=== fifo_gen_lram ===
fifo_gen_lram, close-up of the layout:
The bar under the picture is 10 µm long. Region (25, 10) to (50, 35) µm. Cells in grey, sequential cells in the stronger grey; small squares are vias.
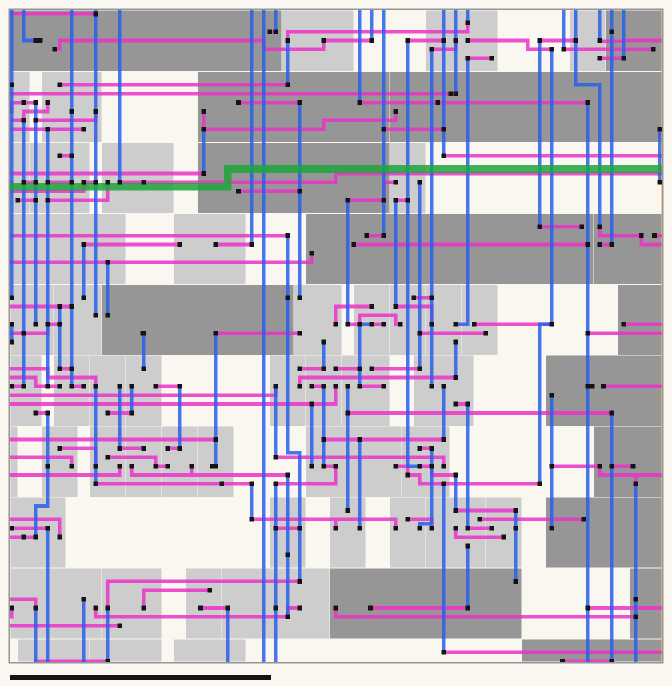
fifo_gen_lram, gate families picked out:
The bar under the picture is 20 µm long.
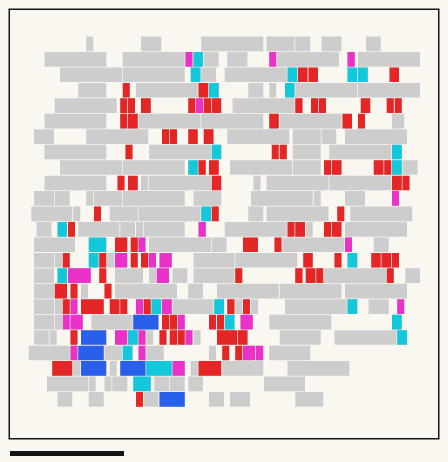
**src/rtl/fifo_gen_lram.sv**
```systemverilog
// fifo_gen_lram
// Single-clock synchronous FIFO of arbitrary depth built on LUT RAM.
// The RAM has a synchronous write and an asynchronous read.
// An occupancy counter is the only source of the full, empty and threshold flags.
// FWFT=1 presents the head word combinationally.
// FWFT=0 registers the head word on each accepted read.
//
// Ports:
//   clk        clock
//   rstn       synchronous active-low reset
//   i_flush    synchronous flush, discards contents (error flags kept)
//   i_clr_err  clears the sticky o_ovf / o_udf flags
//   i_wren     write request, i_wrdata write data
//   i_rden     read request (acknowledge of presented word in FWFT mode)
//   o_rddata   read data, o_rdvalid marks it valid
//   o_full     count == DEPTH,      o_afull  count >= AFULL_TH
//   o_empty    count == 0,          o_aempty count <= AEMPTY_TH
//   o_count    occupancy 0..DEPTH
//   o_ovf      sticky: a write was rejected
//   o_udf      sticky: a read was rejected
module fifo_gen_lram #(
  parameter int DATA_W    = 8,
  parameter int DEPTH     = 6,
  parameter int FWFT      = 1,
  parameter int AFULL_TH  = DEPTH - 1,
  parameter int AEMPTY_TH = 1,
  parameter int CNT_W     = $clog2(DEPTH + 1)
) (
  input  logic              clk,
  input  logic              rstn,
  input  logic              i_flush,
  input  logic              i_clr_err,
  input  logic              i_wren,
  input  logic [DATA_W-1:0] i_wrdata,
  output logic              o_full,
  output logic              o_afull,
  input  logic              i_rden,
  output logic [DATA_W-1:0] o_rddata,
  output logic              o_rdvalid,
  output logic              o_empty,
  output logic              o_aempty,
  output logic [CNT_W-1:0]  o_count,
  output logic              o_ovf,
  output logic              o_udf
);

  localparam int PTR_W = (DEPTH > 1) ? $clog2(DEPTH) : 1;

  localparam logic [PTR_W-1:0] PTR_LAST  = PTR_W'(DEPTH - 1);
  localparam logic [PTR_W-1:0] PTR_ZERO  = PTR_W'(0);
  localparam logic [PTR_W-1:0] PTR_ONE   = PTR_W'(1);
  localparam logic [CNT_W-1:0] CNT_ZERO  = CNT_W'(0);
  localparam logic [CNT_W-1:0] CNT_ONE   = CNT_W'(1);
  localparam logic [CNT_W-1:0] CNT_DEPTH = CNT_W'(DEPTH);
  localparam logic [CNT_W-1:0] CNT_AFULL = CNT_W'(AFULL_TH);
  localparam logic [CNT_W-1:0] CNT_AEMPT = CNT_W'(AEMPTY_TH);

  // Pointer advance with explicit wrap so non-power-of-two depths work.
  function automatic logic [PTR_W-1:0] ptr_inc(input logic [PTR_W-1:0] p);
    logic [PTR_W-1:0] n;
    if (p == PTR_LAST) begin
      n = PTR_ZERO;
    end else begin
      n = p + PTR_ONE;
    end
    return n;
  endfunction

  logic [DATA_W-1:0] r_mem [DEPTH];
  logic [PTR_W-1:0]  r_wrptr;
  logic [PTR_W-1:0]  r_rdptr;
  logic [CNT_W-1:0]  r_count;
  logic              r_ovf;
  logic              r_udf;

  logic              w_empty;
  logic              w_full;
  logic              w_rd_acc;
  logic              w_wr_acc;
  logic [CNT_W-1:0]  w_count_nxt;
  logic [PTR_W-1:0]  w_wrptr_nxt;
  logic [PTR_W-1:0]  w_rdptr_nxt;
  logic              w_ovf_set;
  logic              w_udf_set;

  assign w_empty  = (r_count == CNT_ZERO);
  assign w_full   = (r_count == CNT_DEPTH);
  // Accepted operations are suppressed while a flush is in progress.
  assign w_rd_acc = i_rden & ~w_empty & ~i_flush;
  // When full, an accepted read in the same cycle frees the slot.
  assign w_wr_acc = i_wren & (~w_full | (i_rden & ~w_empty)) & ~i_flush;
  assign w_ovf_set = i_wren & ~i_flush & ~(~w_full | (i_rden & ~w_empty));
  assign w_udf_set = i_rden & ~i_flush & w_empty;

  // Next-state for pointers and count.
  always_comb begin
    w_count_nxt = r_count;
    w_wrptr_nxt = r_wrptr;
    w_rdptr_nxt = r_rdptr;
    if (i_flush) begin
      w_count_nxt = CNT_ZERO;
      w_wrptr_nxt = PTR_ZERO;
      w_rdptr_nxt = PTR_ZERO;
    end else begin
      if (w_wr_acc) begin
        w_wrptr_nxt = ptr_inc(r_wrptr);
      end else begin
        w_wrptr_nxt = r_wrptr;
      end
      if (w_rd_acc) begin
        w_rdptr_nxt = ptr_inc(r_rdptr);
      end else begin
        w_rdptr_nxt = r_rdptr;
      end
      case ({w_wr_acc, w_rd_acc})
        2'b10:   w_count_nxt = r_count + CNT_ONE;
        2'b01:   w_count_nxt = r_count - CNT_ONE;
        default: w_count_nxt = r_count;
      endcase
    end
  end

  // Pointer and occupancy registers.
  always_ff @(posedge clk) begin
    if (!rstn) begin
      r_count <= CNT_ZERO;
      r_wrptr <= PTR_ZERO;
      r_rdptr <= PTR_ZERO;
    end else begin
      r_count <= w_count_nxt;
      r_wrptr <= w_wrptr_nxt;
      r_rdptr <= w_rdptr_nxt;
    end
  end

  // LUT RAM write port; contents are intentionally not reset.
  always_ff @(posedge clk) begin
    if (w_wr_acc) begin
      r_mem[r_wrptr] <= i_wrdata;
    end
  end

  // Sticky error flags: a new error wins over a same-cycle clear.
  always_ff @(posedge clk) begin
    if (!rstn) begin
      r_ovf <= 1'b0;
      r_udf <= 1'b0;
    end else begin
      if (w_ovf_set) begin
        r_ovf <= 1'b1;
      end else if (i_clr_err) begin
        r_ovf <= 1'b0;
      end else begin
        r_ovf <= r_ovf;
      end
      if (w_udf_set) begin
        r_udf <= 1'b1;
      end else if (i_clr_err) begin
        r_udf <= 1'b0;
      end else begin
        r_udf <= r_udf;
      end
    end
  end

  assign o_count  = r_count;
  assign o_empty  = w_empty;
  assign o_full   = w_full;
  assign o_afull  = (r_count >= CNT_AFULL);
  assign o_aempty = (r_count <= CNT_AEMPT);
  assign o_ovf    = r_ovf;
  assign o_udf    = r_udf;

  generate
    if (FWFT != 0) begin : g_fwft
      // Head word presented straight from RAM; only rdptr sits in the path.
      assign o_rddata  = r_mem[r_rdptr];
      assign o_rdvalid = ~w_empty;
    end else begin : g_std
      logic [DATA_W-1:0] r_rddata;
      logic              r_rdvalid;

      // Registered read port: data holds, valid pulses for one cycle.
      always_ff @(posedge clk) begin
        if (!rstn) begin
          r_rddata  <= {DATA_W{1'b0}};
          r_rdvalid <= 1'b0;
        end else if (w_rd_acc) begin
          r_rddata  <= r_mem[r_rdptr];
          r_rdvalid <= 1'b1;
        end else begin
          r_rddata  <= r_rddata;
          r_rdvalid <= 1'b0;
        end
      end

      assign o_rddata  = r_rddata;
      assign o_rdvalid = r_rdvalid;
    end
  endgenerate

endmodule
```
**config.mk**
```make
export PLATFORM = sky130hd
export DESIGN_NAME = fifo_gen_lram
export DESIGN_NICKNAME = d
export VERILOG_FILES = /design/src/rtl/fifo_gen_lram.sv
export SDC_FILE = /design/constraint.sdc
export NUM_CORES = 1
export LEC_CHECK = 0
export ABC_AREA = 1
export CAP_MARGIN = 20
export CORE_MARGIN = 3
export CORE_UTILIZATION = 55
export DETAILED_ROUTE_END_ITERATION = 10
export PLACE_DENSITY = 0.79
export SLEW_MARGIN = 10
export SYNTH_ARGS = -nofsm -noshare
export SYNTH_HDL_FRONTEND = slang
export SYNTH_SLANG_ARGS = --single-unit
```
**constraint.sdc**
```tcl
create_clock -name clk -period 3.71 [get_ports clk]
set_clock_uncertainty 0.2 [all_clocks]
set_input_delay 1.113 -clock clk [delete_from_list [all_inputs] [get_ports clk]]
set_output_delay 1.113 -clock clk [all_outputs]
set_load 0.1 [all_outputs]
```
==> results_slide.txt <==
Synthesis and Place & Route Summary

Run status
  – Outcome: complete, no violations

Setup path
  – Reg-to-reg slack, setup: around 1.5 ns
  – CP Class: reg2out
  – CP endpoint kind: output pin
  – Setup crit end: o_rddata[2]
  – R2R cell count: 5

Synthesis
  – Cells after synthesis: about 250
  – Yosys synthesis warning count: 0
  – Top-count cell post-synth: nand2_1
  – Yosys stat cell total: 246
  – Register share after synthesis: 0.652

CTS
  – # H-tree levels: 3
  – Root Buffer: clkbuf_8

Global route
  – Largest net degree at the start of global routing: 25
  – Vias in the first global route: 1789

Floorplan
  – IO Pins: 32

Min path
  – Hold Path Class: reg2reg

Placed design
  – Post-place instance area: 2980 µm²
  – Placed insts: approximately 330

Power
  – Main power group: sequential cells

Route
  – Wire per inst: 15.6 µm

Finish
  – Non-filler cells, final: 346
  – Max reg flops: 48
About 'close-up of the layout' of fifo_gen_lram:
[met3] green
[met2] blue
[met1] magenta
[met4] orange
sequential cells in the window: 8
most frequent: nand2_1 (13), inv_1 (5), dfxtp_1 (5)
cells with their middle in the window: 49
netlist names of flops here include: `r_mem` (3), `r_rdptr` (2)

About 'gate families picked out' of fifo_gen_lram:
[NOR gates] magenta | cells: 29 | most used: nor2_1
[NAND gates] red | cells: 92 | most used: nand2_1
[inverting AOI/OAI gates] cyan | cells: 27 | most used: o21ai_0 | where: spread over the die
[adder and majority cells] blue | cells: 6 | most used: ha_1 | where: lower left

## kinds of logic (layout without fill, tap and decap cells)
family | after synthesis | after routing | synth area share
simple gates | 121 | 121 | 0.209
buf+inv | 28 | 76 | 0.0516
flops | 62 | 62 | 0.652
fa+ha+maj | 6 | 6 | 0.0284
compound gates | 27 | 27 | 0.0530
xor+xnor | 2 | 2 | 0.00663
## cell type report
type                       count  area share
timing repair buffer          38       0.100
clock buffer                  14      0.0481
clock inverter                 2      0.0107
tap                           52      0.0205
sequential                    62       0.543
inverter                      22      0.0268
multi-input combinational    156       0.251

=== mips_cpu_fetch_unit_flat ===
mips_cpu_fetch_unit_flat, clock network drawn from the DEF:
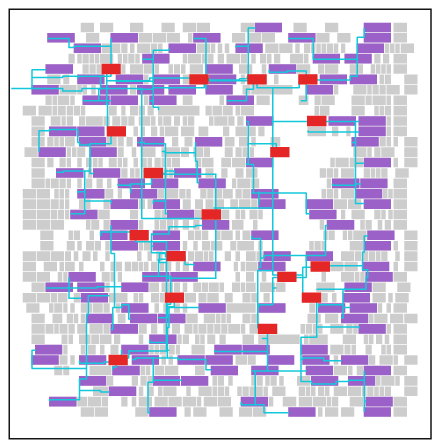
==> src/rtl/mips_cpu_fetch_unit_if.sv <==
// Fetch unit bus bundle: Avalon-style instruction read port, the fetched
// instruction presented to decode, and the controller's retire/branch inputs.
//   master : the fetch unit (drives mem_address/mem_read, instr_*, active)
//   slave  : memory + controller side (drives waitrequest/readdata, fetch_next,
//            branch_req/branch_target)
interface mips_cpu_fetch_unit_if;
  logic [31:0] mem_address;
  logic        mem_read;
  logic        mem_waitrequest;
  logic [31:0] mem_readdata;
  logic [31:0] instr_word;
  logic [31:0] instr_pc;
  logic        instr_valid;
  logic        fetch_next;
  logic        branch_req;
  logic [31:0] branch_target;
  logic        active;

  modport master (
    output mem_address, mem_read, instr_word, instr_pc, instr_valid, active,
    input  mem_waitrequest, mem_readdata, fetch_next, branch_req, branch_target
  );

  modport slave (
    input  mem_address, mem_read, instr_word, instr_pc, instr_valid, active,
    output mem_waitrequest, mem_readdata, fetch_next, branch_req, branch_target
  );
endinterface

==> src/rtl/mips_cpu_fetch_unit.sv <==
// Instruction fetch stage of the multicycle MIPS CPU.
// Owns the PC, reads one word per instruction over the Avalon-style bus
// (stalling on waitrequest), holds the word plus its PC for decode, and
// applies branch/jump targets after one delay slot. A taken target of 0
// halts the CPU until reset.
// Ports:
//   clk   : clock, rising edge
//   rst_n : synchronous active-low reset
//   bus   : mips_cpu_fetch_unit_if.master (memory read port, instr_* outputs,
//           fetch_next / branch_req / branch_target, active)
module mips_cpu_fetch_unit #(
  parameter logic [31:0] RESET_VECTOR = 32'hBFC0_0000
) (
  input  logic                   clk,
  input  logic                   rst_n,
  mips_cpu_fetch_unit_if.master  bus
);

  typedef enum logic [1:0] {FETCH, HOLD, HALTED} state_t;

  state_t      state_q;
  logic [31:0] pc_q, tgt_q, instr_word_q, instr_pc_q;
  logic        pend_q, slot_q;
  logic        mem_read_q, instr_valid_q, active_q;

  // Branch bookkeeping with this cycle's branch_req folded in. A branch_req
  // seen while one is already pending sits in a delay slot and is dropped.
  logic        pend_e, slot_e;
  logic [31:0] tgt_e;

  always_comb begin
    pend_e = pend_q;
    slot_e = slot_q;
    tgt_e  = tgt_q;
    if (bus.branch_req && !pend_q) begin
      pend_e = 1'b1;
      slot_e = 1'b0;
      tgt_e  = {bus.branch_target[31:2], 2'b00};
    end
  end

  always_ff @(posedge clk) begin
    if (!rst_n) begin
      state_q       <= FETCH;
      pc_q          <= RESET_VECTOR;
      tgt_q         <= '0;
      pend_q        <= 1'b0;
      slot_q        <= 1'b0;
      instr_word_q  <= '0;
      instr_pc_q    <= '0;
      mem_read_q    <= 1'b1;
      instr_valid_q <= 1'b0;
      active_q      <= 1'b1;
    end else begin
      case (state_q)
        FETCH: begin
          if (!bus.mem_waitrequest) begin
            instr_word_q  <= bus.mem_readdata;
            instr_pc_q    <= pc_q;
            state_q       <= HOLD;
            mem_read_q    <= 1'b0;
            instr_valid_q <= 1'b1;
          end
        end
        HOLD: begin
          pend_q <= pend_e;
          slot_q <= slot_e;
          tgt_q  <= tgt_e;
          if (bus.fetch_next) begin
            instr_valid_q <= 1'b0;
            if (pend_e && slot_e) begin
              // delay slot retiring: take the target
              pc_q   <= tgt_e;
              pend_q <= 1'b0;
              slot_q <= 1'b0;
              if (tgt_e == '0) begin
                state_q  <= HALTED;
                active_q <= 1'b0;
              end else begin
                state_q    <= FETCH;
                mem_read_q <= 1'b1;
              end
            end else begin
              // sequential; if a branch is pending the next fetch is its slot
              pc_q       <= pc_q + 32'd4;
              slot_q     <= pend_e;
              state_q    <= FETCH;
              mem_read_q <= 1'b1;
            end
          end
        end
        default: ; // HALTED: only reset leaves
      endcase
    end
  end

  // Reset held low must not present a read even though state is FETCH.
  assign bus.mem_read    = mem_read_q & rst_n;
  assign bus.mem_address = pc_q;
  assign bus.instr_word  = instr_word_q;
  assign bus.instr_pc    = instr_pc_q;
  assign bus.instr_valid = instr_valid_q;
  assign bus.active      = active_q;

endmodule

==> src/flat_wrapper.sv <==
// flat-port wrapper written by rule: the top's interface ports become plain ports
module mips_cpu_fetch_unit_flat 
#(
  parameter logic [31:0] RESET_VECTOR = 32'hBFC0_0000
)
  (clk, rst_n, bus_mem_address, bus_mem_read, bus_instr_word, bus_instr_pc, bus_instr_valid, bus_active, bus_mem_waitrequest, bus_mem_readdata, bus_fetch_next, bus_branch_req, bus_branch_target);
  mips_cpu_fetch_unit_if bus_i ();
  input  logic clk;
  input  logic rst_n;
  output wire logic [$bits(bus_i.mem_address)-1:0] bus_mem_address;
  output wire logic [$bits(bus_i.mem_read)-1:0] bus_mem_read;
  output wire logic [$bits(bus_i.instr_word)-1:0] bus_instr_word;
  output wire logic [$bits(bus_i.instr_pc)-1:0] bus_instr_pc;
  output wire logic [$bits(bus_i.instr_valid)-1:0] bus_instr_valid;
  output wire logic [$bits(bus_i.active)-1:0] bus_active;
  input wire logic [$bits(bus_i.mem_waitrequest)-1:0] bus_mem_waitrequest;
  input wire logic [$bits(bus_i.mem_readdata)-1:0] bus_mem_readdata;
  input wire logic [$bits(bus_i.fetch_next)-1:0] bus_fetch_next;
  input wire logic [$bits(bus_i.branch_req)-1:0] bus_branch_req;
  input wire logic [$bits(bus_i.branch_target)-1:0] bus_branch_target;
  assign bus_mem_address = bus_i.mem_address;
  assign bus_mem_read = bus_i.mem_read;
  assign bus_instr_word = bus_i.instr_word;
  assign bus_instr_pc = bus_i.instr_pc;
  assign bus_instr_valid = bus_i.instr_valid;
  assign bus_active = bus_i.active;
  assign bus_i.mem_waitrequest = bus_mem_waitrequest;
  assign bus_i.mem_readdata = bus_mem_readdata;
  assign bus_i.fetch_next = bus_fetch_next;
  assign bus_i.branch_req = bus_branch_req;
  assign bus_i.branch_target = bus_branch_target;
  mips_cpu_fetch_unit #(.RESET_VECTOR(RESET_VECTOR)) u_core (.clk(clk), .rst_n(rst_n), .bus(bus_i));
endmodule
==> config.mk <==
export PLATFORM = sky130hd
export DESIGN_NAME = mips_cpu_fetch_unit_flat
export DESIGN_NICKNAME = d
export VERILOG_FILES = /design/src/rtl/mips_cpu_fetch_unit_if.sv /design/src/rtl/mips_cpu_fetch_unit.sv /design/src/flat_wrapper.sv
export SDC_FILE = /design/constraint.sdc
export NUM_CORES = 1
export LEC_CHECK = 0
export CAP_MARGIN = 20
export CORE_AREA = 3 3 107 109
export CTS_BUF_LIST = sky130_fd_sc_hd__clkbuf_4 sky130_fd_sc_hd__clkbuf_8
export DETAILED_ROUTE_END_ITERATION = 6
export DIE_AREA = 0 0 110 112
export PLACE_DENSITY = 0.86
export REMOVE_ABC_BUFFERS = 1
export SLEW_MARGIN = 20
export SYNTH_ARGS = -nofsm -noshare
export SYNTH_HDL_FRONTEND = slang
export SYNTH_SLANG_ARGS = --single-unit
==> constraint.sdc <==
create_clock -name clk -period 4.87 [get_ports clk]
set_clock_uncertainty 0.15 [all_clocks]
set_input_delay 0.974 -clock clk [delete_from_list [all_inputs] [get_ports clk]]
set_output_delay 0.974 -clock clk [all_outputs]
set_load 0.02 [all_outputs]
==> results_slide.txt <==
Synthesis and Place & Route Summary

STA
  – Max Slew Vio Count: 0
  – Hold Violations, Final: 0
  – FMAX: 299 MHz

Route
  – Drt drc: 4
  – WL met3: 1550 µm
  – Met2 routed WL: 7700 µm
  – Wire per inst: 15.8 µm
  – Initial DRC Count: just under 600

Synthesis
  – Aoi share: 0.187
  – Yosys stat cell total: around 740
  – Post-synth EDFFs: 0

Finish
  – Largest class: multi-input combinational cells
  – Number of logic gates: 546
  – Final core occ: 0.725

Run status
  – Violated checks: design-rule violations
  – Outcome: complete, but fails checks

Power
  – Combinational group share of total power: 0.122
  – Internal power: 1.87 mW
  – Clk pwr: 1.01 mW
  – Sw Ratio: 0.242
  – Main power group: sequential cells

Min path
  – Hold depth: 2
  – Hold Path Class: reg2reg

Floorplan
  – Tap cells: approximately 140

Global route
  – Initial antenna violation count: 0
  – Met2 Use GR: 0.429
  – GR met1 Demand/Resource: 0.326

Setup path
  – Reg-to-reg slack, setup: 2.02 ns

Run
  – Maxcap violations: 0
About 'clock network drawn from the DEF' of mips_cpu_fetch_unit_flat:
[flip-flops] purple | count: 134
[clock wires] cyan | length: 1510 µm
[cells driving clock nets] red | count: 17
routed clock nets: 18
flops lie: spread over the die

registers in the layout, summed over array words and instances (netlist names), 2 cells and up:
signal	flops
u_core.bus.instr_pc	32
u_core.bus.instr_word	32
u_core.bus.mem_address	32
u_core.state_q	2
u_core.tgt_q	32
critical path, stage by stage:
cell             delay [ns]
clkdlybuf4s50_1        0.50
and2_1                 0.14
clkdlybuf4s50_1        0.60

=== dram_rsp_assembler ===
dram_rsp_assembler, wire density map:
20 x 20 tiles, from black (low) to pale yellow (high), scaled to the fullest tile. Values are wire area over tile area, all layers added.
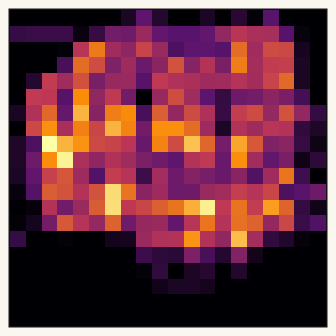
dram_rsp_assembler, close-up of the layout:
The bar under the picture is 10 µm long. Region (38, 18) to (63, 43) µm. Cells in grey, sequential cells in the stronger grey; small squares are vias.
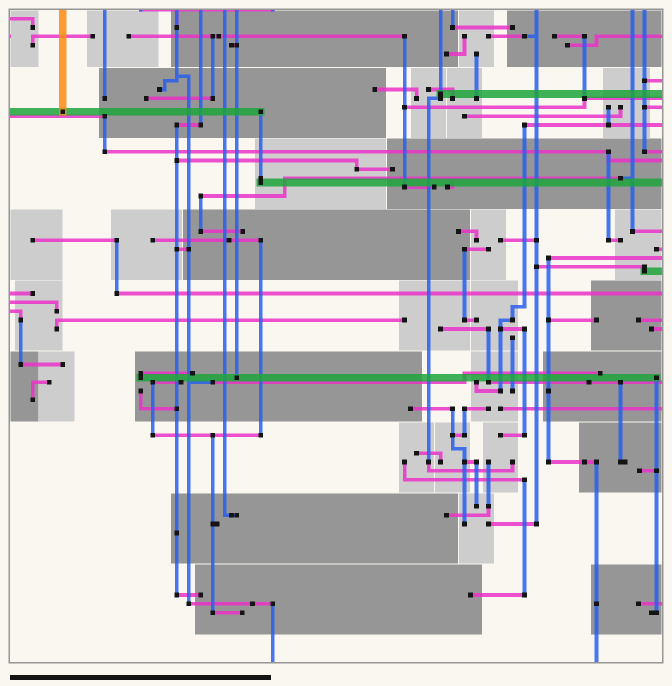
[config.mk]
export PLATFORM = sky130hd
export DESIGN_NAME = dram_rsp_assembler
export DESIGN_NICKNAME = d
export VERILOG_FILES = /design/src/rtl/dram_rsp_assembler.sv
export SDC_FILE = /design/constraint.sdc
export NUM_CORES = 1
export LEC_CHECK = 0
export ABC_AREA = 1
export CORE_MARGIN = 2
export CORE_UTILIZATION = 35
export CTS_CLUSTER_DIAMETER = 40
export DETAILED_ROUTE_END_ITERATION = 10
export SKIP_CTS_REPAIR_TIMING = 1
export SLEW_MARGIN = 20
export SYNTH_ARGS = -nofsm -noshare
export SYNTH_HDL_FRONTEND = slang
export SYNTH_SLANG_ARGS = --single-unit
[constraint.sdc]
create_clock -name clk -period 1.94 [get_ports clk]
set_input_delay 0.388 -clock clk [delete_from_list [all_inputs] [get_ports clk]]
set_output_delay 0.388 -clock clk [all_outputs]
set_load 0.05 [all_outputs]
[src/rtl/dram_rsp_assembler.sv]
// Read-response assembler: packs LSB-first DRAM read bits into DATA_WIDTH-bit words
// and queues them in a small FIFO for the L2 valid/ready port.
module dram_rsp_assembler #(
    parameter int unsigned DATA_WIDTH = 8,
    parameter int unsigned RSP_DEPTH  = 4
) (
    input  logic                               clk,
    input  logic                               rst_b,
    input  logic                               rd_bit_valid,
    input  logic                               rd_bit,
    output logic                               rd_bit_ready,
    input  logic                               flush,
    output logic                               l2_rsp_valid,
    output logic [DATA_WIDTH-1:0]              l2_rsp_data,
    input  logic                               l2_rsp_ready,
    output logic [$clog2(RSP_DEPTH+1)-1:0]     fifo_level,
    output logic                               partial
);

    localparam int unsigned CNT_W = (DATA_WIDTH > 1) ? $clog2(DATA_WIDTH) : 1;
    localparam int unsigned PTR_W = (RSP_DEPTH > 1) ? $clog2(RSP_DEPTH) : 1;
    localparam int unsigned LVL_W = $clog2(RSP_DEPTH + 1);

    localparam logic [1:0] IDLE = 2'd0;
    localparam logic [1:0] FILL = 2'd1;
    localparam logic [1:0] HOLD = 2'd2;

    logic [1:0]            r_state;
    logic [CNT_W-1:0]      r_count;
    logic [DATA_WIDTH-1:0] r_shift;
    logic [DATA_WIDTH-1:0] r_hold;
    logic                  r_rdy;
    logic [DATA_WIDTH-1:0] r_mem [RSP_DEPTH];
    logic [PTR_W-1:0]      r_wr_ptr;
    logic [PTR_W-1:0]      r_rd_ptr;
    logic [LVL_W-1:0]      r_level;
    logic                  r_valid;
    logic [DATA_WIDTH-1:0] r_data;

    logic [1:0]            w_state_nxt;
    logic [CNT_W-1:0]      w_count_nxt;
    logic [DATA_WIDTH-1:0] w_shift_nxt;
    logic [DATA_WIDTH-1:0] w_hold_nxt;
    logic [DATA_WIDTH-1:0] w_word;
    logic [DATA_WIDTH-1:0] w_push_data;
    logic                  w_accept;
    logic                  w_pop;
    logic                  w_push;
    logic                  w_space;
    logic [PTR_W-1:0]      w_wr_ptr_nxt;
    logic [PTR_W-1:0]      w_rd_ptr_nxt;
    logic [LVL_W-1:0]      w_level_nxt;
    logic [DATA_WIDTH-1:0] w_data_nxt;

    // Assembly FSM: flush wins, then completion pushes or parks the word in HOLD
    always_comb begin
        w_state_nxt = r_state;
        w_count_nxt = r_count;
        w_shift_nxt = r_shift;
        w_hold_nxt  = r_hold;
        w_push      = 1'b0;
        w_push_data = r_hold;
        w_accept    = rd_bit_valid && r_rdy && !flush;
        w_pop       = r_valid && l2_rsp_ready;
        w_space     = (r_level != LVL_W'(RSP_DEPTH)) || w_pop;
        w_word      = r_shift;
        w_word[r_count] = rd_bit;

        if (flush) begin
            w_state_nxt = IDLE;
            w_count_nxt = '0;
            w_shift_nxt = '0;
            w_hold_nxt  = '0;
        end else begin
            case (r_state)
                IDLE, FILL: begin
                    if (w_accept) begin
                        if (r_count == CNT_W'(DATA_WIDTH - 1)) begin
                            w_count_nxt = '0;
                            w_shift_nxt = '0;
                            if (w_space) begin
                                w_push      = 1'b1;
                                w_push_data = w_word;
                                w_state_nxt = IDLE;
                            end else begin
                                w_hold_nxt  = w_word;
                                w_state_nxt = HOLD;
                            end
                        end else begin
                            w_count_nxt = r_count + CNT_W'(1);
                            w_shift_nxt = w_word;
                            w_state_nxt = FILL;
                        end
                    end
                end
                HOLD: begin
                    if (w_space) begin
                        w_push      = 1'b1;
                        w_push_data = r_hold;
                        w_hold_nxt  = '0;
                        w_state_nxt = IDLE;
                    end
                end
                default: w_state_nxt = IDLE;
            endcase
        end
    end

    // FIFO bookkeeping; head register bypasses a push that lands on the new head slot
    always_comb begin
        w_wr_ptr_nxt = r_wr_ptr + PTR_W'(w_push);
        w_rd_ptr_nxt = r_rd_ptr + PTR_W'(w_pop);
        w_level_nxt  = r_level;
        if (w_push && !w_pop) begin
            w_level_nxt = r_level + LVL_W'(1);
        end else if (!w_push && w_pop) begin
            w_level_nxt = r_level - LVL_W'(1);
        end
        w_data_nxt = r_data;
        if (w_level_nxt != '0) begin
            if (w_push && (r_wr_ptr == w_rd_ptr_nxt)) begin
                w_data_nxt = w_push_data;
            end else begin
                w_data_nxt = r_mem[w_rd_ptr_nxt];
            end
        end
    end

    always_ff @(posedge clk) begin
        if (!rst_b) begin
            r_state  <= IDLE;
            r_count  <= '0;
            r_shift  <= '0;
            r_hold   <= '0;
            r_rdy    <= 1'b0;
            r_wr_ptr <= '0;
            r_rd_ptr <= '0;
            r_level  <= '0;
            r_valid  <= 1'b0;
            r_data   <= '0;
        end else begin
            r_state  <= w_state_nxt;
            r_count  <= w_count_nxt;
            r_shift  <= w_shift_nxt;
            r_hold   <= w_hold_nxt;
            r_rdy    <= (w_state_nxt != HOLD);
            r_wr_ptr <= w_wr_ptr_nxt;
            r_rd_ptr <= w_rd_ptr_nxt;
            r_level  <= w_level_nxt;
            r_valid  <= (w_level_nxt != '0);
            r_data   <= w_data_nxt;
        end
    end

    // Storage array needs no reset: the pointers and level define its validity
    always_ff @(posedge clk) begin
        if (w_push) begin
            r_mem[r_wr_ptr] <= w_push_data;
        end
    end

    assign rd_bit_ready = r_rdy;
    assign l2_rsp_valid = r_valid;
    assign l2_rsp_data  = r_data;
    assign fifo_level   = r_level;
    assign partial      = (r_state != IDLE);

endmodule

==> results_slide.txt <==
Synthesis and Place & Route Summary

Setup path
  – CP startpoint: fifo_level[0]
  – Stages on worst setup path: 13

Run status
  – Outcome: complete, no violations

Route
  – Met1 WL: 3280 µm
  – Vias post-DR: roughly 2600
  – Drt drc: 0

Global route
  – GR met1 Demand/Resource: 0.194
  – Met2 Use GR: 0.227

Synthesis
  – Post-synthesis mux area share: 0
  – Top logic family: simple AND/OR/NAND/NOR gates

Finish
  – Non-filler cells, final: between 500 and 600
  – P&R area growth vs syn: 32.4%
  – Final core occ: 0.476

CTS
  – Root Buffer: clkbuf_8

Power
  – Leak: approximately 1.8 nW
Notes on 'wire density map' of dram_rsp_assembler above:
mean over tiles: 0.10
tiles over half the peak: 21%
fullest tile: 0.37

Notes on 'close-up of the layout' of dram_rsp_assembler above:
[met3] green
[met1] magenta
[met2] blue
[met4] orange
cells with their middle in the window: 28
most frequent: nand2_1 (8), edfxtp_1 (8), buf_4 (5)
netlist names of flops here include: `r_mem` (8)
sequential cells in the window: 8

-- layout make-up --
cell class / instances / area, µm² / area share
inverters: 41 / 161 / 0.0367
well taps: 129 / 161 / 0.0367
repair buffers: 73 / 659 / 0.150
clock inverters: 5 / 83.8 / 0.0191
flip-flops and latches: 70 / 1740 / 0.395
multi-input cells: 258 / 1460 / 0.331
clock buffers: 11 / 141 / 0.0321
-- registers in the layout (all words and copies together) (netlist names) --
name          count
r_mem            32
l2_rsp_data       8
r_hold            8
r_shift           8
fifo_level        3
r_count           3
r_rd_ptr          2
r_state           2
r_wr_ptr          2
l2_rsp_valid      1
rd_bit_ready      1

=== map_server ===
map_server, cell outlines without signal wires:
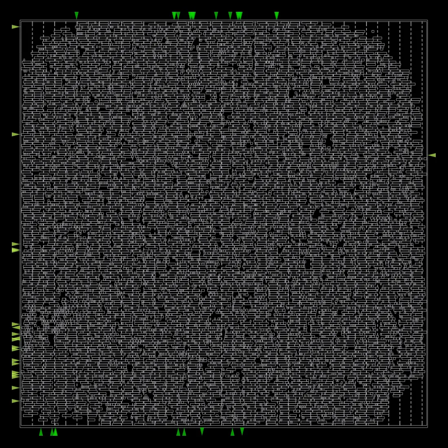
map_server, close-up of the layout:
The bar under the picture is 10 µm long. Region (240, 139) to (265, 164) µm. Cells in grey, sequential cells in the stronger grey; small squares are vias.
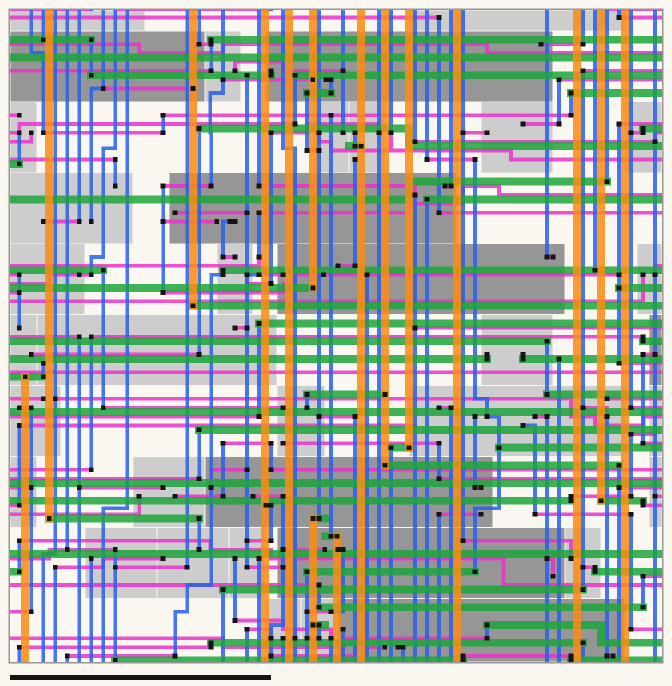
<file path="src/rtl/map_pkg.sv">
// Shared constants and types for the wall-map server.
// Holds map geometry, the init/idle state encoding, the queued write
// request layout and the default-layout cell rule.
package map_pkg;

    localparam int WIDTH       = 64;
    localparam int GAME_HEIGHT = 44;
    localparam int FIFO_DEPTH  = 8;

    localparam logic [5:0] LAST_COL  = 6'(WIDTH - 1);
    localparam logic [5:0] LAST_ROW  = 6'(GAME_HEIGHT - 1);
    localparam logic [5:0] ROW_LIMIT = 6'(GAME_HEIGHT);

    typedef enum logic {
        CLEAR = 1'b0,
        IDLE  = 1'b1
    } state_t;

    typedef struct packed {
        logic [5:0] x;
        logic [5:0] y;
        logic       wall;
    } wr_req_t;

    // Default layout: solid border, optional pillar grid in the interior.
    function automatic logic default_cell(input logic [5:0] x, input logic [5:0] y,
                                          input logic pillars);
        logic border;
        logic pillar;
        border = (x == 6'd0) || (x == LAST_COL) || (y == 6'd0) || (y == LAST_ROW);
        pillar = pillars && (x[2:0] == 3'd4) && (y[2:0] == 3'd4);
        return border || pillar;
    endfunction

endpackage

</file>
<file path="src/rtl/map_wr_fifo.sv">
// Small FIFO of pending wall writes. Head entry is visible combinationally
// so the consumer can commit it on the same edge that pops it.
// Synchronous flush discards all entries.
module map_wr_fifo
    import map_pkg::*;
#(
    parameter int DEPTH = 8
) (
    input  logic    clk,
    input  logic    rst,
    input  logic    flush,
    input  logic    push,
    input  wr_req_t push_data,
    input  logic    pop,
    output wr_req_t head,
    output logic    full,
    output logic    empty
);

    localparam int PTR_W = $clog2(DEPTH);

    wr_req_t            mem [DEPTH];
    logic [PTR_W-1:0]   wr_ptr_reg;
    logic [PTR_W-1:0]   rd_ptr_reg;
    logic [PTR_W:0]     count_reg;
    logic               push_ok;
    logic               pop_ok;

    assign full    = (count_reg == (PTR_W + 1)'(DEPTH));
    assign empty   = (count_reg == '0);
    assign push_ok = push & ~full & ~flush;
    assign pop_ok  = pop & ~empty & ~flush;
    assign head    = mem[rd_ptr_reg];

    // Entry storage; written at the tail on an accepted push.
    always_ff @(posedge clk) begin
        if (push_ok) begin
            mem[wr_ptr_reg] <= push_data;
        end
    end

    // Pointers wrap naturally (power-of-two depth); count tracks occupancy.
    always_ff @(posedge clk) begin
        if (rst || flush) begin
            wr_ptr_reg <= '0;
            rd_ptr_reg <= '0;
            count_reg  <= '0;
        end else begin
            if (push_ok) begin
                wr_ptr_reg <= wr_ptr_reg + 1'b1;
            end
            if (pop_ok) begin
                rd_ptr_reg <= rd_ptr_reg + 1'b1;
            end
            case ({push_ok, pop_ok})
                2'b10:   count_reg <= count_reg + 1'b1;
                2'b01:   count_reg <= count_reg - 1'b1;
                default: count_reg <= count_reg;
            endcase
        end
    end

endmodule

</file>
<file path="src/rtl/map_server.sv">
// Wall-map server: 64x44 wall bitmap with two registered read ports
// (renderer and collision query), a row-per-cycle rebuild of the default
// layout, and a write FIFO drained only while the renderer is idle.
// Build option: MAP_SERVER_PILLARS_EN adds a pillar grid to the default layout.
module map_server
    import map_pkg::*;
(
    input  logic       clk,
    input  logic       rst,
    input  logic       i_buzy,
    input  logic [5:0] i_request_x,
    input  logic [5:0] i_request_y,
    output logic       o_is_wall,
    input  logic [5:0] i_query_x,
    input  logic [5:0] i_query_y,
    output logic       o_query_wall,
    input  logic       i_init,
    output logic       o_ready,
    input  logic       i_wr_valid,
    output logic       o_wr_ready,
    input  logic [5:0] i_wr_x,
    input  logic [5:0] i_wr_y,
    input  logic       i_wr_wall
);

`ifdef MAP_SERVER_PILLARS_EN
    localparam logic PILLARS = 1'b1;
`else
    localparam logic PILLARS = 1'b0;
`endif

    state_t             state_reg, state_next;
    logic [5:0]         row_reg, row_next;
    logic [WIDTH-1:0]   map_reg [GAME_HEIGHT];
    logic [WIDTH-1:0]   clear_row;
    logic               is_wall_reg;
    logic               query_wall_reg;
    logic               fifo_full, fifo_empty;
    logic               push, pop, commit, clear_wr;
    wr_req_t            push_data, head;

    assign o_ready    = (state_reg == IDLE);
    assign o_wr_ready = (state_reg == IDLE) & ~fifo_full & ~i_init;
    assign push       = i_wr_valid & o_wr_ready;
    assign pop        = (state_reg == IDLE) & ~i_buzy & ~fifo_empty & ~i_init;
    assign commit     = pop & (head.y < ROW_LIMIT);
    assign clear_wr   = (state_reg == CLEAR) & ~i_init;
    assign push_data  = '{x: i_wr_x, y: i_wr_y, wall: i_wr_wall};

    map_wr_fifo #(
        .DEPTH(FIFO_DEPTH)
    ) u_fifo (
        .clk       (clk),
        .rst       (rst),
        .flush     (i_init),
        .push      (push),
        .push_data (push_data),
        .pop       (pop),
        .head      (head),
        .full      (fifo_full),
        .empty     (fifo_empty)
    );

    // Default-layout contents of the row currently being rebuilt.
    for (genvar gi = 0; gi < WIDTH; gi++) begin : g_clear_col
        assign clear_row[gi] = default_cell(6'(gi), row_reg, PILLARS);
    end

    // State and rebuild-row registers.
    always_ff @(posedge clk) begin
        if (rst) begin
            state_reg <= CLEAR;
            row_reg   <= '0;
        end else begin
            state_reg <= state_next;
            row_reg   <= row_next;
        end
    end

    // Next state: walk rows 0..43 in CLEAR, init restarts from row 0.
    always_comb begin
        state_next = state_reg;
        row_next   = row_reg;
        case (state_reg)
            CLEAR: begin
                if (i_init) begin
                    row_next = '0;
                end else if (row_reg == LAST_ROW) begin
                    state_next = IDLE;
                    row_next   = '0;
                end else begin
                    row_next = row_reg + 1'b1;
                end
            end
            IDLE: begin
                if (i_init) begin
                    state_next = CLEAR;
                    row_next   = '0;
                end
            end
            default: begin
                state_next = CLEAR;
                row_next   = '0;
            end
        endcase
    end

    // Bitmap update: whole row during rebuild, single cell on a commit.
    always_ff @(posedge clk) begin
        if (clear_wr) begin
            map_reg[row_reg] <= clear_row;
        end else if (commit) begin
            map_reg[head.y][head.x] <= head.wall;
        end
    end

    // Registered read ports; rows past the game area read as wall.
    always_ff @(posedge clk) begin
        if (rst) begin
            is_wall_reg    <= 1'b0;
            query_wall_reg <= 1'b0;
        end else begin
            is_wall_reg    <= (i_request_y >= ROW_LIMIT) ? 1'b1
                                                         : map_reg[i_request_y][i_request_x];
            query_wall_reg <= (i_query_y >= ROW_LIMIT) ? 1'b1
                                                       : map_reg[i_query_y][i_query_x];
        end
    end

    assign o_is_wall    = is_wall_reg;
    assign o_query_wall = query_wall_reg;

endmodule

</file>
<file path="config.mk">
export PLATFORM = sky130hd
export DESIGN_NAME = map_server
export DESIGN_NICKNAME = d
export VERILOG_FILES = /design/src/rtl/map_pkg.sv /design/src/rtl/map_wr_fifo.sv /design/src/rtl/map_server.sv
export SDC_FILE = /design/constraint.sdc
export NUM_CORES = 2
export LEC_CHECK = 0
export CELL_PAD_IN_SITES_DETAIL_PLACEMENT = 0
export CELL_PAD_IN_SITES_GLOBAL_PLACEMENT = 1
export CORE_UTILIZATION = 59
export DETAILED_ROUTE_END_ITERATION = 8
export MAX_ROUTING_LAYER = met4
export PLACE_DENSITY_LB_ADDON = 0.1
export SETUP_SLACK_MARGIN = 0.05
export SLEW_MARGIN = 20
export SYNTH_ARGS = -nofsm -noshare
export SYNTH_HDL_FRONTEND = slang
export SYNTH_HIERARCHICAL = 1
export SYNTH_SLANG_ARGS = --single-unit
</file>
<file path="constraint.sdc">
create_clock -name clk -period 510.1 [get_ports clk]
set_input_delay 102.02 -clock clk [delete_from_list [all_inputs] [get_ports clk]]
set_output_delay 102.02 -clock clk [all_outputs]
set_load 0.02 [all_outputs]
</file>
==> results_slide.txt <==
Synthesis and Place & Route Summary

Power
  – Switching pwr: 0.135 mW
  – Sequential share of power: 0.491
  – Internal power: ~0.41 mW
  – Max VDD drop: slightly above 0.003 mV
  – Combinational power: between 0.05 and 0.06 mW

Global route
  – Total grt overflow: 0
  – First-pass GRT wire length: 796000 µm
  – Vias in the first global route: just over 100k
  – Met2 Use GR: 0.656

Min path
  – Hold Path Class: reg2reg

CTS
  – Hold buffers post-CTS: 0
  – Worst-path clk slew: 0.06 ns
  – Post CTS Setup Buffer Count: 0
  – Maximum clock path buffer count: 4
  – CTS tree: built

Setup path
  – Crit-path max FO: 9
  – Stages on worst setup path: 4
  – Reg-to-reg slack, setup: slightly above 500 ns
  – Arrival @ worst endpoint: 103.63 ns
  – CP startpoint: i_init
  – Critical path's top delay family: buffers and inverters

Run status
  – Outcome: complete, no violations

Synthesis
  – Top-count cell post-synth: nor2_1
  – And+or+nand+nor area frac: 0.0944
  – Yosys stat cell total: about 11000
  – Yosys stat area: between 100000 and 150000 µm²
  – Mapped cell area: 149000 µm²
  – Area share, top type: 0.587
  – Yosys synthesis warning count: 6

Route
  – Detailed Route WL: 582000 µm
  – WL met3: 96300 µm
  – Vias post-DR: about 110k
  – Wire per inst: 41.8 µm

STA
  – TNS Setup: 0 ns
  – Slew Limit Headroom: 0.108
  – Hold Violations, Final: 0
  – Final Skew: approximately 0.045 ns

Placed design
  – Post-place setup slack: around 300 ns
  – Placed insts: 13200

Floorplan
  – Chip area: about 260000 µm²
  – IO Pins: 46

Finish
  – Commonest Layout Cell: nor2_1
## Picture notes: 'cell outlines without signal wires' of map_server
Rows: 184
Core Region: 252000 µm²
fraction of area in registers: 0.536
fillers: 18300
final core occ: 0.653

## Picture notes: 'close-up of the layout' of map_server
[met1] magenta
[met4] orange
[met3] green
[met2] blue
netlist names of flops here include: `map_reg` (7)
most frequent: nor2_1 (9), edfxtp_1 (7), buf_4 (6)
sequential cells in the window: 7
cells with their middle in the window: 28

-- per-stage QoR --
step                 util  total power, mW
finish              0.653            0.548
detailed placement  0.608            0.324
CTS                 0.646            0.543
global route        0.653            0.556
floorplan               -            0.349
global placement    0.607            0.323
-- cell type report --
type | instances | share of cell area
clock buffers | 426 | 0.0536
diodes | 90 | 0.00137
flip-flops and latches | 2942 | 0.536
inverters | 26 | 0.000700
well taps | 3348 | 0.0255
repair buffers | 426 | 0.0281
clock inverters | 138 | 0.00591
multi-input cells | 6533 | 0.349

=== wb_arbiter ===
## src/rtl/cpu_pkg.sv

```systemverilog
// cpu_pkg: shared register-file widths and the writeback entry type.
package cpu_pkg;
  localparam int DATA_W = 32;
  localparam int ADDR_W = 5;
  localparam logic [ADDR_W-1:0] REG_ZERO = '0;
  typedef struct packed {
    logic              live;
    logic [ADDR_W-1:0] rd;
    logic [DATA_W-1:0] data;
  } wb_entry_t;
endpackage

```

## src/rtl/wb_kill_fifo.sv

```systemverilog
// wb_kill_fifo: load-result FIFO whose entries can be killed by a younger write to the same register.
module wb_kill_fifo
  import cpu_pkg::*;
#(
  parameter int DEPTH = 4
) (
  input  logic                   clk,
  input  logic                   rst,
  input  logic                   i_push,
  input  wb_entry_t              i_push_entry,
  input  logic                   i_pop,
  input  logic                   i_kill_en,
  input  logic [ADDR_W-1:0]      i_kill_rd,
  output wb_entry_t              o_head,
  output logic [$clog2(DEPTH):0] o_count,
  output logic [2**ADDR_W-1:0]   o_busy_mask
);
  localparam int PW = $clog2(DEPTH);
  localparam int CW = PW + 1;
  wb_entry_t        r_mem [DEPTH];
  logic [PW-1:0]    r_head;
  logic [PW-1:0]    r_tail;
  logic [CW-1:0]    r_count;
  always_ff @(posedge clk) begin
    if (rst) begin
      r_head  <= '0;
      r_tail  <= '0;
      r_count <= '0;
      for (int i = 0; i < DEPTH; i++) r_mem[i].live <= 1'b0;
    end else begin
      for (int i = 0; i < DEPTH; i++)
        if (i_kill_en && r_mem[i].rd == i_kill_rd) r_mem[i].live <= 1'b0;
      // a popped slot is cleared so the mask only ever sees occupied entries
      if (i_pop) begin
        r_mem[r_head].live <= 1'b0;
        r_head             <= r_head + 1'b1;
      end
      if (i_push) begin
        r_mem[r_tail] <= i_push_entry;
        r_tail        <= r_tail + 1'b1;
      end
      r_count <= r_count + CW'(i_push) - CW'(i_pop);
    end
  end
  assign o_head  = r_mem[r_head];
  assign o_count = r_count;
  always_comb begin
    o_busy_mask = '0;
    for (int i = 0; i < DEPTH; i++)
      if (r_mem[i].live) o_busy_mask[r_mem[i].rd] = 1'b1;
    o_busy_mask[0] = 1'b0;
  end
endmodule

```

## src/rtl/wb_arbiter.sv

```systemverilog
// wb_arbiter: merges ALU and buffered load results into one registered register-file write per cycle.
module wb_arbiter
  import cpu_pkg::*;
#(
  parameter int DEPTH = 4
) (
  input  logic                   clk,
  input  logic                   rst,
  input  logic                   alu_valid,
  input  logic [ADDR_W-1:0]      alu_rd,
  input  logic [DATA_W-1:0]      alu_data,
  input  logic                   ld_valid,
  output logic                   ld_ready,
  input  logic [ADDR_W-1:0]      ld_rd,
  input  logic [DATA_W-1:0]      ld_data,
  output logic [ADDR_W-1:0]      write_reg,
  output logic [DATA_W-1:0]      write_data,
  output logic                   regWrite,
  output logic [2**ADDR_W-1:0]   busy_mask,
  output logic [$clog2(DEPTH):0] fifo_count
);
  localparam int CW = $clog2(DEPTH) + 1;
  logic      w_alu_wr;
  logic      w_push;
  logic      w_pop;
  wb_entry_t w_head;
  wb_entry_t w_push_entry;
  wb_entry_t w_nxt;
  assign w_alu_wr     = alu_valid && alu_rd != REG_ZERO;
  assign ld_ready     = !rst && fifo_count < CW'(DEPTH);
  assign w_push       = ld_valid && ld_ready && ld_rd != REG_ZERO;
  assign w_pop        = !w_alu_wr && fifo_count != '0;
  // the ALU result is younger than a load arriving alongside it
  assign w_push_entry = wb_entry_t'{live: !(w_alu_wr && ld_rd == alu_rd), rd: ld_rd, data: ld_data};
  assign w_nxt        = w_alu_wr ? wb_entry_t'{live: 1'b1, rd: alu_rd, data: alu_data} :
                        (w_pop && w_head.live) ? w_head :
                        wb_entry_t'{live: 1'b0, rd: write_reg, data: write_data};
  wb_kill_fifo #(.DEPTH(DEPTH)) u_fifo (
    .clk          (clk),
    .rst          (rst),
    .i_push       (w_push),
    .i_push_entry (w_push_entry),
    .i_pop        (w_pop),
    .i_kill_en    (w_alu_wr),
    .i_kill_rd    (alu_rd),
    .o_head       (w_head),
    .o_count      (fifo_count),
    .o_busy_mask  (busy_mask)
  );
  always_ff @(posedge clk) begin
    if (rst) {regWrite, write_reg, write_data} <= '0;
    else     {regWrite, write_reg, write_data} <= w_nxt;
  end
endmodule

```

## config.mk

```make
export PLATFORM = sky130hd
export DESIGN_NAME = wb_arbiter
export DESIGN_NICKNAME = d
export VERILOG_FILES = /design/src/rtl/cpu_pkg.sv /design/src/rtl/wb_kill_fifo.sv /design/src/rtl/wb_arbiter.sv
export SDC_FILE = /design/constraint.sdc
export NUM_CORES = 1
export LEC_CHECK = 0
export ABC_AREA = 1
export CAP_MARGIN = 20
export CORE_MARGIN = 2
export CORE_UTILIZATION = 59
export DETAILED_ROUTE_END_ITERATION = 7
export PLACE_DENSITY = 0.93
export SLEW_MARGIN = 30
export SYNTH_ARGS = -nofsm -noshare
export SYNTH_HDL_FRONTEND = slang
export SYNTH_HIERARCHICAL = 1
export SYNTH_SLANG_ARGS = --single-unit
```

## constraint.sdc

```tcl
create_clock -name clk -period 8.5 [get_ports clk]
set_input_delay 1.7 -clock clk [delete_from_list [all_inputs] [get_ports clk]]
set_output_delay 1.7 -clock clk [all_outputs]
set_load 0.01 [all_outputs]
```

wb_arbiter, cell outlines without signal wires:
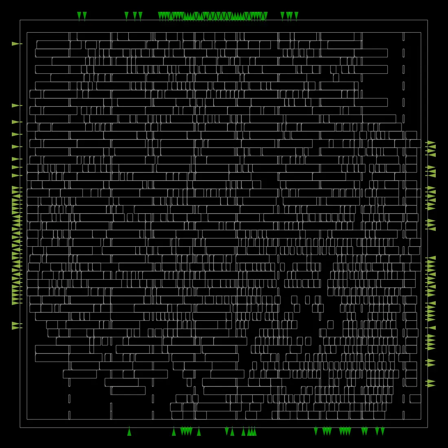
tap cells: 220
seq_cells: 199
Rows: 47
final core occ: 0.729

## kinds of logic (layout without fill, tap and decap cells)
family                   after synthesis  after routing  share of synthesized area
other                                  1              1                   0.000372
buffers and inverters                162            297                     0.0801
AND-OR/OR-AND                        192            192                      0.120
XOR/XNOR                               6              6                    0.00522
flip-flops                           199            199                      0.546
adder cells (fa/ha/maj)               11             11                     0.0144
AND/OR/NAND/NOR                      550            550                      0.234
## critical path: cells and delay by family
| kind | cells | cell delay, ns |
|---|---|---|
| simple gates | 1 | 0.16 |
| buf+inv | 2 | 1.05 |
==> results_slide.txt <==
Synthesis and Place & Route Summary

Floorplan
  – Chip area: ~18000 µm²
  – Die Span Y: 135 µm

Setup path
  – CP dominant cell by count: clkdlybuf4s50_1
  – Reg-to-reg slack, setup: 4.72 ns

Power
  – Main power group: sequential cells
  – Clk pwr: 0.785 mW
  – Switching pwr: 1.02 mW
  – Sw Ratio: 0.363
  – Sequential share of power: 0.410

Min path
  – Hold Path Class: reg2reg
  – Hold_sp: u_fifo/r_tail[1]

STA
  – WHS: approximately 0.54 ns
  – FMAX: 217 MHz
  – RSZ-0062 raised after global routing: no

Route
  – Initial DRC Count: 1205
  – WL met3: 2910 µm

Run status
  – Outcome: complete, no violations

Finish
  – Share of cells above drive strength 1: 0.0748
  – Non-filler cells, final: 1476

Synthesis
  – Cells after synthesis: between 1000 and 1500
  – Area share, top type: 0.453
  – Synth async-reset ratio: 0
  – Top-count cell post-synth: nand2_1

CTS
  – Total CTS buffers: 17

Placed design
  – IO Port Bufs: 150
  – Post-place setup slack: 3.54 ns

=== eeprom_ctrl ===
eeprom_ctrl, clock network drawn from the DEF:
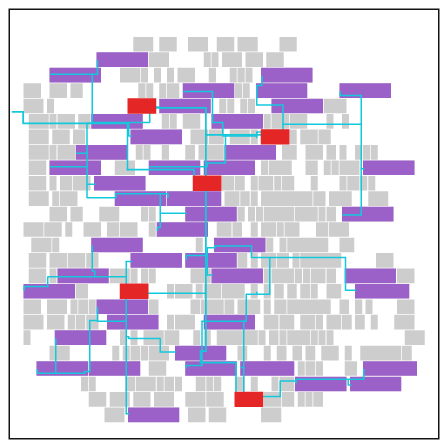
eeprom_ctrl, close-up of the layout:
The bar under the picture is 10 µm long. Region (25, 10) to (50, 35) µm. Cells in grey, sequential cells in the stronger grey; small squares are vias.
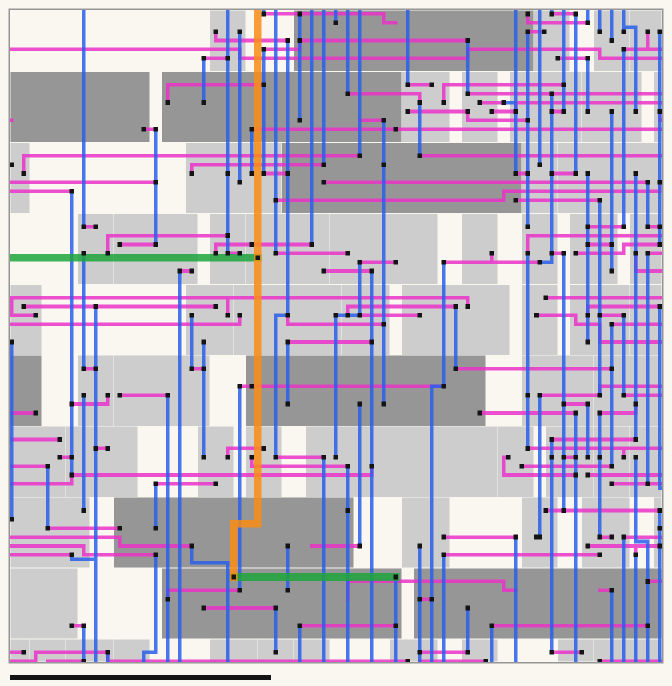
eeprom_ctrl, gate families picked out:
The bar under the picture is 20 µm long.
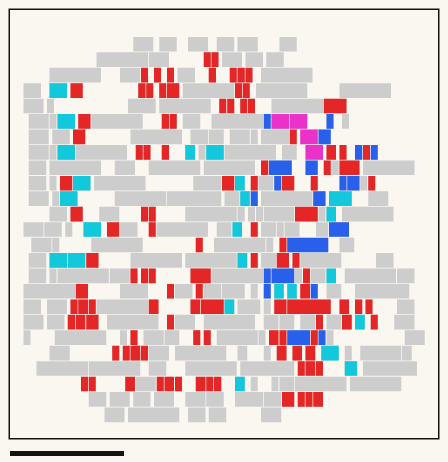
--- src/rtl/eeprom_ctrl_pkg.sv ---
// eeprom_ctrl_pkg
// Shared widths, controller state encoding and the parameter clamp helper
// used by eeprom_ctrl and its phase timer.
package eeprom_ctrl_pkg;

    localparam int ADDR_W = 11;
    localparam int DATA_W = 8;

    typedef enum logic [2:0] {
        ST_IDLE   = 3'd0,
        ST_SETUP  = 3'd1,
        ST_STROBE = 3'd2,
        ST_HOLD   = 3'd3,
        ST_RECOV  = 3'd4,
        ST_RESP   = 3'd5
    } state_t;

    // Phase lengths below one cycle make no sense on the bus; treat them as one.
    function automatic int clamp1(input int x);
        return (x < 1) ? 1 : x;
    endfunction

endpackage

--- src/rtl/eeprom_phase_timer.sv ---
// eeprom_phase_timer
// Loadable down-counter shared by every timed phase of the controller.
// Ports:
//   clk, rst_n  - clock, asynchronous active-low reset
//   i_load      - load i_load_val this cycle (takes priority over counting)
//   i_load_val  - terminal count minus one for the phase being entered
//   o_done      - counter has reached zero (last cycle of the phase)
module eeprom_phase_timer #(
    parameter int CNT_W = 8
) (
    input  logic             clk,
    input  logic             rst_n,
    input  logic             i_load,
    input  logic [CNT_W-1:0] i_load_val,
    output logic             o_done
);

    logic [CNT_W-1:0] r_cnt;

    always_ff @(posedge clk or negedge rst_n) begin
        if (!rst_n) begin
            r_cnt <= '0;
        end else if (i_load) begin
            r_cnt <= i_load_val;
        end else if (r_cnt != '0) begin
            r_cnt <= r_cnt - 1'b1;
        end
    end

    assign o_done = (r_cnt == '0);

endmodule

--- src/rtl/eeprom_ctrl.sv ---
// eeprom_ctrl
// Sequencer for a 2K x 8 parallel EEPROM with active-low CE/OE/WE.
// Takes single-beat read/write requests on a valid/ready port, drives
// registered chip strobes with programmable setup/pulse/hold phases and
// waits out the write-recovery time before responding.
// Optional build macro EEPROM_CTRL_VERIFY_EN: every write is followed by a
// read-back of the same address; rsp_rdata returns the read-back value and
// rsp_err flags a mismatch against the written data.
// Ports:
//   clk, rst_n                      - clock, asynchronous active-low reset
//   req_valid/req_ready             - request handshake
//   req_we, req_addr, req_wdata     - request fields, latched on accept
//   rsp_valid, rsp_rdata, rsp_err   - one-cycle completion
//   busy                            - inverse of req_ready
//   ee_ce_n, ee_oe_n, ee_we_n       - chip strobes (registered)
//   ee_addr, ee_data_out, ee_data_oe, ee_data_in - address and split data bus
//
// state      | meaning
// -----------+---------------------------------------------------------
// ST_IDLE    | ready for a request, chip deselected
// ST_SETUP   | CE low, address (and write data) settling before strobe
// ST_STROBE  | OE low for read / WE low for write
// ST_HOLD    | strobe released, CE/address/data held
// ST_RECOV   | write recovery, CE high, data bus released
// ST_RESP    | rsp_valid pulse, returns to IDLE
module eeprom_ctrl
    import eeprom_ctrl_pkg::*;
#(
    parameter int SETUP_CYC    = 1,
    parameter int PULSE_CYC    = 2,
    parameter int HOLD_CYC     = 1,
    parameter int WR_RECOV_CYC = 16,
    parameter int CNT_W        = 8
) (
    input  logic              clk,
    input  logic              rst_n,
    input  logic              req_valid,
    output logic              req_ready,
    input  logic              req_we,
    input  logic [ADDR_W-1:0] req_addr,
    input  logic [DATA_W-1:0] req_wdata,
    output logic              rsp_valid,
    output logic [DATA_W-1:0] rsp_rdata,
    output logic              rsp_err,
    output logic              busy,
    output logic              ee_ce_n,
    output logic              ee_oe_n,
    output logic              ee_we_n,
    output logic [ADDR_W-1:0] ee_addr,
    output logic [DATA_W-1:0] ee_data_out,
    output logic              ee_data_oe,
    input  logic [DATA_W-1:0] ee_data_in
);

    localparam logic [CNT_W-1:0] S_LD = CNT_W'(clamp1(SETUP_CYC) - 1);
    localparam logic [CNT_W-1:0] P_LD = CNT_W'(clamp1(PULSE_CYC) - 1);
    localparam logic [CNT_W-1:0] H_LD = CNT_W'(clamp1(HOLD_CYC) - 1);
    localparam logic [CNT_W-1:0] R_LD = CNT_W'(clamp1(WR_RECOV_CYC) - 1);

    state_t              r_state;
    logic                r_req_ready;
    logic                r_we;
    logic                r_rsp_valid;
    logic [DATA_W-1:0]   r_rsp_rdata;
    logic                r_ce_n;
    logic                r_oe_n;
    logic                r_we_n;
    logic [ADDR_W-1:0]   r_addr;
    logic [DATA_W-1:0]   r_data_out;
    logic                r_data_oe;

    logic                w_tmr_load;
    logic [CNT_W-1:0]    w_tmr_val;
    logic                w_tmr_done;
    logic                w_rd_phase;   // current SETUP/STROBE/HOLD pass uses read strobes

`ifdef EEPROM_CTRL_VERIFY_EN
    logic                r_verify;     // write has finished recovery, now reading back
    logic [DATA_W-1:0]   r_wdata;
    logic                r_rsp_err;

    assign w_rd_phase = !r_we || r_verify;
    assign rsp_err    = r_rsp_err;
`else
    assign w_rd_phase = !r_we;
    assign rsp_err    = 1'b0;
`endif

    // The counter is reloaded on the edge that leaves a timed phase, with the
    // length of whichever phase follows. In IDLE it is held at the setup
    // length so SETUP starts with the right count on the accept edge.
    always_comb begin
        w_tmr_load = 1'b0;
        w_tmr_val  = '0;
        case (r_state)
            ST_IDLE: begin
                w_tmr_load = 1'b1;
                w_tmr_val  = S_LD;
            end
            ST_SETUP: begin
                w_tmr_load = w_tmr_done;
                w_tmr_val  = P_LD;
            end
            ST_STROBE: begin
                w_tmr_load = w_tmr_done;
                w_tmr_val  = H_LD;
            end
            ST_HOLD: begin
                w_tmr_load = w_tmr_done;
                w_tmr_val  = R_LD;
            end
            ST_RECOV: begin
                w_tmr_load = w_tmr_done;
                w_tmr_val  = S_LD;
            end
            default: begin
                w_tmr_load = 1'b0;
                w_tmr_val  = '0;
            end
        endcase
    end

    eeprom_phase_timer #(
        .CNT_W (CNT_W)
    ) u_timer (
        .clk        (clk),
        .rst_n      (rst_n),
        .i_load     (w_tmr_load),
        .i_load_val (w_tmr_val),
        .o_done     (w_tmr_done)
    );

    always_ff @(posedge clk or negedge rst_n) begin
        if (!rst_n) begin
            r_state     <= ST_IDLE;
            r_req_ready <= 1'b1;
            r_we        <= 1'b0;
            r_rsp_valid <= 1'b0;
            r_rsp_rdata <= '0;
            r_ce_n      <= 1'b1;
            r_oe_n      <= 1'b1;
            r_we_n      <= 1'b1;
            r_addr      <= '0;
            r_data_out  <= '0;
            r_data_oe   <= 1'b0;
`ifdef EEPROM_CTRL_VERIFY_EN
            r_verify    <= 1'b0;
            r_wdata     <= '0;
            r_rsp_err   <= 1'b0;
`endif
        end else begin
            r_rsp_valid <= 1'b0;
            case (r_state)
                ST_IDLE: begin
                    if (req_valid) begin
                        r_we        <= req_we;
                        r_addr      <= req_addr;
                        if (req_we) begin
                            r_data_out <= req_wdata;
                        end
                        r_data_oe   <= req_we;
                        r_ce_n      <= 1'b0;
                        r_req_ready <= 1'b0;
`ifdef EEPROM_CTRL_VERIFY_EN
                        r_verify    <= 1'b0;
                        r_wdata     <= req_wdata;
                        r_rsp_err   <= 1'b0;
`endif
                        r_state     <= ST_SETUP;
                    end
                end
                ST_SETUP: begin
                    if (w_tmr_done) begin
                        if (w_rd_phase) begin
                            r_oe_n <= 1'b0;
                        end else begin
                            r_we_n <= 1'b0;
                        end
                        r_state <= ST_STROBE;
                    end
                end
                ST_STROBE: begin
                    if (w_tmr_done) begin
                        r_oe_n <= 1'b1;
                        r_we_n <= 1'b1;
                        if (w_rd_phase) begin
                            r_rsp_rdata <= ee_data_in;
                        end
`ifdef EEPROM_CTRL_VERIFY_EN
                        if (r_verify) begin
                            r_rsp_err <= (ee_data_in != r_wdata);
                        end
`endif
                        r_state <= ST_HOLD;
                    end
                end
                ST_HOLD: begin
                    if (w_tmr_done) begin
                        r_ce_n    <= 1'b1;
                        r_data_oe <= 1'b0;
                        if (w_rd_phase) begin
                            r_rsp_valid <= 1'b1;
                            r_state     <= ST_RESP;
                        end else begin
                            r_state     <= ST_RECOV;
                        end
                    end
                end
                ST_RECOV: begin
                    if (w_tmr_done) begin
`ifdef EEPROM_CTRL_VERIFY_EN
                        r_verify <= 1'b1;
                        r_ce_n   <= 1'b0;
                        r_state  <= ST_SETUP;
`else
                        r_rsp_valid <= 1'b1;
                        r_state     <= ST_RESP;
`endif
                    end
                end
                ST_RESP: begin
                    r_req_ready <= 1'b1;
                    r_state     <= ST_IDLE;
                end
                default: begin
                    r_state <= ST_IDLE;
                end
            endcase
        end
    end

    assign req_ready   = r_req_ready;
    assign busy        = ~r_req_ready;
    assign rsp_valid   = r_rsp_valid;
    assign rsp_rdata   = r_rsp_rdata;
    assign ee_ce_n     = r_ce_n;
    assign ee_oe_n     = r_oe_n;
    assign ee_we_n     = r_we_n;
    assign ee_addr     = r_addr;
    assign ee_data_out = r_data_out;
    assign ee_data_oe  = r_data_oe;

endmodule

--- config.mk ---
export PLATFORM = sky130hd
export DESIGN_NAME = eeprom_ctrl
export DESIGN_NICKNAME = d
export VERILOG_FILES = /design/src/rtl/eeprom_ctrl_pkg.sv /design/src/rtl/eeprom_phase_timer.sv /design/src/rtl/eeprom_ctrl.sv
export SDC_FILE = /design/constraint.sdc
export NUM_CORES = 1
export LEC_CHECK = 0
export ABC_AREA = 1
export CAP_MARGIN = 5
export CORE_MARGIN = 2
export CORE_UTILIZATION = 41
export CTS_CLUSTER_DIAMETER = 100
export CTS_CLUSTER_SIZE = 40
export DETAILED_ROUTE_END_ITERATION = 8
export PLACE_DENSITY = 0.77
export SLEW_MARGIN = 30
export SYNTH_ARGS = -nofsm -noshare
export SYNTH_HDL_FRONTEND = slang
export SYNTH_SLANG_ARGS = --single-unit
--- constraint.sdc ---
create_clock -name clk -period 1.34 [get_ports clk]
set_input_delay 0.201 -clock clk [delete_from_list [all_inputs] [get_ports clk]]
set_output_delay 0.201 -clock clk [all_outputs]
set_load 0.01 [all_outputs]
==> results_slide.txt <==
Synthesis and Place & Route Summary

Route
  – Vias post-DR: 1816

CTS
  – Clock sink count: 45
  – # H-tree levels: 2
  – Total CTS buffers: 5
  – Cts repair resizes: 47

Global route
  – GRT Total Usage: 0.192
  – GR peak layer: met2

Synthesis
  – Synth cell types: 27
  – Yosys stat area: ~2100 µm²
  – Post-synth EDFFs: 0
  – Avg Inst Size Synth: 8.71 µm²
  – Mapped cell area: 2090 µm²
  – Top cells by count, synth: nand2_1, dfrtp_1, inv_1
  – Yosys top cell by area: dfrtp_1
  – Post-synthesis mux area share: 0
  – Aoi share: 0.0772
  – Yosys stat cell total: approximately 240

Run status
  – Violated checks: negative setup slack
  – Outcome: complete, but fails checks

Setup path
  – Slowest CP cell: dfrtp_1
  – R2R cell count: 7
  – Worst r2r src: r_state[0]
  – Crit-path max FO: 14

Placed design
  – Post-place setup slack: -0.0797 ns
  – Post-place instance area: 2920 µm²

Floorplan
  – Die Width: approximately 75 µm
  – Rows: 25
  – Core Region: just under 5000 µm²

STA
  – Worst setup margin: -0.0215 ns
  – RSZ-0062 raised after global routing: yes
  – WHS: 0.393 ns
  – Crit share post-route: 1.02
  – Final tally of setup violations: 15
Notes on 'clock network drawn from the DEF' of eeprom_ctrl above:
[clock wires] cyan | length: 558 µm
[cells driving clock nets] red | count: 5
[flip-flops] purple | count: 45
routed clock nets: 6

Notes on 'close-up of the layout' of eeprom_ctrl above:
[met2] blue
[met3] green
[met1] magenta
[met4] orange
netlist names of flops here include: `ee_data_out` (2)
sequential cells in the window: 8
most frequent: nand2_1 (10), dfrtp_1 (7)
cells with their middle in the window: 52

Notes on 'gate families picked out' of eeprom_ctrl above:
[NOR gates] blue | cells: 20 | most used: nor2_1
[inverting AOI/OAI gates] cyan | cells: 24 | most used: o21ai_2
[NAND gates] red | cells: 110 | most used: nand2_1
[XOR/XNOR gates] magenta | cells: 4 | most used: xor2_1
non-filler cells, final: 395
Commonest Layout Cell: nand2_1

cell type report:
cell class                      instances  area [µm²]
Clock buffer                            8        80.1
Sequential cell                        45        1130
Fill cell                             422        1710
Multi-Input combinational cell        161         900
Timing Repair Buffer                   85         797
Timing Repair inverter                  1        7.51
Inverter                               28         111
Tap cell                               67        83.8
layer usage:
layer | up-vias | share of wire | routed length (µm)
met5 | - | 0 | 0
met1 | 851 | 0.45 | 2220
met4 | 0 | 0.011 | 53
li1 | 915 | - | -
met3 | 7 | 0.050 | 245
met2 | 43 | 0.49 | 2410

=== posix_to_calendar ===
posix_to_calendar, cell outlines without signal wires:
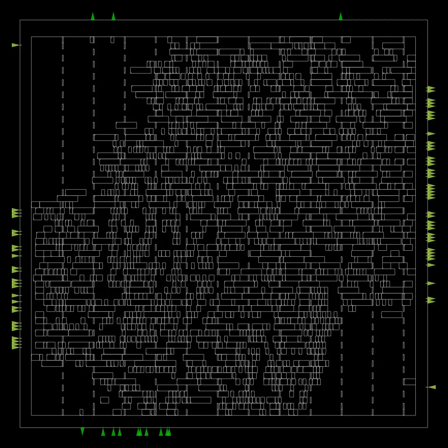
posix_to_calendar, gate families picked out:
The bar under the picture is 50 µm long.
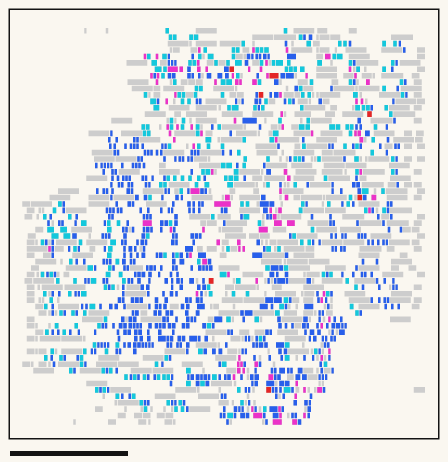
posix_to_calendar, close-up of the layout:
The bar under the picture is 10 µm long. Region (78, 42) to (103, 67) µm. Cells in grey, sequential cells in the stronger grey; small squares are vias.
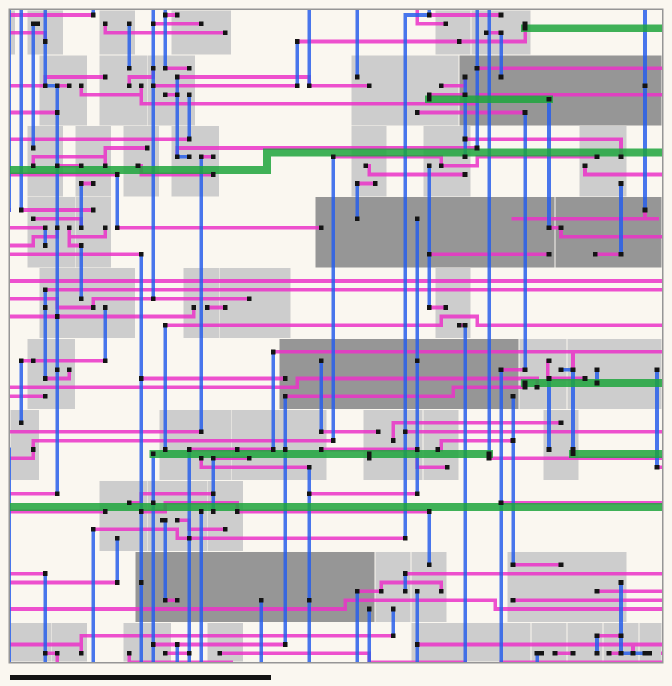
--- src/rtl/posix_cal_pkg.sv ---
// Shared calendar-conversion types: FSM states, seconds-per-unit constants, month lengths.
// No timing of its own; the mod-7 helper exists only when POSIX_CAL_WDAY_EN is defined.
// No flow control.
package posix_cal_pkg;

    typedef enum logic [2:0] {
        IDLE,
        DIV_DAY,
        DIV_HOUR,
        DIV_MIN,
        YEAR,
        MONTH,
        DONE
    } cal_state_t;

    localparam logic [16:0] SEC_IN_DAY  = 17'd86400;
    localparam logic [16:0] SEC_IN_HOUR = 17'd3600;
    localparam logic [16:0] SEC_IN_MIN  = 17'd60;

    function automatic logic [4:0] month_len(input logic [3:0] month, input logic leap);
        case (month)
            4'd2:                    month_len = leap ? 5'd29 : 5'd28;
            4'd4, 4'd6, 4'd9, 4'd11: month_len = 5'd30;
            default:                 month_len = 5'd31;
        endcase
    endfunction

`ifdef POSIX_CAL_WDAY_EN
    // 8 == 1 (mod 7), so folding octal digits together preserves the residue.
    function automatic logic [2:0] mod7_16(input logic [15:0] x);
        logic [5:0] s1;
        logic [3:0] s2;
        logic [2:0] s3;
        s1 = 6'(x[2:0]) + 6'(x[5:3]) + 6'(x[8:6]) + 6'(x[11:9]) + 6'(x[14:12]) + 6'(x[15]);
        s2 = 4'(s1[5:3]) + 4'(s1[2:0]);
        s3 = 3'(s2[3]) + s2[2:0];
        mod7_16 = (s3 == 3'd7) ? 3'd0 : s3;
    endfunction
`endif

endpackage

--- src/rtl/posix_seq_div.sv ---
// Restoring divider, one quotient bit per cycle; shared by the day, hour and minute splits.
// Latency: nbits cycles after start; done is high in the last iteration with quo/rem valid combinationally.
// No backpressure: start reloads immediately, including in the done cycle.
module posix_seq_div #(
    parameter int WN = 32,
    parameter int WD = 17,
    parameter int WQ = 16,
    parameter int WC = 6
) (
    input  logic          clk_i,
    input  logic          rst_n_i,
    input  logic          start,
    input  logic [WN-1:0] dividend,
    input  logic [WD-1:0] divisor,
    input  logic [WC-1:0] nbits,
    output logic          done,
    output logic [WQ-1:0] quo,
    output logic [WD-1:0] rem
);

    logic [WN-1:0] sh_q, sh_nxt;
    logic [WD-1:0] rem_q, dsr_q;
    logic [WC-1:0] cnt_q;
    logic [WD:0]   trial;
    logic          ge;

    // Remainder stays below the divisor, so the low WD bits of the difference are exact.
    assign trial  = {rem_q, sh_q[WN-1]};
    assign ge     = trial >= {1'b0, dsr_q};
    assign rem    = ge ? (trial[WD-1:0] - dsr_q) : trial[WD-1:0];
    assign sh_nxt = {sh_q[WN-2:0], ge};
    assign quo    = sh_nxt[WQ-1:0];
    assign done   = (cnt_q == WC'(1));

    always_ff @(posedge clk_i or negedge rst_n_i) begin
        if (!rst_n_i) begin
            sh_q  <= '0;
            rem_q <= '0;
            dsr_q <= '0;
            cnt_q <= '0;
        end else if (start) begin
            // Left-align so the dividend's MSB is consumed first and the quotient lands in the low bits.
            sh_q  <= dividend << (WC'(WN) - nbits);
            rem_q <= '0;
            dsr_q <= divisor;
            cnt_q <= nbits;
        end else if (cnt_q != '0) begin
            sh_q  <= sh_nxt;
            rem_q <= rem;
            cnt_q <= cnt_q - WC'(1);
        end
    end

endmodule

--- src/rtl/posix_to_calendar.sv ---
// POSIX seconds (GMT applied) to calendar fields; define POSIX_CAL_WDAY_EN to build the weekday output.
// Latency: at most ~211 cycles strobe to valid_o (61 divide, <=137 year, <=12 month, DONE).
// Input never stalls: one strobe while busy is held pending (latest wins) and started right after DONE.
module posix_to_calendar
    import posix_cal_pkg::*;
#(
    parameter int EPOCH_YEAR = 1970,
    parameter int EPOCH_WDAY = 4
) (
    input  logic        clk_i,
    input  logic        rst_n_i,
    input  logic [31:0] posix_time_i,
    input  logic        posix_time_en_i,
    output logic        busy_o,
    output logic        valid_o,
    output logic [5:0]  sec_o,
    output logic [5:0]  min_o,
    output logic [4:0]  hour_o,
    output logic [4:0]  day_o,
    output logic [3:0]  month_o,
    output logic [11:0] year_o,
    output logic [2:0]  wday_o
);

    localparam logic [11:0] EPOCH_YEAR_12 = 12'(EPOCH_YEAR);

    cal_state_t  state_q, state_d;
    logic        pend_vld_q;
    logic [31:0] pend_dat_q;
    logic [15:0] days_q;
    logic [11:0] year_q;
    logic [3:0]  month_q;
    logic [4:0]  hour_q;
    logic [5:0]  min_q, sec_q;

    logic        div_start, div_done;
    logic [31:0] div_dvd;
    logic [16:0] div_dsr, div_rem;
    logic [5:0]  div_nbits;
    logic [15:0] div_quo;

    logic        leap, year_step, mon_step, load_out;
    logic [15:0] year_len, mon_len;

    // Leap rule is exact for 1970..2106, the whole unsigned 32-bit range.
    assign leap      = (year_q[1:0] == 2'b00) && (year_q != 12'd2100);
    assign year_len  = leap ? 16'd366 : 16'd365;
    assign mon_len   = 16'(month_len(month_q, leap));
    assign year_step = (state_q == YEAR) && (days_q >= year_len);
    assign mon_step  = (state_q == MONTH) && (days_q >= mon_len);
    assign load_out  = (state_q == MONTH) && !mon_step;

    posix_seq_div #(.WN(32), .WD(17), .WQ(16), .WC(6)) u_div (
        .clk_i    (clk_i),
        .rst_n_i  (rst_n_i),
        .start    (div_start),
        .dividend (div_dvd),
        .divisor  (div_dsr),
        .nbits    (div_nbits),
        .done     (div_done),
        .quo      (div_quo),
        .rem      (div_rem)
    );

    always_comb begin
        state_d   = state_q;
        div_start = 1'b0;
        div_dvd   = 32'd0;
        div_dsr   = SEC_IN_DAY;
        div_nbits = 6'd32;
        unique case (state_q)
            IDLE: begin
                if (pend_vld_q || posix_time_en_i) begin
                    div_start = 1'b1;
                    div_dvd   = pend_vld_q ? pend_dat_q : posix_time_i;
                    state_d   = DIV_DAY;
                end
            end
            DIV_DAY: begin
                if (div_done) begin
                    div_start = 1'b1;
                    div_dvd   = {15'd0, div_rem};
                    div_dsr   = SEC_IN_HOUR;
                    div_nbits = 6'd17;
                    state_d   = DIV_HOUR;
                end
            end
            DIV_HOUR: begin
                if (div_done) begin
                    div_start = 1'b1;
                    div_dvd   = {15'd0, div_rem};
                    div_dsr   = SEC_IN_MIN;
                    div_nbits = 6'd12;
                    state_d   = DIV_MIN;
                end
            end
            DIV_MIN: if (div_done) state_d = YEAR;
            YEAR:    if (!year_step) state_d = MONTH;
            MONTH:   if (!mon_step) state_d = DONE;
            DONE:    state_d = IDLE;
            default: state_d = IDLE;
        endcase
    end

    always_ff @(posedge clk_i or negedge rst_n_i) begin
        if (!rst_n_i) begin
            state_q    <= IDLE;
            pend_vld_q <= 1'b0;
            pend_dat_q <= 32'd0;
            days_q     <= 16'd0;
            year_q     <= EPOCH_YEAR_12;
            month_q    <= 4'd1;
            hour_q     <= 5'd0;
            min_q      <= 6'd0;
            sec_q      <= 6'd0;
            busy_o     <= 1'b0;
            valid_o    <= 1'b0;
            sec_o      <= 6'd0;
            min_o      <= 6'd0;
            hour_o     <= 5'd0;
            day_o      <= 5'd1;
            month_o    <= 4'd1;
            year_o     <= EPOCH_YEAR_12;
        end else begin
            state_q <= state_d;
            busy_o  <= (state_d != IDLE);
            valid_o <= load_out;

            // A strobe that IDLE does not consume directly parks here; the newest one wins.
            if (posix_time_en_i && !(state_q == IDLE && !pend_vld_q)) begin
                pend_vld_q <= 1'b1;
                pend_dat_q <= posix_time_i;
            end else if (state_q == IDLE) begin
                pend_vld_q <= 1'b0;
            end

            if (state_q == DIV_DAY && div_done) days_q <= div_quo;
            if (state_q == DIV_HOUR && div_done) hour_q <= div_quo[4:0];
            if (state_q == DIV_MIN && div_done) begin
                min_q   <= div_quo[5:0];
                sec_q   <= div_rem[5:0];
                year_q  <= EPOCH_YEAR_12;
                month_q <= 4'd1;
            end
            if (year_step) begin
                days_q <= days_q - year_len;
                year_q <= year_q + 12'd1;
            end
            if (mon_step) begin
                days_q  <= days_q - mon_len;
                month_q <= month_q + 4'd1;
            end

            if (load_out) begin
                sec_o   <= sec_q;
                min_o   <= min_q;
                hour_o  <= hour_q;
                day_o   <= days_q[4:0] + 5'd1;
                month_o <= month_q;
                year_o  <= year_q;
            end
        end
    end

`ifdef POSIX_CAL_WDAY_EN
    localparam logic [15:0] EPOCH_WDAY_16 = 16'(EPOCH_WDAY);
    logic [2:0] wday_q;

    always_ff @(posedge clk_i or negedge rst_n_i) begin
        if (!rst_n_i) begin
            wday_q <= 3'd0;
            wday_o <= 3'(EPOCH_WDAY);
        end else begin
            if (state_q == DIV_DAY && div_done) wday_q <= mod7_16(div_quo + EPOCH_WDAY_16);
            if (load_out) wday_o <= wday_q;
        end
    end
`else
    // Weekday not built; EPOCH_WDAY only matters in the weekday build.
    assign wday_o = 3'(EPOCH_WDAY) & 3'd0;
`endif

endmodule

--- config.mk ---
export PLATFORM = sky130hd
export DESIGN_NAME = posix_to_calendar
export DESIGN_NICKNAME = d
export VERILOG_FILES = /design/src/rtl/posix_cal_pkg.sv /design/src/rtl/posix_seq_div.sv /design/src/rtl/posix_to_calendar.sv
export SDC_FILE = /design/constraint.sdc
export NUM_CORES = 1
export LEC_CHECK = 0
export ABC_AREA = 1
export CAP_MARGIN = 10
export CORE_MARGIN = 5
export CORE_UTILIZATION = 40
export DETAILED_ROUTE_END_ITERATION = 8
export SLEW_MARGIN = 10
export SYNTH_ARGS = -nofsm -noshare
export SYNTH_HDL_FRONTEND = slang
export SYNTH_SLANG_ARGS = --single-unit
--- constraint.sdc ---
create_clock -name clk_i -period 8.7 [get_ports clk_i]
set_clock_uncertainty 0.05 [all_clocks]
set_input_delay 1.305 -clock clk_i [delete_from_list [all_inputs] [get_ports clk_i]]
set_output_delay 1.305 -clock clk_i [all_outputs]
set_load 0.05 [all_outputs]
==> results_slide.txt <==
Synthesis and Place & Route Summary

CTS
  – Cts repair resizes: 0
  – Maximum clock path buffer count: 2
  – Clock sink count: 184
  – CTS tree: built
  – Root Buffer: clkbuf_16

Setup path
  – Slowest CP cell: clkinv_1
  – CP endpoint kind: flip-flop
  – Worst r2r src: u_div.cnt_q[1]
  – Stages on worst setup path: 15
  – Reg-to-reg slack, setup: 4.52 ns
  – CP startpoint: u_div.cnt_q[1]

Finish
  – Most frequent logic cells in the routed design: nand2_1, dfrtp_1, inv_1, o21ai_0, nand3_1
  – Final core occ: 0.459

Global route
  – GR met1 Demand/Resource: 0.279
  – Largest net degree at the start of global routing: 114
  – Initial antenna violation count: 0
  – GR peak layer: met2

Synthesis
  – Synth async-reset ratio: 1.00
  – Yosys stat area: 11800 µm²
  – Post-synth EDFFs: 0
  – Area share, top type: 0.355
  – Avg Inst Size Synth: 7.22 µm²
  – Yosys stat cell total: 1630

Run status
  – Outcome: complete, no violations

Route
  – Via density: 5.14
  – First-pass DRT Iterations: 5

STA
  – Hold Violations, Final: 0
  – Final tally of setup violations: 0
  – Worst slew pin tran: roughly 1.0 ns

Placed design
  – Post-place setup slack: 4.30 ns

Power
  – Switching pwr: 0.452 mW
Notes on 'cell outlines without signal wires' of posix_to_calendar above:
tap cells: 384
fraction of area in registers: 0.350
Core Region: 28900 µm²
non-filler cells, final: 2056

Notes on 'gate families picked out' of posix_to_calendar above:
[inverting AOI/OAI gates] cyan | cells: 293 | most used: o21ai_0 | where: spread over the die
[AND and OR gates] red | cells: 7
[NAND gates] blue | cells: 711 | most used: nand2_1
[NOR gates] magenta | cells: 102 | most used: nor2_1
combinational share of cell area: 0.452
Commonest Layout Cell: nand2_1

Notes on 'close-up of the layout' of posix_to_calendar above:
[met2] blue
[met1] magenta
[met3] green
netlist names of flops here include: `u_div.rem_q` (3), `u_div.dsr_q` (1)
cells with their middle in the window: 49
most frequent: nand2_1 (11), inv_1 (10), nand3_1 (7)
sequential cells in the window: 4

## cell type report
type	instances	area (µm²)
clock buffers	18	439
clock inverters	14	173
fillers	2936	15600
inverters	190	726
multi-input cells	1183	5980
flip-flops and latches	184	4630
well taps	384	480
repair buffers	83	812
## power groups by stage
stage,Combinational (mW),Clock (mW),Sequential (mW)
4_1_cts,0.0648,0.815,0.875
5_1_grt,0.0732,0.851,0.877
3_5_place_dp,0.0647,0,0.891
3_3_place_gp,0.0639,0,0.891
2_1_floorplan,0.0257,0,0.890
6_report,0.0626,0.803,0.875

=== id_stage ===
**src/rtl/id_stage.sv**
```systemverilog
// rtl/id_stage.sv - instruction decode stage: GPR read addressing, ID/EX register, load-use stall, flush
// Optional feature: define ID_LOAD_USE_STALL_EN to enable load-use hazard detection and stall_cnt_o.
module id_stage #(
    parameter int INST_WIDTH    = 32,
    parameter int REG_ADD_WIDTH = 5,
    parameter int REG_DAT_WIDTH = 32
) (
    input  logic                     clk_i,
    input  logic                     rst_n_i,
    input  logic                     flush_i,
    input  logic                     if_valid_i,
    output logic                     if_ready_o,
    input  logic [INST_WIDTH-1:0]    if_pc_i,
    input  logic [INST_WIDTH-1:0]    if_inst_i,
    output logic [REG_ADD_WIDTH-1:0] gpr_rd_addr_0_o,
    input  logic [REG_DAT_WIDTH-1:0] gpr_rd_data_0_i,
    output logic [REG_ADD_WIDTH-1:0] gpr_rd_addr_1_o,
    input  logic [REG_DAT_WIDTH-1:0] gpr_rd_data_1_i,
    input  logic                     ex_load_i,
    input  logic [REG_ADD_WIDTH-1:0] ex_dst_addr_i,
    output logic                     id_valid_o,
    input  logic                     id_ready_i,
    output logic [INST_WIDTH-1:0]    id_pc_o,
    output logic [5:0]               id_op_o,
    output logic [REG_DAT_WIDTH-1:0] id_src0_o,
    output logic [REG_DAT_WIDTH-1:0] id_src1_o,
    output logic [REG_DAT_WIDTH-1:0] id_imm_o,
    output logic [REG_ADD_WIDTH-1:0] id_dst_addr_o,
    output logic                     id_wre_o,
    output logic [15:0]              stall_cnt_o
);

    localparam logic [5:0] OP_RTYPE = 6'h00;
    localparam logic [5:0] OP_STORE = 6'h2B;
    localparam logic [5:0] OP_BEQ   = 6'h04;

    logic [5:0]               op;
    logic [REG_ADD_WIDTH-1:0] rs;
    logic [REG_ADD_WIDTH-1:0] rt;
    logic [REG_ADD_WIDTH-1:0] rd;
    logic [REG_ADD_WIDTH-1:0] dst;
    logic [REG_DAT_WIDTH-1:0] imm;
    logic                     is_rtype;
    logic                     no_wb;
    logic                     uses_rt;
    logic                     wre;
    logic                     stall;
    logic                     capture;

    assign op  = if_inst_i[31:26];
    assign rs  = if_inst_i[21 +: REG_ADD_WIDTH];
    assign rt  = if_inst_i[16 +: REG_ADD_WIDTH];
    assign rd  = if_inst_i[11 +: REG_ADD_WIDTH];
    assign imm = {{(REG_DAT_WIDTH-16){if_inst_i[15]}}, if_inst_i[15:0]};

    assign gpr_rd_addr_0_o = rs;
    assign gpr_rd_addr_1_o = rt;

    assign is_rtype = (op == OP_RTYPE);
    assign no_wb    = (op == OP_STORE) || (op == OP_BEQ);
    assign uses_rt  = is_rtype || no_wb;
    assign dst      = is_rtype ? rd : rt;
    // Writes to r0 are architecturally void, so never advertise a writeback for them.
    assign wre      = !no_wb && (dst != '0);

`ifdef ID_LOAD_USE_STALL_EN
    assign stall = if_valid_i && ex_load_i && (ex_dst_addr_i != '0) &&
                   ((ex_dst_addr_i == rs) || (uses_rt && (ex_dst_addr_i == rt)));

    logic [15:0] stall_cnt_q;

    always_ff @(posedge clk_i or negedge rst_n_i) begin
        if (!rst_n_i) begin
            stall_cnt_q <= '0;
        end else if (stall && !flush_i && (stall_cnt_q != 16'hFFFF)) begin
            stall_cnt_q <= stall_cnt_q + 16'd1;
        end
    end

    assign stall_cnt_o = stall_cnt_q;
`else
    logic unused_hazard_inputs;

    assign unused_hazard_inputs = ^{ex_load_i, ex_dst_addr_i, uses_rt};
    assign stall       = 1'b0;
    assign stall_cnt_o = '0;
`endif

    assign if_ready_o = (!id_valid_o || id_ready_i) && !stall && !flush_i;
    assign capture    = if_valid_i && if_ready_o;

    // Flush wins; otherwise a capture refills, and a consumed beat with nothing behind it drains.
    always_ff @(posedge clk_i or negedge rst_n_i) begin
        if (!rst_n_i) begin
            id_valid_o <= 1'b0;
        end else if (flush_i) begin
            id_valid_o <= 1'b0;
        end else if (capture) begin
            id_valid_o <= 1'b1;
        end else if (id_ready_i) begin
            id_valid_o <= 1'b0;
        end
    end

    always_ff @(posedge clk_i or negedge rst_n_i) begin
        if (!rst_n_i) begin
            id_pc_o       <= '0;
            id_op_o       <= '0;
            id_src0_o     <= '0;
            id_src1_o     <= '0;
            id_imm_o      <= '0;
            id_dst_addr_o <= '0;
            id_wre_o      <= 1'b0;
        end else if (capture) begin
            id_pc_o       <= if_pc_i;
            id_op_o       <= op;
            id_src0_o     <= gpr_rd_data_0_i;
            id_src1_o     <= gpr_rd_data_1_i;
            id_imm_o      <= imm;
            id_dst_addr_o <= dst;
            id_wre_o      <= wre;
        end
    end

endmodule

```
**config.mk**
```make
export PLATFORM = sky130hd
export DESIGN_NAME = id_stage
export DESIGN_NICKNAME = d
export VERILOG_FILES = /design/src/rtl/id_stage.sv
export SDC_FILE = /design/constraint.sdc
export NUM_CORES = 1
export LEC_CHECK = 0
export CORE_AREA = 2 2 119 121
export DETAILED_ROUTE_END_ITERATION = 10
export DIE_AREA = 0 0 121 123
export PLACE_DENSITY = 0.8
export SYNTH_ARGS = -nofsm -noshare
export SYNTH_HDL_FRONTEND = slang
export SYNTH_SLANG_ARGS = --single-unit
export TNS_END_PERCENT = 20
```
**constraint.sdc**
```tcl
create_clock -name clk_i -period 3.87 [get_ports clk_i]
set_input_delay 1.161 -clock clk_i [delete_from_list [all_inputs] [get_ports clk_i]]
set_output_delay 1.161 -clock clk_i [all_outputs]
set_load 0.1 [all_outputs]
```
id_stage, cell outlines without signal wires:
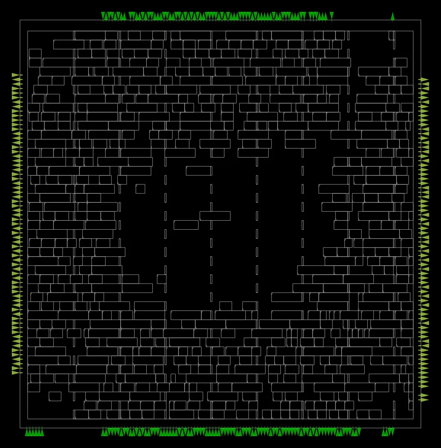
tap cells: 180
fillers: 1044
final core occ: 0.604
seq_cells: 125
non-filler cells, final: 784

==> results_slide.txt <==
Synthesis and Place & Route Summary

Floorplan
  – Die Width: 121 µm
  – Core Region: around 14000 µm²
  – Rows: 43

Synthesis
  – Yosys stat area: 5060 µm²
  – Yosys synthesis warning count: 0
  – Post-synth EDFFs: 0
  – Area share, top type: 0.618
  – Yosys top cell by area: dfrtp_1
  – Top-count cell post-synth: dfrtp_1

Finish
  – Largest class: sequential cells
  – Combinational share of cell area: 0.195
  – P&R area growth vs syn: 62.4%
  – Number of logic gates: between 150 and 200

Power
  – Clk pwr: 1.50 mW
  – Sw Ratio: 0.479
  – Max VDD drop: around 0.40 mV
  – Combinational power: 2.90 mW
  – Switching pwr: 2.90 mW

STA
  – TNS Setup: 0 ns
  – Crit share post-route: 0.837

CTS
  – Post CTS Setup Buffer Count: 0
  – Cts repair resizes: 0
  – Clock sink count: 125
  – Hold buffers post-CTS: 0
  – Maximum clock path buffer count: 2
  – Root Buffer: clkbuf_16
  – CTS tree: built

Global route
  – GR peak layer: met2
  – GRT Total Usage: 0.170
  – First-pass GRT wire length: slightly below 20000 µm

Route
  – First-pass DRT Iterations: 5
  – Via density: approximately 4.5
  – Met1 WL: roughly 4400 µm
  – Vias post-DR: around 3600

Run status
  – Outcome: complete, no violations

Setup path
  – Stages on worst setup path: 4
  – Slowest CP cell: clkdlybuf4s50_1
  – Critical Path Max Stage Delay: 0.40 ns
  – Critical path required time: about 2.7 ns
  – Arrival @ worst endpoint: 2.08 ns

Min path
  – Hold depth: 1

Placed design
  – Post-place setup slack: between 0.5 and 0.6 ns

Run
  – Tool warning count: 32
[per-stage QoR]
step           cell area, µm²  instances
6_report                 8220        784
4_1_cts                  8220        784
3_5_place_dp             7660        752
2_1_floorplan            5120        348
3_3_place_gp             7660        752
5_1_grt                  8220        784
[kinds of logic (layout without fill, tap and decap cells)]
logic type,Yosys count,count (layout),synth area share
other,1,16,0.000741
buffers and inverters,57,313,0.0769
AND/OR/NAND/NOR,19,19,0.0195
flip-flops,125,125,0.618
multiplexers,125,125,0.277
AND-OR/OR-AND,6,6,0.00742

=== mul_result_packer ===
mul_result_packer, wire density map:
26 x 26 tiles, from black (low) to pale yellow (high), scaled to the fullest tile. Values are wire area over tile area, all layers added.
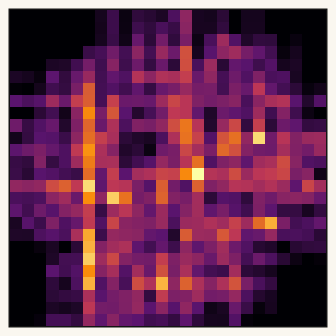
mul_result_packer, cell outlines without signal wires:
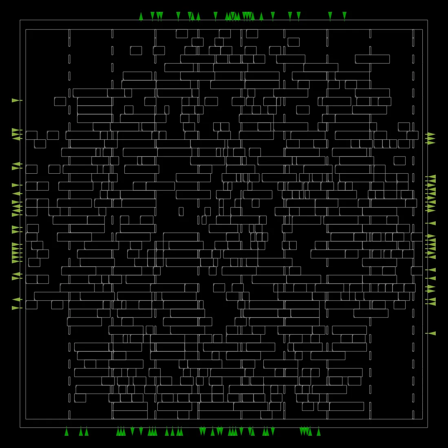
$ cat src/rtl/mul_result_packer.sv
// Buffers signed 64-bit multiplier products in a small FIFO, flags products that
// do not fit in 32 signed bits, and streams each product as a low beat then a high beat.
module mul_result_packer #(
  parameter int DEPTH = 2,
  parameter int CW    = $clog2(DEPTH) + 1
) (
  input  logic          clk,
  input  logic          reset,
  input  logic          in_valid,
  output logic          in_ready,
  input  logic [63:0]   in_res,
  output logic          out_valid,
  input  logic          out_ready,
  output logic [31:0]   out_data,
  output logic          out_hi,
  output logic          out_last,
  output logic          out_ovf,
  output logic [CW-1:0] count
);

  localparam int PW = (DEPTH > 1) ? $clog2(DEPTH) : 1;

  typedef enum logic [1:0] {
    ST_EMPTY = 2'd0,
    ST_LO    = 2'd1,
    ST_HI    = 2'd2
  } state_t;

  // Entry layout: bit 64 is the overflow flag, bits 63..0 the product.
  logic [64:0]   mem_r [DEPTH];
  logic [PW-1:0] wr_ptr_r;
  logic [PW-1:0] rd_ptr_r;
  logic [CW-1:0] count_r;
  state_t        state_r;
  state_t        state_s;
  logic          push_s;
  logic          pop_s;
  logic          ovf_s;
  logic [CW-1:0] remain_s;
  logic [64:0]   head_s;

  // Overflow means bits 63..31 are not a pure sign extension.
  function automatic logic calc_ovf(input logic [63:0] res);
    calc_ovf = ~(&res[63:31] | ~|res[63:31]);
  endfunction

  assign in_ready = (count_r != CW'(DEPTH));
  assign push_s   = in_valid && in_ready;
  assign ovf_s    = calc_ovf(in_res);
  assign remain_s = count_r + CW'(push_s) - CW'(1);
  assign head_s   = mem_r[rd_ptr_r];

  // Next-state logic for the beat sequencer; a push into an empty FIFO starts LO at once.
  always_comb begin
    state_s = state_r;
    pop_s   = 1'b0;
    case (state_r)
      ST_EMPTY: begin
        if (push_s || (count_r != CW'(0))) begin
          state_s = ST_LO;
        end else begin
          state_s = ST_EMPTY;
        end
      end
      ST_LO: begin
        if (out_ready) begin
          state_s = ST_HI;
        end else begin
          state_s = ST_LO;
        end
      end
      ST_HI: begin
        if (out_ready) begin
          pop_s   = 1'b1;
          state_s = (remain_s != CW'(0)) ? ST_LO : ST_EMPTY;
        end else begin
          state_s = ST_HI;
        end
      end
      default: begin
        state_s = ST_EMPTY;
        pop_s   = 1'b0;
      end
    endcase
  end

  // Sequencer state, pointers and occupancy.
  always_ff @(posedge clk or negedge reset) begin
    if (!reset) begin
      state_r  <= ST_EMPTY;
      wr_ptr_r <= {PW{1'b0}};
      rd_ptr_r <= {PW{1'b0}};
      count_r  <= {CW{1'b0}};
    end else begin
      state_r <= state_s;
      if (push_s) begin
        wr_ptr_r <= wr_ptr_r + PW'(1);
      end
      if (pop_s) begin
        rd_ptr_r <= rd_ptr_r + PW'(1);
      end
      if (push_s && !pop_s) begin
        count_r <= count_r + CW'(1);
      end else if (pop_s && !push_s) begin
        count_r <= count_r - CW'(1);
      end
    end
  end

  // Product storage; contents are only observed while the sequencer is non-empty.
  always_ff @(posedge clk) begin
    if (push_s) begin
      mem_r[wr_ptr_r] <= {ovf_s, in_res};
    end
  end

  // Beat outputs come from the head entry and the registered state only.
  always_comb begin
    out_data = 32'h0000_0000;
    out_ovf  = 1'b0;
    case (state_r)
      ST_LO: begin
        out_data = head_s[31:0];
        out_ovf  = head_s[64];
      end
      ST_HI: begin
        out_data = head_s[63:32];
        out_ovf  = head_s[64];
      end
      default: begin
        out_data = 32'h0000_0000;
        out_ovf  = 1'b0;
      end
    endcase
  end

  assign out_valid = (state_r != ST_EMPTY);
  assign out_hi    = (state_r == ST_HI);
  assign out_last  = (state_r == ST_HI);
  assign count     = count_r;

endmodule

$ cat config.mk
export PLATFORM = sky130hd
export DESIGN_NAME = mul_result_packer
export DESIGN_NICKNAME = d
export VERILOG_FILES = /design/src/rtl/mul_result_packer.sv
export SDC_FILE = /design/constraint.sdc
export NUM_CORES = 1
export LEC_CHECK = 0
export CORE_MARGIN = 1.5
export CORE_UTILIZATION = 35
export CTS_CLUSTER_SIZE = 24
export DETAILED_ROUTE_END_ITERATION = 16
export GPL_TIMING_DRIVEN = 0
export SYNTH_ARGS = -nofsm -noshare
export SYNTH_HDL_FRONTEND = slang
export SYNTH_SLANG_ARGS = --single-unit
$ cat constraint.sdc
create_clock -name clk -period 4.59 [get_ports clk]
set_input_delay 1.377 -clock clk [delete_from_list [all_inputs] [get_ports clk]]
set_output_delay 1.377 -clock clk [all_outputs]
set_load 0.005 [all_outputs]
==> results_slide.txt <==
Synthesis and Place & Route Summary

Run status
  – Outcome: complete, no violations

Finish
  – MI comb area: approximately 1500 µm²

Global route
  – GRT Total Usage: 0.161
  – Met2 Use GR: 0.259
  – Vias in the first global route: 3464
  – GR peak layer: met2

Synthesis
  – Register share after synthesis: 0.708
  – Mapped cell area: 5720 µm²
  – Aoi share: 0.0455
  – Yosys top cell by area: edfxtp_1
  – Avg Inst Size Synth: ~17 µm²
  – Yosys xor share: 0.00918

STA
  – Period minus WS final: around 4.3 ns
  – Max Slew Vio Count: 0
  – Crit share post-route: 0.945
  – Worst setup margin: approximately 0.25 ns

Power
  – Switching pwr: 1.40 mW
  – Clk pwr: between 1 and 1.5 mW

Placed design
  – Routability cong.: between 0.7 and 0.8

Route
  – Initial DRC Count: 182

Setup path
  – CP dominant cell by count: clkbuf_1
  – Worst r2r src: state_r[0]
  – Slowest CP cell: clkbuf_1
  – R2R cell count: 8
  – Setup crit end: out_data[6]

CTS
  – CTS tree: built
  – Worst-path clk slew: 0.05 ns

Floorplan
  – Rows: 46
Notes on 'wire density map' of mul_result_packer above:
fullest tile: 0.45
nearly empty tiles: 15%
tiles over half the peak: 11%
emptiest ninth of the die: upper left
mean over tiles: 0.12
vias post-DR: 3366
Detailed Route WL: 12900 µm

Notes on 'cell outlines without signal wires' of mul_result_packer above:
non-filler cells, final: 692
seq_cells: 136

-- layout make-up --
class	count	area share
Inverter	6	0.00295
Buffer	19	0.0153
Timing Repair Buffer	109	0.147
Multi-Input combinational cell	177	0.202
Tap cell	216	0.0354
Clock inverter	9	0.00804
Clock buffer	20	0.0573
Sequential cell	136	0.532
-- worst min path at each step --
stage                     to  slack [ns]  cells past startpoint
floorplan           wr_ptr_r        0.48                      1
global placement    wr_ptr_r        0.49                      1
detailed placement  wr_ptr_r        0.54                      1
CTS                 wr_ptr_r        0.56                      1
global route        count[0]        0.58                      1
finish              wr_ptr_r        0.55                      1

=== pdp8_membus_ctrl ===
`src/rtl/pdp8_membus_ctrl.sv`:
```
// Memory/IO bus sequencer for the pin-limited PDP-8: serialises one 12-bit
// request into address (or IO-select) phases plus three nibble data phases.
module pdp8_membus_ctrl #(
    parameter int WAIT_STATES = 0,
    parameter bit HI_CACHE    = 1'b1
) (
    input  logic        clk,
    input  logic        rst,
    input  logic        req,
    input  logic        we,
    input  logic        io,
    input  logic [4:0]  io_dev,
    input  logic [11:0] addr,
    input  logic [11:0] wdata,
    output logic        ack,
    output logic        busy,
    output logic [11:0] rdata,
    output logic [7:0]  bus_out,
    input  logic [3:0]  bus_in
);

    localparam logic [3:0] LAST_WAIT = 4'(WAIT_STATES);

    typedef enum logic [2:0] {
        S_IDLE,
        S_ADDR_HI,
        S_ADDR_LO,
        S_IO_SEL,
        S_NIB,
        S_DONE
    } state_t;

    state_t      state, state_n;
    logic [1:0]  k, k_n;
    logic [3:0]  wcnt, wcnt_n;
    logic        accept;

    logic        we_r, we_n;
    logic [4:0]  dev_r, dev_n;
    logic [11:0] addr_r, addr_n;
    logic [11:0] wdata_r, wdata_n;
    logic [5:0]  last_hi;
    logic        hi_valid;
    logic [5:0]  last_lo, last_lo_n;
    logic [7:0]  rbuf;
    logic [3:0]  nib_n;
    logic        strobe_n;
    logic [7:0]  bus_n;

    assign ack  = (state == S_DONE);
    assign busy = (state != S_IDLE);

    always_comb begin
        state_n = state;
        k_n     = k;
        wcnt_n  = wcnt;
        accept  = 1'b0;
        case (state)
            S_IDLE: begin
                if (req) begin
                    accept = 1'b1;
                    if (io)
                        state_n = S_IO_SEL;
                    else if (HI_CACHE && hi_valid && addr[11:6] == last_hi)
                        state_n = S_ADDR_LO;
                    else
                        state_n = S_ADDR_HI;
                end
            end
            S_ADDR_HI: state_n = S_ADDR_LO;
            S_ADDR_LO, S_IO_SEL: begin
                state_n = S_NIB;
                k_n     = 2'd0;
                wcnt_n  = 4'd0;
            end
            S_NIB: begin
                if (wcnt == LAST_WAIT) begin
                    wcnt_n = 4'd0;
                    if (k == 2'd2)
                        state_n = S_DONE;
                    else
                        k_n = k + 2'd1;
                end else begin
                    wcnt_n = wcnt + 4'd1;
                end
            end
            S_DONE:  state_n = S_IDLE;
            default: state_n = S_IDLE;
        endcase

        // bus_out is registered, so encode from the values the next cycle will hold
        we_n      = accept ? we     : we_r;
        dev_n     = accept ? io_dev : dev_r;
        addr_n    = accept ? addr   : addr_r;
        wdata_n   = accept ? wdata  : wdata_r;
        last_lo_n = (state_n == S_ADDR_LO) ? addr_n[5:0] : last_lo;

        case (k_n)
            2'd0:    nib_n = wdata_n[11:8];
            2'd1:    nib_n = wdata_n[7:4];
            default: nib_n = wdata_n[3:0];
        endcase
        strobe_n = !(we_n && wcnt_n == LAST_WAIT);

        case (state_n)
            S_ADDR_HI: bus_n = {2'b11, addr_n[11:6]};
            S_ADDR_LO: bus_n = {2'b10, addr_n[5:0]};
            S_IO_SEL:  bus_n = {3'b011, dev_n};
            S_NIB:     bus_n = {1'b0, k_n, strobe_n, (we_n ? nib_n : 4'h0)};
            default:   bus_n = {2'b10, last_lo_n};
        endcase
    end

    always_ff @(posedge clk) begin
        if (rst) begin
            state    <= S_IDLE;
            k        <= 2'd0;
            wcnt     <= 4'd0;
            we_r     <= 1'b0;
            dev_r    <= 5'd0;
            addr_r   <= 12'd0;
            wdata_r  <= 12'd0;
            last_hi  <= 6'd0;
            hi_valid <= 1'b0;
            last_lo  <= 6'd0;
            rbuf     <= 8'd0;
            rdata    <= 12'd0;
            bus_out  <= 8'b1000_0000;
        end else begin
            state   <= state_n;
            k       <= k_n;
            wcnt    <= wcnt_n;
            we_r    <= we_n;
            dev_r   <= dev_n;
            addr_r  <= addr_n;
            wdata_r <= wdata_n;
            last_lo <= last_lo_n;
            bus_out <= bus_n;
            if (state_n == S_ADDR_HI) begin
                last_hi  <= addr_n[11:6];
                hi_valid <= 1'b1;
            end
            // rdata only changes together with the ack, so assemble in rbuf first
            if (state == S_NIB && !we_r && wcnt == LAST_WAIT) begin
                case (k)
                    2'd0:    rbuf[7:4] <= bus_in;
                    2'd1:    rbuf[3:0] <= bus_in;
                    default: rdata     <= {rbuf, bus_in};
                endcase
            end
        end
    end

endmodule

```
`config.mk`:
```
export PLATFORM = sky130hd
export DESIGN_NAME = pdp8_membus_ctrl
export DESIGN_NICKNAME = d
export VERILOG_FILES = /design/src/rtl/pdp8_membus_ctrl.sv
export SDC_FILE = /design/constraint.sdc
export NUM_CORES = 1
export LEC_CHECK = 0
export CAP_MARGIN = 30
export CORE_MARGIN = 2
export CORE_UTILIZATION = 40
export CTS_BUF_LIST = sky130_fd_sc_hd__clkbuf_2 sky130_fd_sc_hd__clkbuf_4 sky130_fd_sc_hd__clkbuf_8
export CTS_CLUSTER_SIZE = 40
export DETAILED_ROUTE_END_ITERATION = 12
export GPL_ROUTABILITY_DRIVEN = 1
export SLEW_MARGIN = 10
export SYNTH_ARGS = -nofsm -noshare
export SYNTH_HDL_FRONTEND = slang
export SYNTH_SLANG_ARGS = --single-unit
```
`constraint.sdc`:
```
create_clock -name clk -period 4.8 [get_ports clk]
set_input_delay 0.72 -clock clk [delete_from_list [all_inputs] [get_ports clk]]
set_output_delay 0.72 -clock clk [all_outputs]
set_load 0.005 [all_outputs]
```
==> results_slide.txt <==
Synthesis and Place & Route Summary

Synthesis
  – Syn nets: 423
  – And+or+nand+nor area frac: 0.224
  – Avg Inst Size Synth: 8.78 µm²
  – Yosys stat area: between 3000 and 4000 µm²
  – Top logic family: simple AND/OR/NAND/NOR gates
  – Post-synthesis mux area share: 0.109
  – Synth cell types: 59
  – Post-synth EDFFs: 0

STA
  – Max Slew Vio Count: 0
  – Final tally of setup violations: 0
  – TNS Setup: 0 ns
  – Worst slew pin tran: 0.775 ns

Finish
  – Final net count: ~470
  – Most frequent logic cells in the routed design: dfxtp_1, clkdlybuf4s50_1, nor2_1, nand2_1, mux2i_1
  – Non-filler cells, final: 537
  – Share of cells above drive strength 1: 0.0903

Min path
  – Hold depth: 2

Route
  – Met2 routed WL: about 4100 µm
  – First-pass DRT Iterations: 4
  – Detailed Route WL: 8590 µm
  – Met1 WL: 4010 µm
  – Wire per inst: between 15 and 20 µm
  – Initial DRC Count: 119
  – Drt drc: 0

Power
  – Sequential share of power: 0.483
  – Internal power: 0.910 mW
  – PD cells: 315 nW/µm²

CTS
  – Root Buffer: clkbuf_8
  – # H-tree levels: 3
  – Total CTS buffers: 9

Global route
  – Met2 Use GR: 0.333

Run
  – Tool warning count: 30

Placed design
  – Placed insts: between 500 and 600
  – IO Port Bufs: 59
  – Routability cong.: 0.872

Setup path
  – Reg-to-reg slack, setup: 2.08 ns
  – Crit-path max FO: 8
  – Arrival @ worst endpoint: 3.18 ns
  – Stages on worst setup path: 8

Run status
  – Outcome: complete, no violations

Floorplan
  – Rows: 33
-- how the worst max path moves through the flow --
stage	start	to	slack [ns]
after floorplan	addr[10]	bus_out[3]	2.46
after detailed placement	req	bus_out[3]	1.25
after global placement	req	bus_out[1]	1.38
after global routing	req	bus_out[3]	1.69
after CTS	req	bus_out[3]	1.59
final	req	bus_out[3]	1.84
-- final cells by class --
cell class                 instances  area share
inverter                           7     0.00636
clock buffer                       9      0.0300
sequential                        69       0.334
clock inverter                     7      0.0124
tap                              105      0.0318
multi-input combinational        277       0.436
timing repair buffer              63       0.150
pdp8_membus_ctrl, wire density map:
19 x 19 tiles, from black (low) to pale yellow (high), scaled to the fullest tile. Values are wire area over tile area, all layers added.
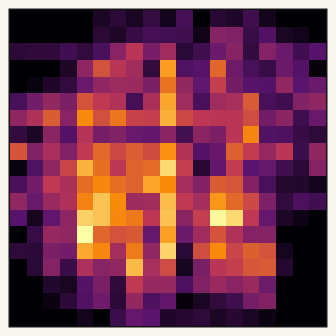
emptiest ninth of the die: upper left
fullest tile: 0.46
nearly empty tiles: 14%

pdp8_membus_ctrl, clock network drawn from the DEF:
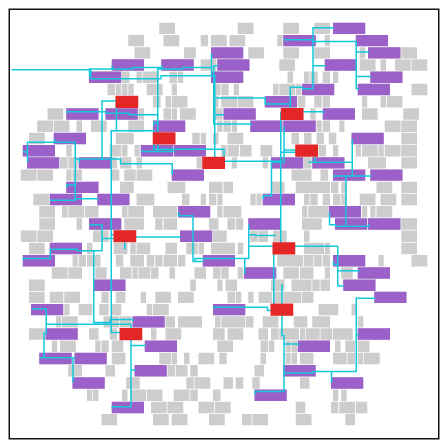
[flip-flops] purple | count: 69
[cells driving clock nets] red | count: 9
[clock wires] cyan | length: 917 µm
routed clock nets: 10
flops lie: spread over the die
clock network power share: 0.330
Final Skew: 0.00956 ns
clk pwr: 0.430 mW
Worst-Skew Late Latency: 0.35 ns


=== shift_sub_divider_8_bits_flat ===
shift_sub_divider_8_bits_flat, gate families picked out:
The bar under the picture is 20 µm long.
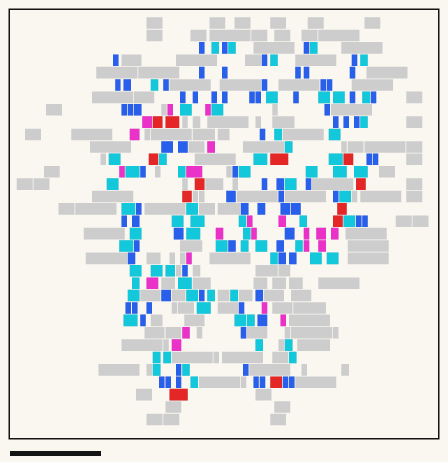
[src/rtl/shift_sub_divider_8_bits_if.sv]
// ---------------------------------------------------------------------------
// shift_sub_divider_8_bits_if
//
// This interface bundles the request and result signals of the 8-bit
// shift-subtract divider. Clock and reset are not part of the bundle.
//
//   start        request, sampled only while the divider is idle
//   dividend     unsigned dividend, sampled on the accept edge
//   divisor      unsigned divisor, sampled on the accept edge
//   quotient     registered quotient, updated only on completion
//   remainder    registered remainder, updated only on completion
//   busy         high from the accept edge until the return to idle
//   done         one-cycle completion pulse
//   div_by_zero  set when the last completed operation had divisor == 0
//
// Modports:
//   master  the requester, which drives the operands and reads the results
//   slave   the divider itself
// ---------------------------------------------------------------------------
interface shift_sub_divider_8_bits_if;
    logic       start;
    logic [7:0] dividend;
    logic [7:0] divisor;
    logic [7:0] quotient;
    logic [7:0] remainder;
    logic       busy;
    logic       done;
    logic       div_by_zero;

    modport master (
        output start,
        output dividend,
        output divisor,
        input  quotient,
        input  remainder,
        input  busy,
        input  done,
        input  div_by_zero
    );

    modport slave (
        input  start,
        input  dividend,
        input  divisor,
        output quotient,
        output remainder,
        output busy,
        output done,
        output div_by_zero
    );
endinterface : shift_sub_divider_8_bits_if

[src/rtl/shift_sub_divider_8_bits.sv]
// ---------------------------------------------------------------------------
// shift_sub_divider_8_bits
//
// This is a sequential 8-bit unsigned restoring divider. It produces one
// quotient bit per clock. A request is accepted in IDLE when start is high.
// A normal divide spends 8 cycles in RUN and 1 cycle in DONE, so done
// asserts 8 cycles after the accept edge. A zero divisor bypasses RUN and
// registers quotient = 8'hFF and remainder = dividend on the accept edge.
//
// Ports:
//   clk    rising-edge clock
//   rst_n  asynchronous active-low reset; it aborts any operation in flight
//   bus    shift_sub_divider_8_bits_if.slave
//          (start, dividend, divisor -> quotient, remainder, busy, done,
//           div_by_zero)
// ---------------------------------------------------------------------------
module shift_sub_divider_8_bits (
    input  logic                            clk,
    input  logic                            rst_n,
    shift_sub_divider_8_bits_if.slave       bus
);

    typedef enum logic [1:0] {
        IDLE = 2'd0,
        RUN  = 2'd1,
        DONE = 2'd2
    } state_t;

    state_t     r_state;
    state_t     w_state_next;

    logic [8:0] r_rem;        // partial remainder
    logic [7:0] r_q;          // dividend shifting out, quotient shifting in
    logic [7:0] r_d;          // captured divisor
    logic [2:0] r_cnt;        // iteration index 0..7

    logic [7:0] r_quotient;
    logic [7:0] r_remainder;
    logic       r_div_by_zero;

    logic       w_accept;
    logic       w_div_zero;
    logic       w_last_iter;

    logic [8:0] w_trial;
    logic [8:0] w_diff;
    logic       w_fits;
    logic [8:0] w_rem_next;
    logic [7:0] w_q_next;

    // -----------------------------------------------------------------------
    // One restoring iteration. The next dividend bit shifts into the
    // partial remainder. The divisor is subtracted only when it fits. The
    // compare is 9 bits wide because the shifted value can reach 2*D-1,
    // which overflows 8 bits when D > 128.
    // -----------------------------------------------------------------------
    assign w_trial    = {r_rem[7:0], r_q[7]};
    assign w_fits     = (w_trial >= {1'b0, r_d});
    assign w_diff     = w_trial - {1'b0, r_d};
    assign w_rem_next = w_fits ? w_diff : w_trial;
    assign w_q_next   = {r_q[6:0], w_fits};

    assign w_div_zero  = (bus.divisor == 8'd0);
    assign w_last_iter = (r_cnt == 3'd7);

    // -----------------------------------------------------------------------
    // Next-state logic
    // -----------------------------------------------------------------------
    // NOTE: every signal this block drives gets a default first. If any path
    // leaves one unassigned, synthesis infers a latch.
    always_comb begin
        w_state_next = r_state;
        w_accept     = 1'b0;
        case (r_state)
            IDLE: begin
                if (bus.start) begin
                    w_accept     = 1'b1;
                    w_state_next = w_div_zero ? DONE : RUN;
                end
            end
            RUN: begin
                if (w_last_iter) begin
                    w_state_next = DONE;
                end
            end
            DONE: begin
                w_state_next = IDLE;
            end
            default: begin
                w_state_next = IDLE;
            end
        endcase
    end

    // -----------------------------------------------------------------------
    // State register
    // -----------------------------------------------------------------------
    // NOTE: sequential state uses non-blocking assignments only. Every
    // register then sees the pre-edge values of the others, whatever order
    // the blocks run in.
    always_ff @(posedge clk or negedge rst_n) begin
        if (!rst_n) begin
            r_state <= IDLE;
        end else begin
            r_state <= w_state_next;
        end
    end

    // -----------------------------------------------------------------------
    // Working registers: load on accept, iterate while in RUN
    // -----------------------------------------------------------------------
    // NOTE: these are a handful of flops and not a memory array, so they all
    // take the asynchronous reset. The reset state is then fully defined.
    always_ff @(posedge clk or negedge rst_n) begin
        if (!rst_n) begin
            r_rem <= 9'd0;
            r_q   <= 8'd0;
            r_d   <= 8'd0;
            r_cnt <= 3'd0;
        end else if (w_accept) begin
            r_rem <= 9'd0;
            r_q   <= bus.dividend;
            r_d   <= bus.divisor;
            r_cnt <= 3'd0;
        end else if (r_state == RUN) begin
            r_rem <= w_rem_next;
            r_q   <= w_q_next;
            r_cnt <= r_cnt + 3'd1;
        end
    end

    // -----------------------------------------------------------------------
    // Result registers. They change only when an operation completes, and
    // they hold their value through IDLE.
    // -----------------------------------------------------------------------
    always_ff @(posedge clk or negedge rst_n) begin
        if (!rst_n) begin
            r_quotient    <= 8'd0;
            r_remainder   <= 8'd0;
            r_div_by_zero <= 1'b0;
        end else if (w_accept && w_div_zero) begin
            r_quotient    <= 8'hFF;
            r_remainder   <= bus.dividend;
            r_div_by_zero <= 1'b1;
        end else if ((r_state == RUN) && w_last_iter) begin
            // Use the values of the 8th iteration, which complete on this
            // same edge.
            r_quotient    <= w_q_next;
            r_remainder   <= w_rem_next[7:0];
            r_div_by_zero <= 1'b0;
        end
    end

    // -----------------------------------------------------------------------
    // Outputs. busy and done decode directly from the state register, so
    // reset clears them at the same moment it clears the state.
    // -----------------------------------------------------------------------
    assign bus.quotient    = r_quotient;
    assign bus.remainder   = r_remainder;
    assign bus.div_by_zero = r_div_by_zero;
    assign bus.busy        = (r_state != IDLE);
    assign bus.done        = (r_state == DONE);

endmodule : shift_sub_divider_8_bits

[src/flat_wrapper.sv]
// flat-port wrapper written by rule: the top's interface ports become plain ports
module shift_sub_divider_8_bits_flat 
  (clk, rst_n, bus_start, bus_dividend, bus_divisor, bus_quotient, bus_remainder, bus_busy, bus_done, bus_div_by_zero);
  shift_sub_divider_8_bits_if bus_i ();
  input  logic clk;
  input  logic rst_n;
  input wire logic [$bits(bus_i.start)-1:0] bus_start;
  input wire logic [$bits(bus_i.dividend)-1:0] bus_dividend;
  input wire logic [$bits(bus_i.divisor)-1:0] bus_divisor;
  output wire logic [$bits(bus_i.quotient)-1:0] bus_quotient;
  output wire logic [$bits(bus_i.remainder)-1:0] bus_remainder;
  output wire logic [$bits(bus_i.busy)-1:0] bus_busy;
  output wire logic [$bits(bus_i.done)-1:0] bus_done;
  output wire logic [$bits(bus_i.div_by_zero)-1:0] bus_div_by_zero;
  assign bus_i.start = bus_start;
  assign bus_i.dividend = bus_dividend;
  assign bus_i.divisor = bus_divisor;
  assign bus_quotient = bus_i.quotient;
  assign bus_remainder = bus_i.remainder;
  assign bus_busy = bus_i.busy;
  assign bus_done = bus_i.done;
  assign bus_div_by_zero = bus_i.div_by_zero;
  shift_sub_divider_8_bits u_core (.clk(clk), .rst_n(rst_n), .bus(bus_i));
endmodule
[config.mk]
export PLATFORM = sky130hd
export DESIGN_NAME = shift_sub_divider_8_bits_flat
export DESIGN_NICKNAME = d
export VERILOG_FILES = /design/src/rtl/shift_sub_divider_8_bits_if.sv /design/src/rtl/shift_sub_divider_8_bits.sv /design/src/flat_wrapper.sv
export SDC_FILE = /design/constraint.sdc
export NUM_CORES = 1
export LEC_CHECK = 0
export CORE_UTILIZATION = 30
export CTS_CLUSTER_DIAMETER = 50
export CTS_CLUSTER_SIZE = 28
export DETAILED_ROUTE_END_ITERATION = 8
export GPL_TIMING_DRIVEN = 0
export HOLD_SLACK_MARGIN = 0.06
export SETUP_SLACK_MARGIN = 0.3
export SYNTH_ARGS = -nofsm -noshare
export SYNTH_HDL_FRONTEND = slang
export SYNTH_SLANG_ARGS = --single-unit
[constraint.sdc]
create_clock -name clk -period 3.88 [get_ports clk]
set_input_delay 0.776 -clock clk [delete_from_list [all_inputs] [get_ports clk]]
set_output_delay 0.776 -clock clk [all_outputs]
set_load 0.005 [all_outputs]
==> results_slide.txt <==
Synthesis and Place & Route Summary

Run status
  – Outcome: complete, no violations

Power
  – Max VDD drop: between 0.3 and 0.4 mV

Route
  – Met1 WL: 3310 µm
  – WL met3: 320 µm
  – Vias post-DR: 2294
  – Initial DRC Count: 143

Finish
  – Final core occ: 0.383
  – Antenna cells: 0
  – Number of logic gates: 209
  – Seq_cells: approximately 46
  – Combinational share of cell area: 0.401
  – Most frequent logic cells in the routed design: nand2_1, dfrtp_1, clkdlybuf4s50_1, o21ai_0

Placed design
  – Routability cong.: 0.840
  – IO Port Bufs: 37

Setup path
  – Arrival @ worst endpoint: 2.73 ns
  – CP Class: in2reg
  – Reg-to-reg slack, setup: approximately 1.4 ns

Synthesis
  – Yosys stat cell total: 285
  – Avg Inst Size Synth: just under 9 µm²
  – Yosys top cell by area: dfrtp_1

CTS
  – Clock sink count: between 40 and 50
About 'gate families picked out' of shift_sub_divider_8_bits_flat:
[NAND gates] blue | cells: 83 | most used: nand2_1
[NOR gates] magenta | cells: 22 | most used: nor2_1
[AND and OR gates] red | cells: 12 | most used: and3_1
[inverting AOI/OAI gates] cyan | cells: 68 | most used: o21ai_0

[cell families (layout without fill, tap and decap cells)]
family	Yosys count	count (layout)	share of synthesized area
multiplexers	1	1	0.00394
AND/OR/NAND/NOR	117	117	0.216
flip-flops	46	46	0.453
adder cells (fa/ha/maj)	11	11	0.0572
buffers and inverters	30	76	0.0493
AND-OR/OR-AND	76	76	0.206
XOR/XNOR	4	4	0.0138
[worst max-delay path, stage by stage]
cell and delay (ns):
clkdlybuf4s50_1 0.41, or4_1 0.63, or3_1 0.36, buf_6 0.15, mux2i_1 0.11, a41oi_1 0.16
o31ai_1 0.12


## Gallery

Wire density map.
shot_01.png
25 x 25 tiles, from black (low) to pale yellow (high), scaled to the fullest tile. Values are wire area over tile area, all layers added.
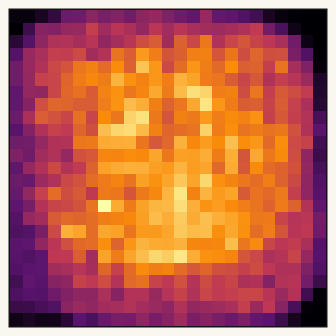
shot_02.png
15 x 15 tiles, from black (low) to pale yellow (high), scaled to the fullest tile. Values are wire area over tile area, all layers added.
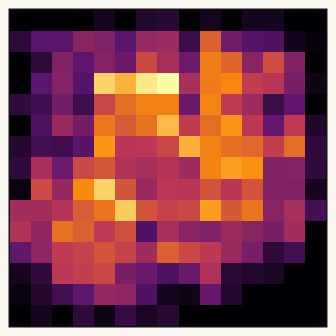
shot_03.png
36 x 36 tiles, from black (low) to pale yellow (high), scaled to the fullest tile. Values are wire area over tile area, all layers added.
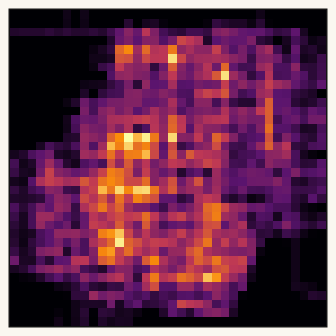
shot_04.png
19 x 19 tiles, from black (low) to pale yellow (high), scaled to the fullest tile. Values are wire area over tile area, all layers added.
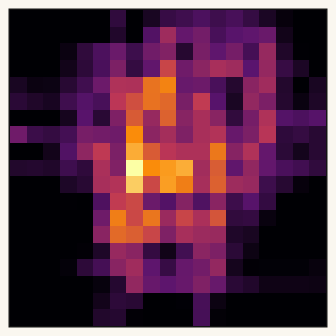
shot_05.png
22 x 22 tiles, from black (low) to pale yellow (high), scaled to the fullest tile. Values are wire area over tile area, all layers added.
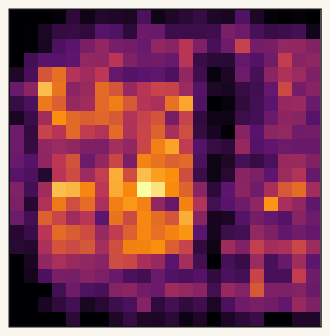
shot_06.png
24 x 25 tiles, from black (low) to pale yellow (high), scaled to the fullest tile. Values are wire area over tile area, all layers added.
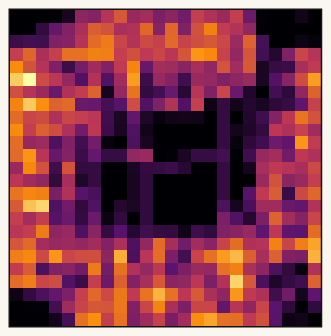
For mips_cpu_fetch_unit_flat, see shot_05.png.
For id_stage, see shot_06.png.
For fifo_gen_lram, see shot_02.png.
For shift_sub_divider_8_bits_flat, see shot_04.png.
For map_server, see shot_01.png.
For posix_to_calendar, see shot_03.png.


==> layout pictures side by side <==
Clock network drawn from the DEF.
panel A
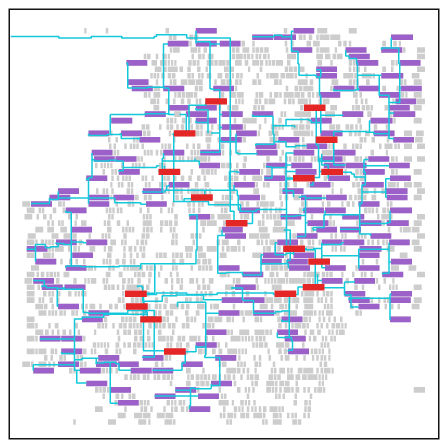
panel B
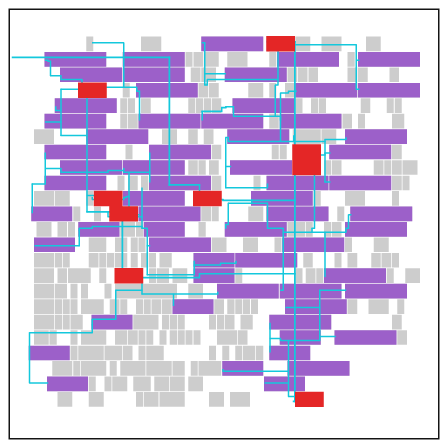
panel C
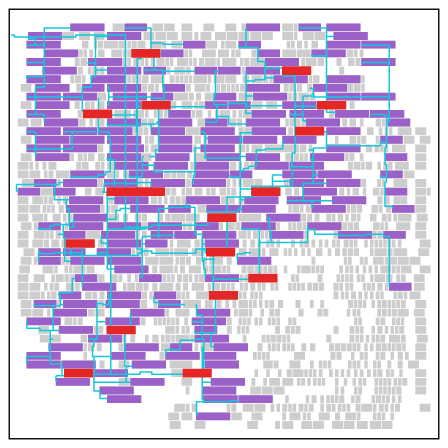
panel D
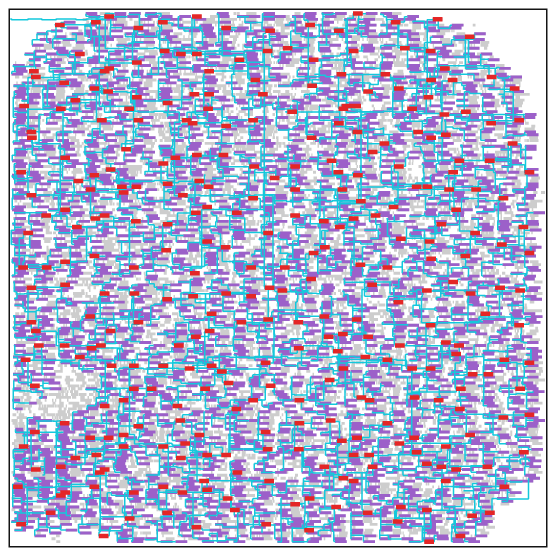
panel E
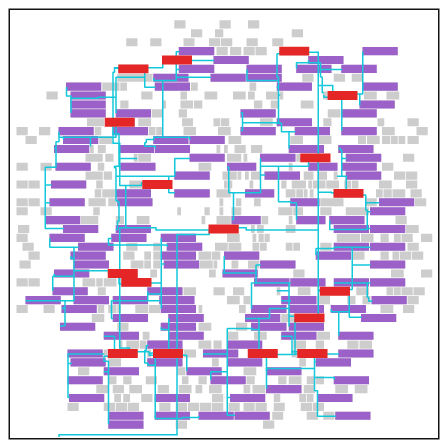
panel F
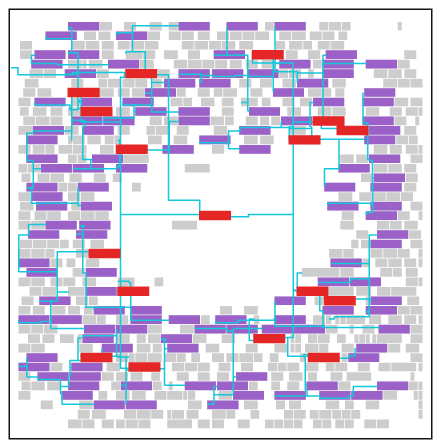
panel F -> id_stage
panel A -> posix_to_calendar
panel C -> wb_arbiter
panel E -> mul_result_packer
panel D -> map_server
panel B -> fifo_gen_lram

Key to panel F:
[cells driving clock nets] red | count: 17
[clock wires] cyan | length: 1620 µm
[flip-flops] purple | count: 125
flops lie: spread over the die
routed clock nets: 18

Power figures rest on the tool's default switching activity, not on a simulated workload.
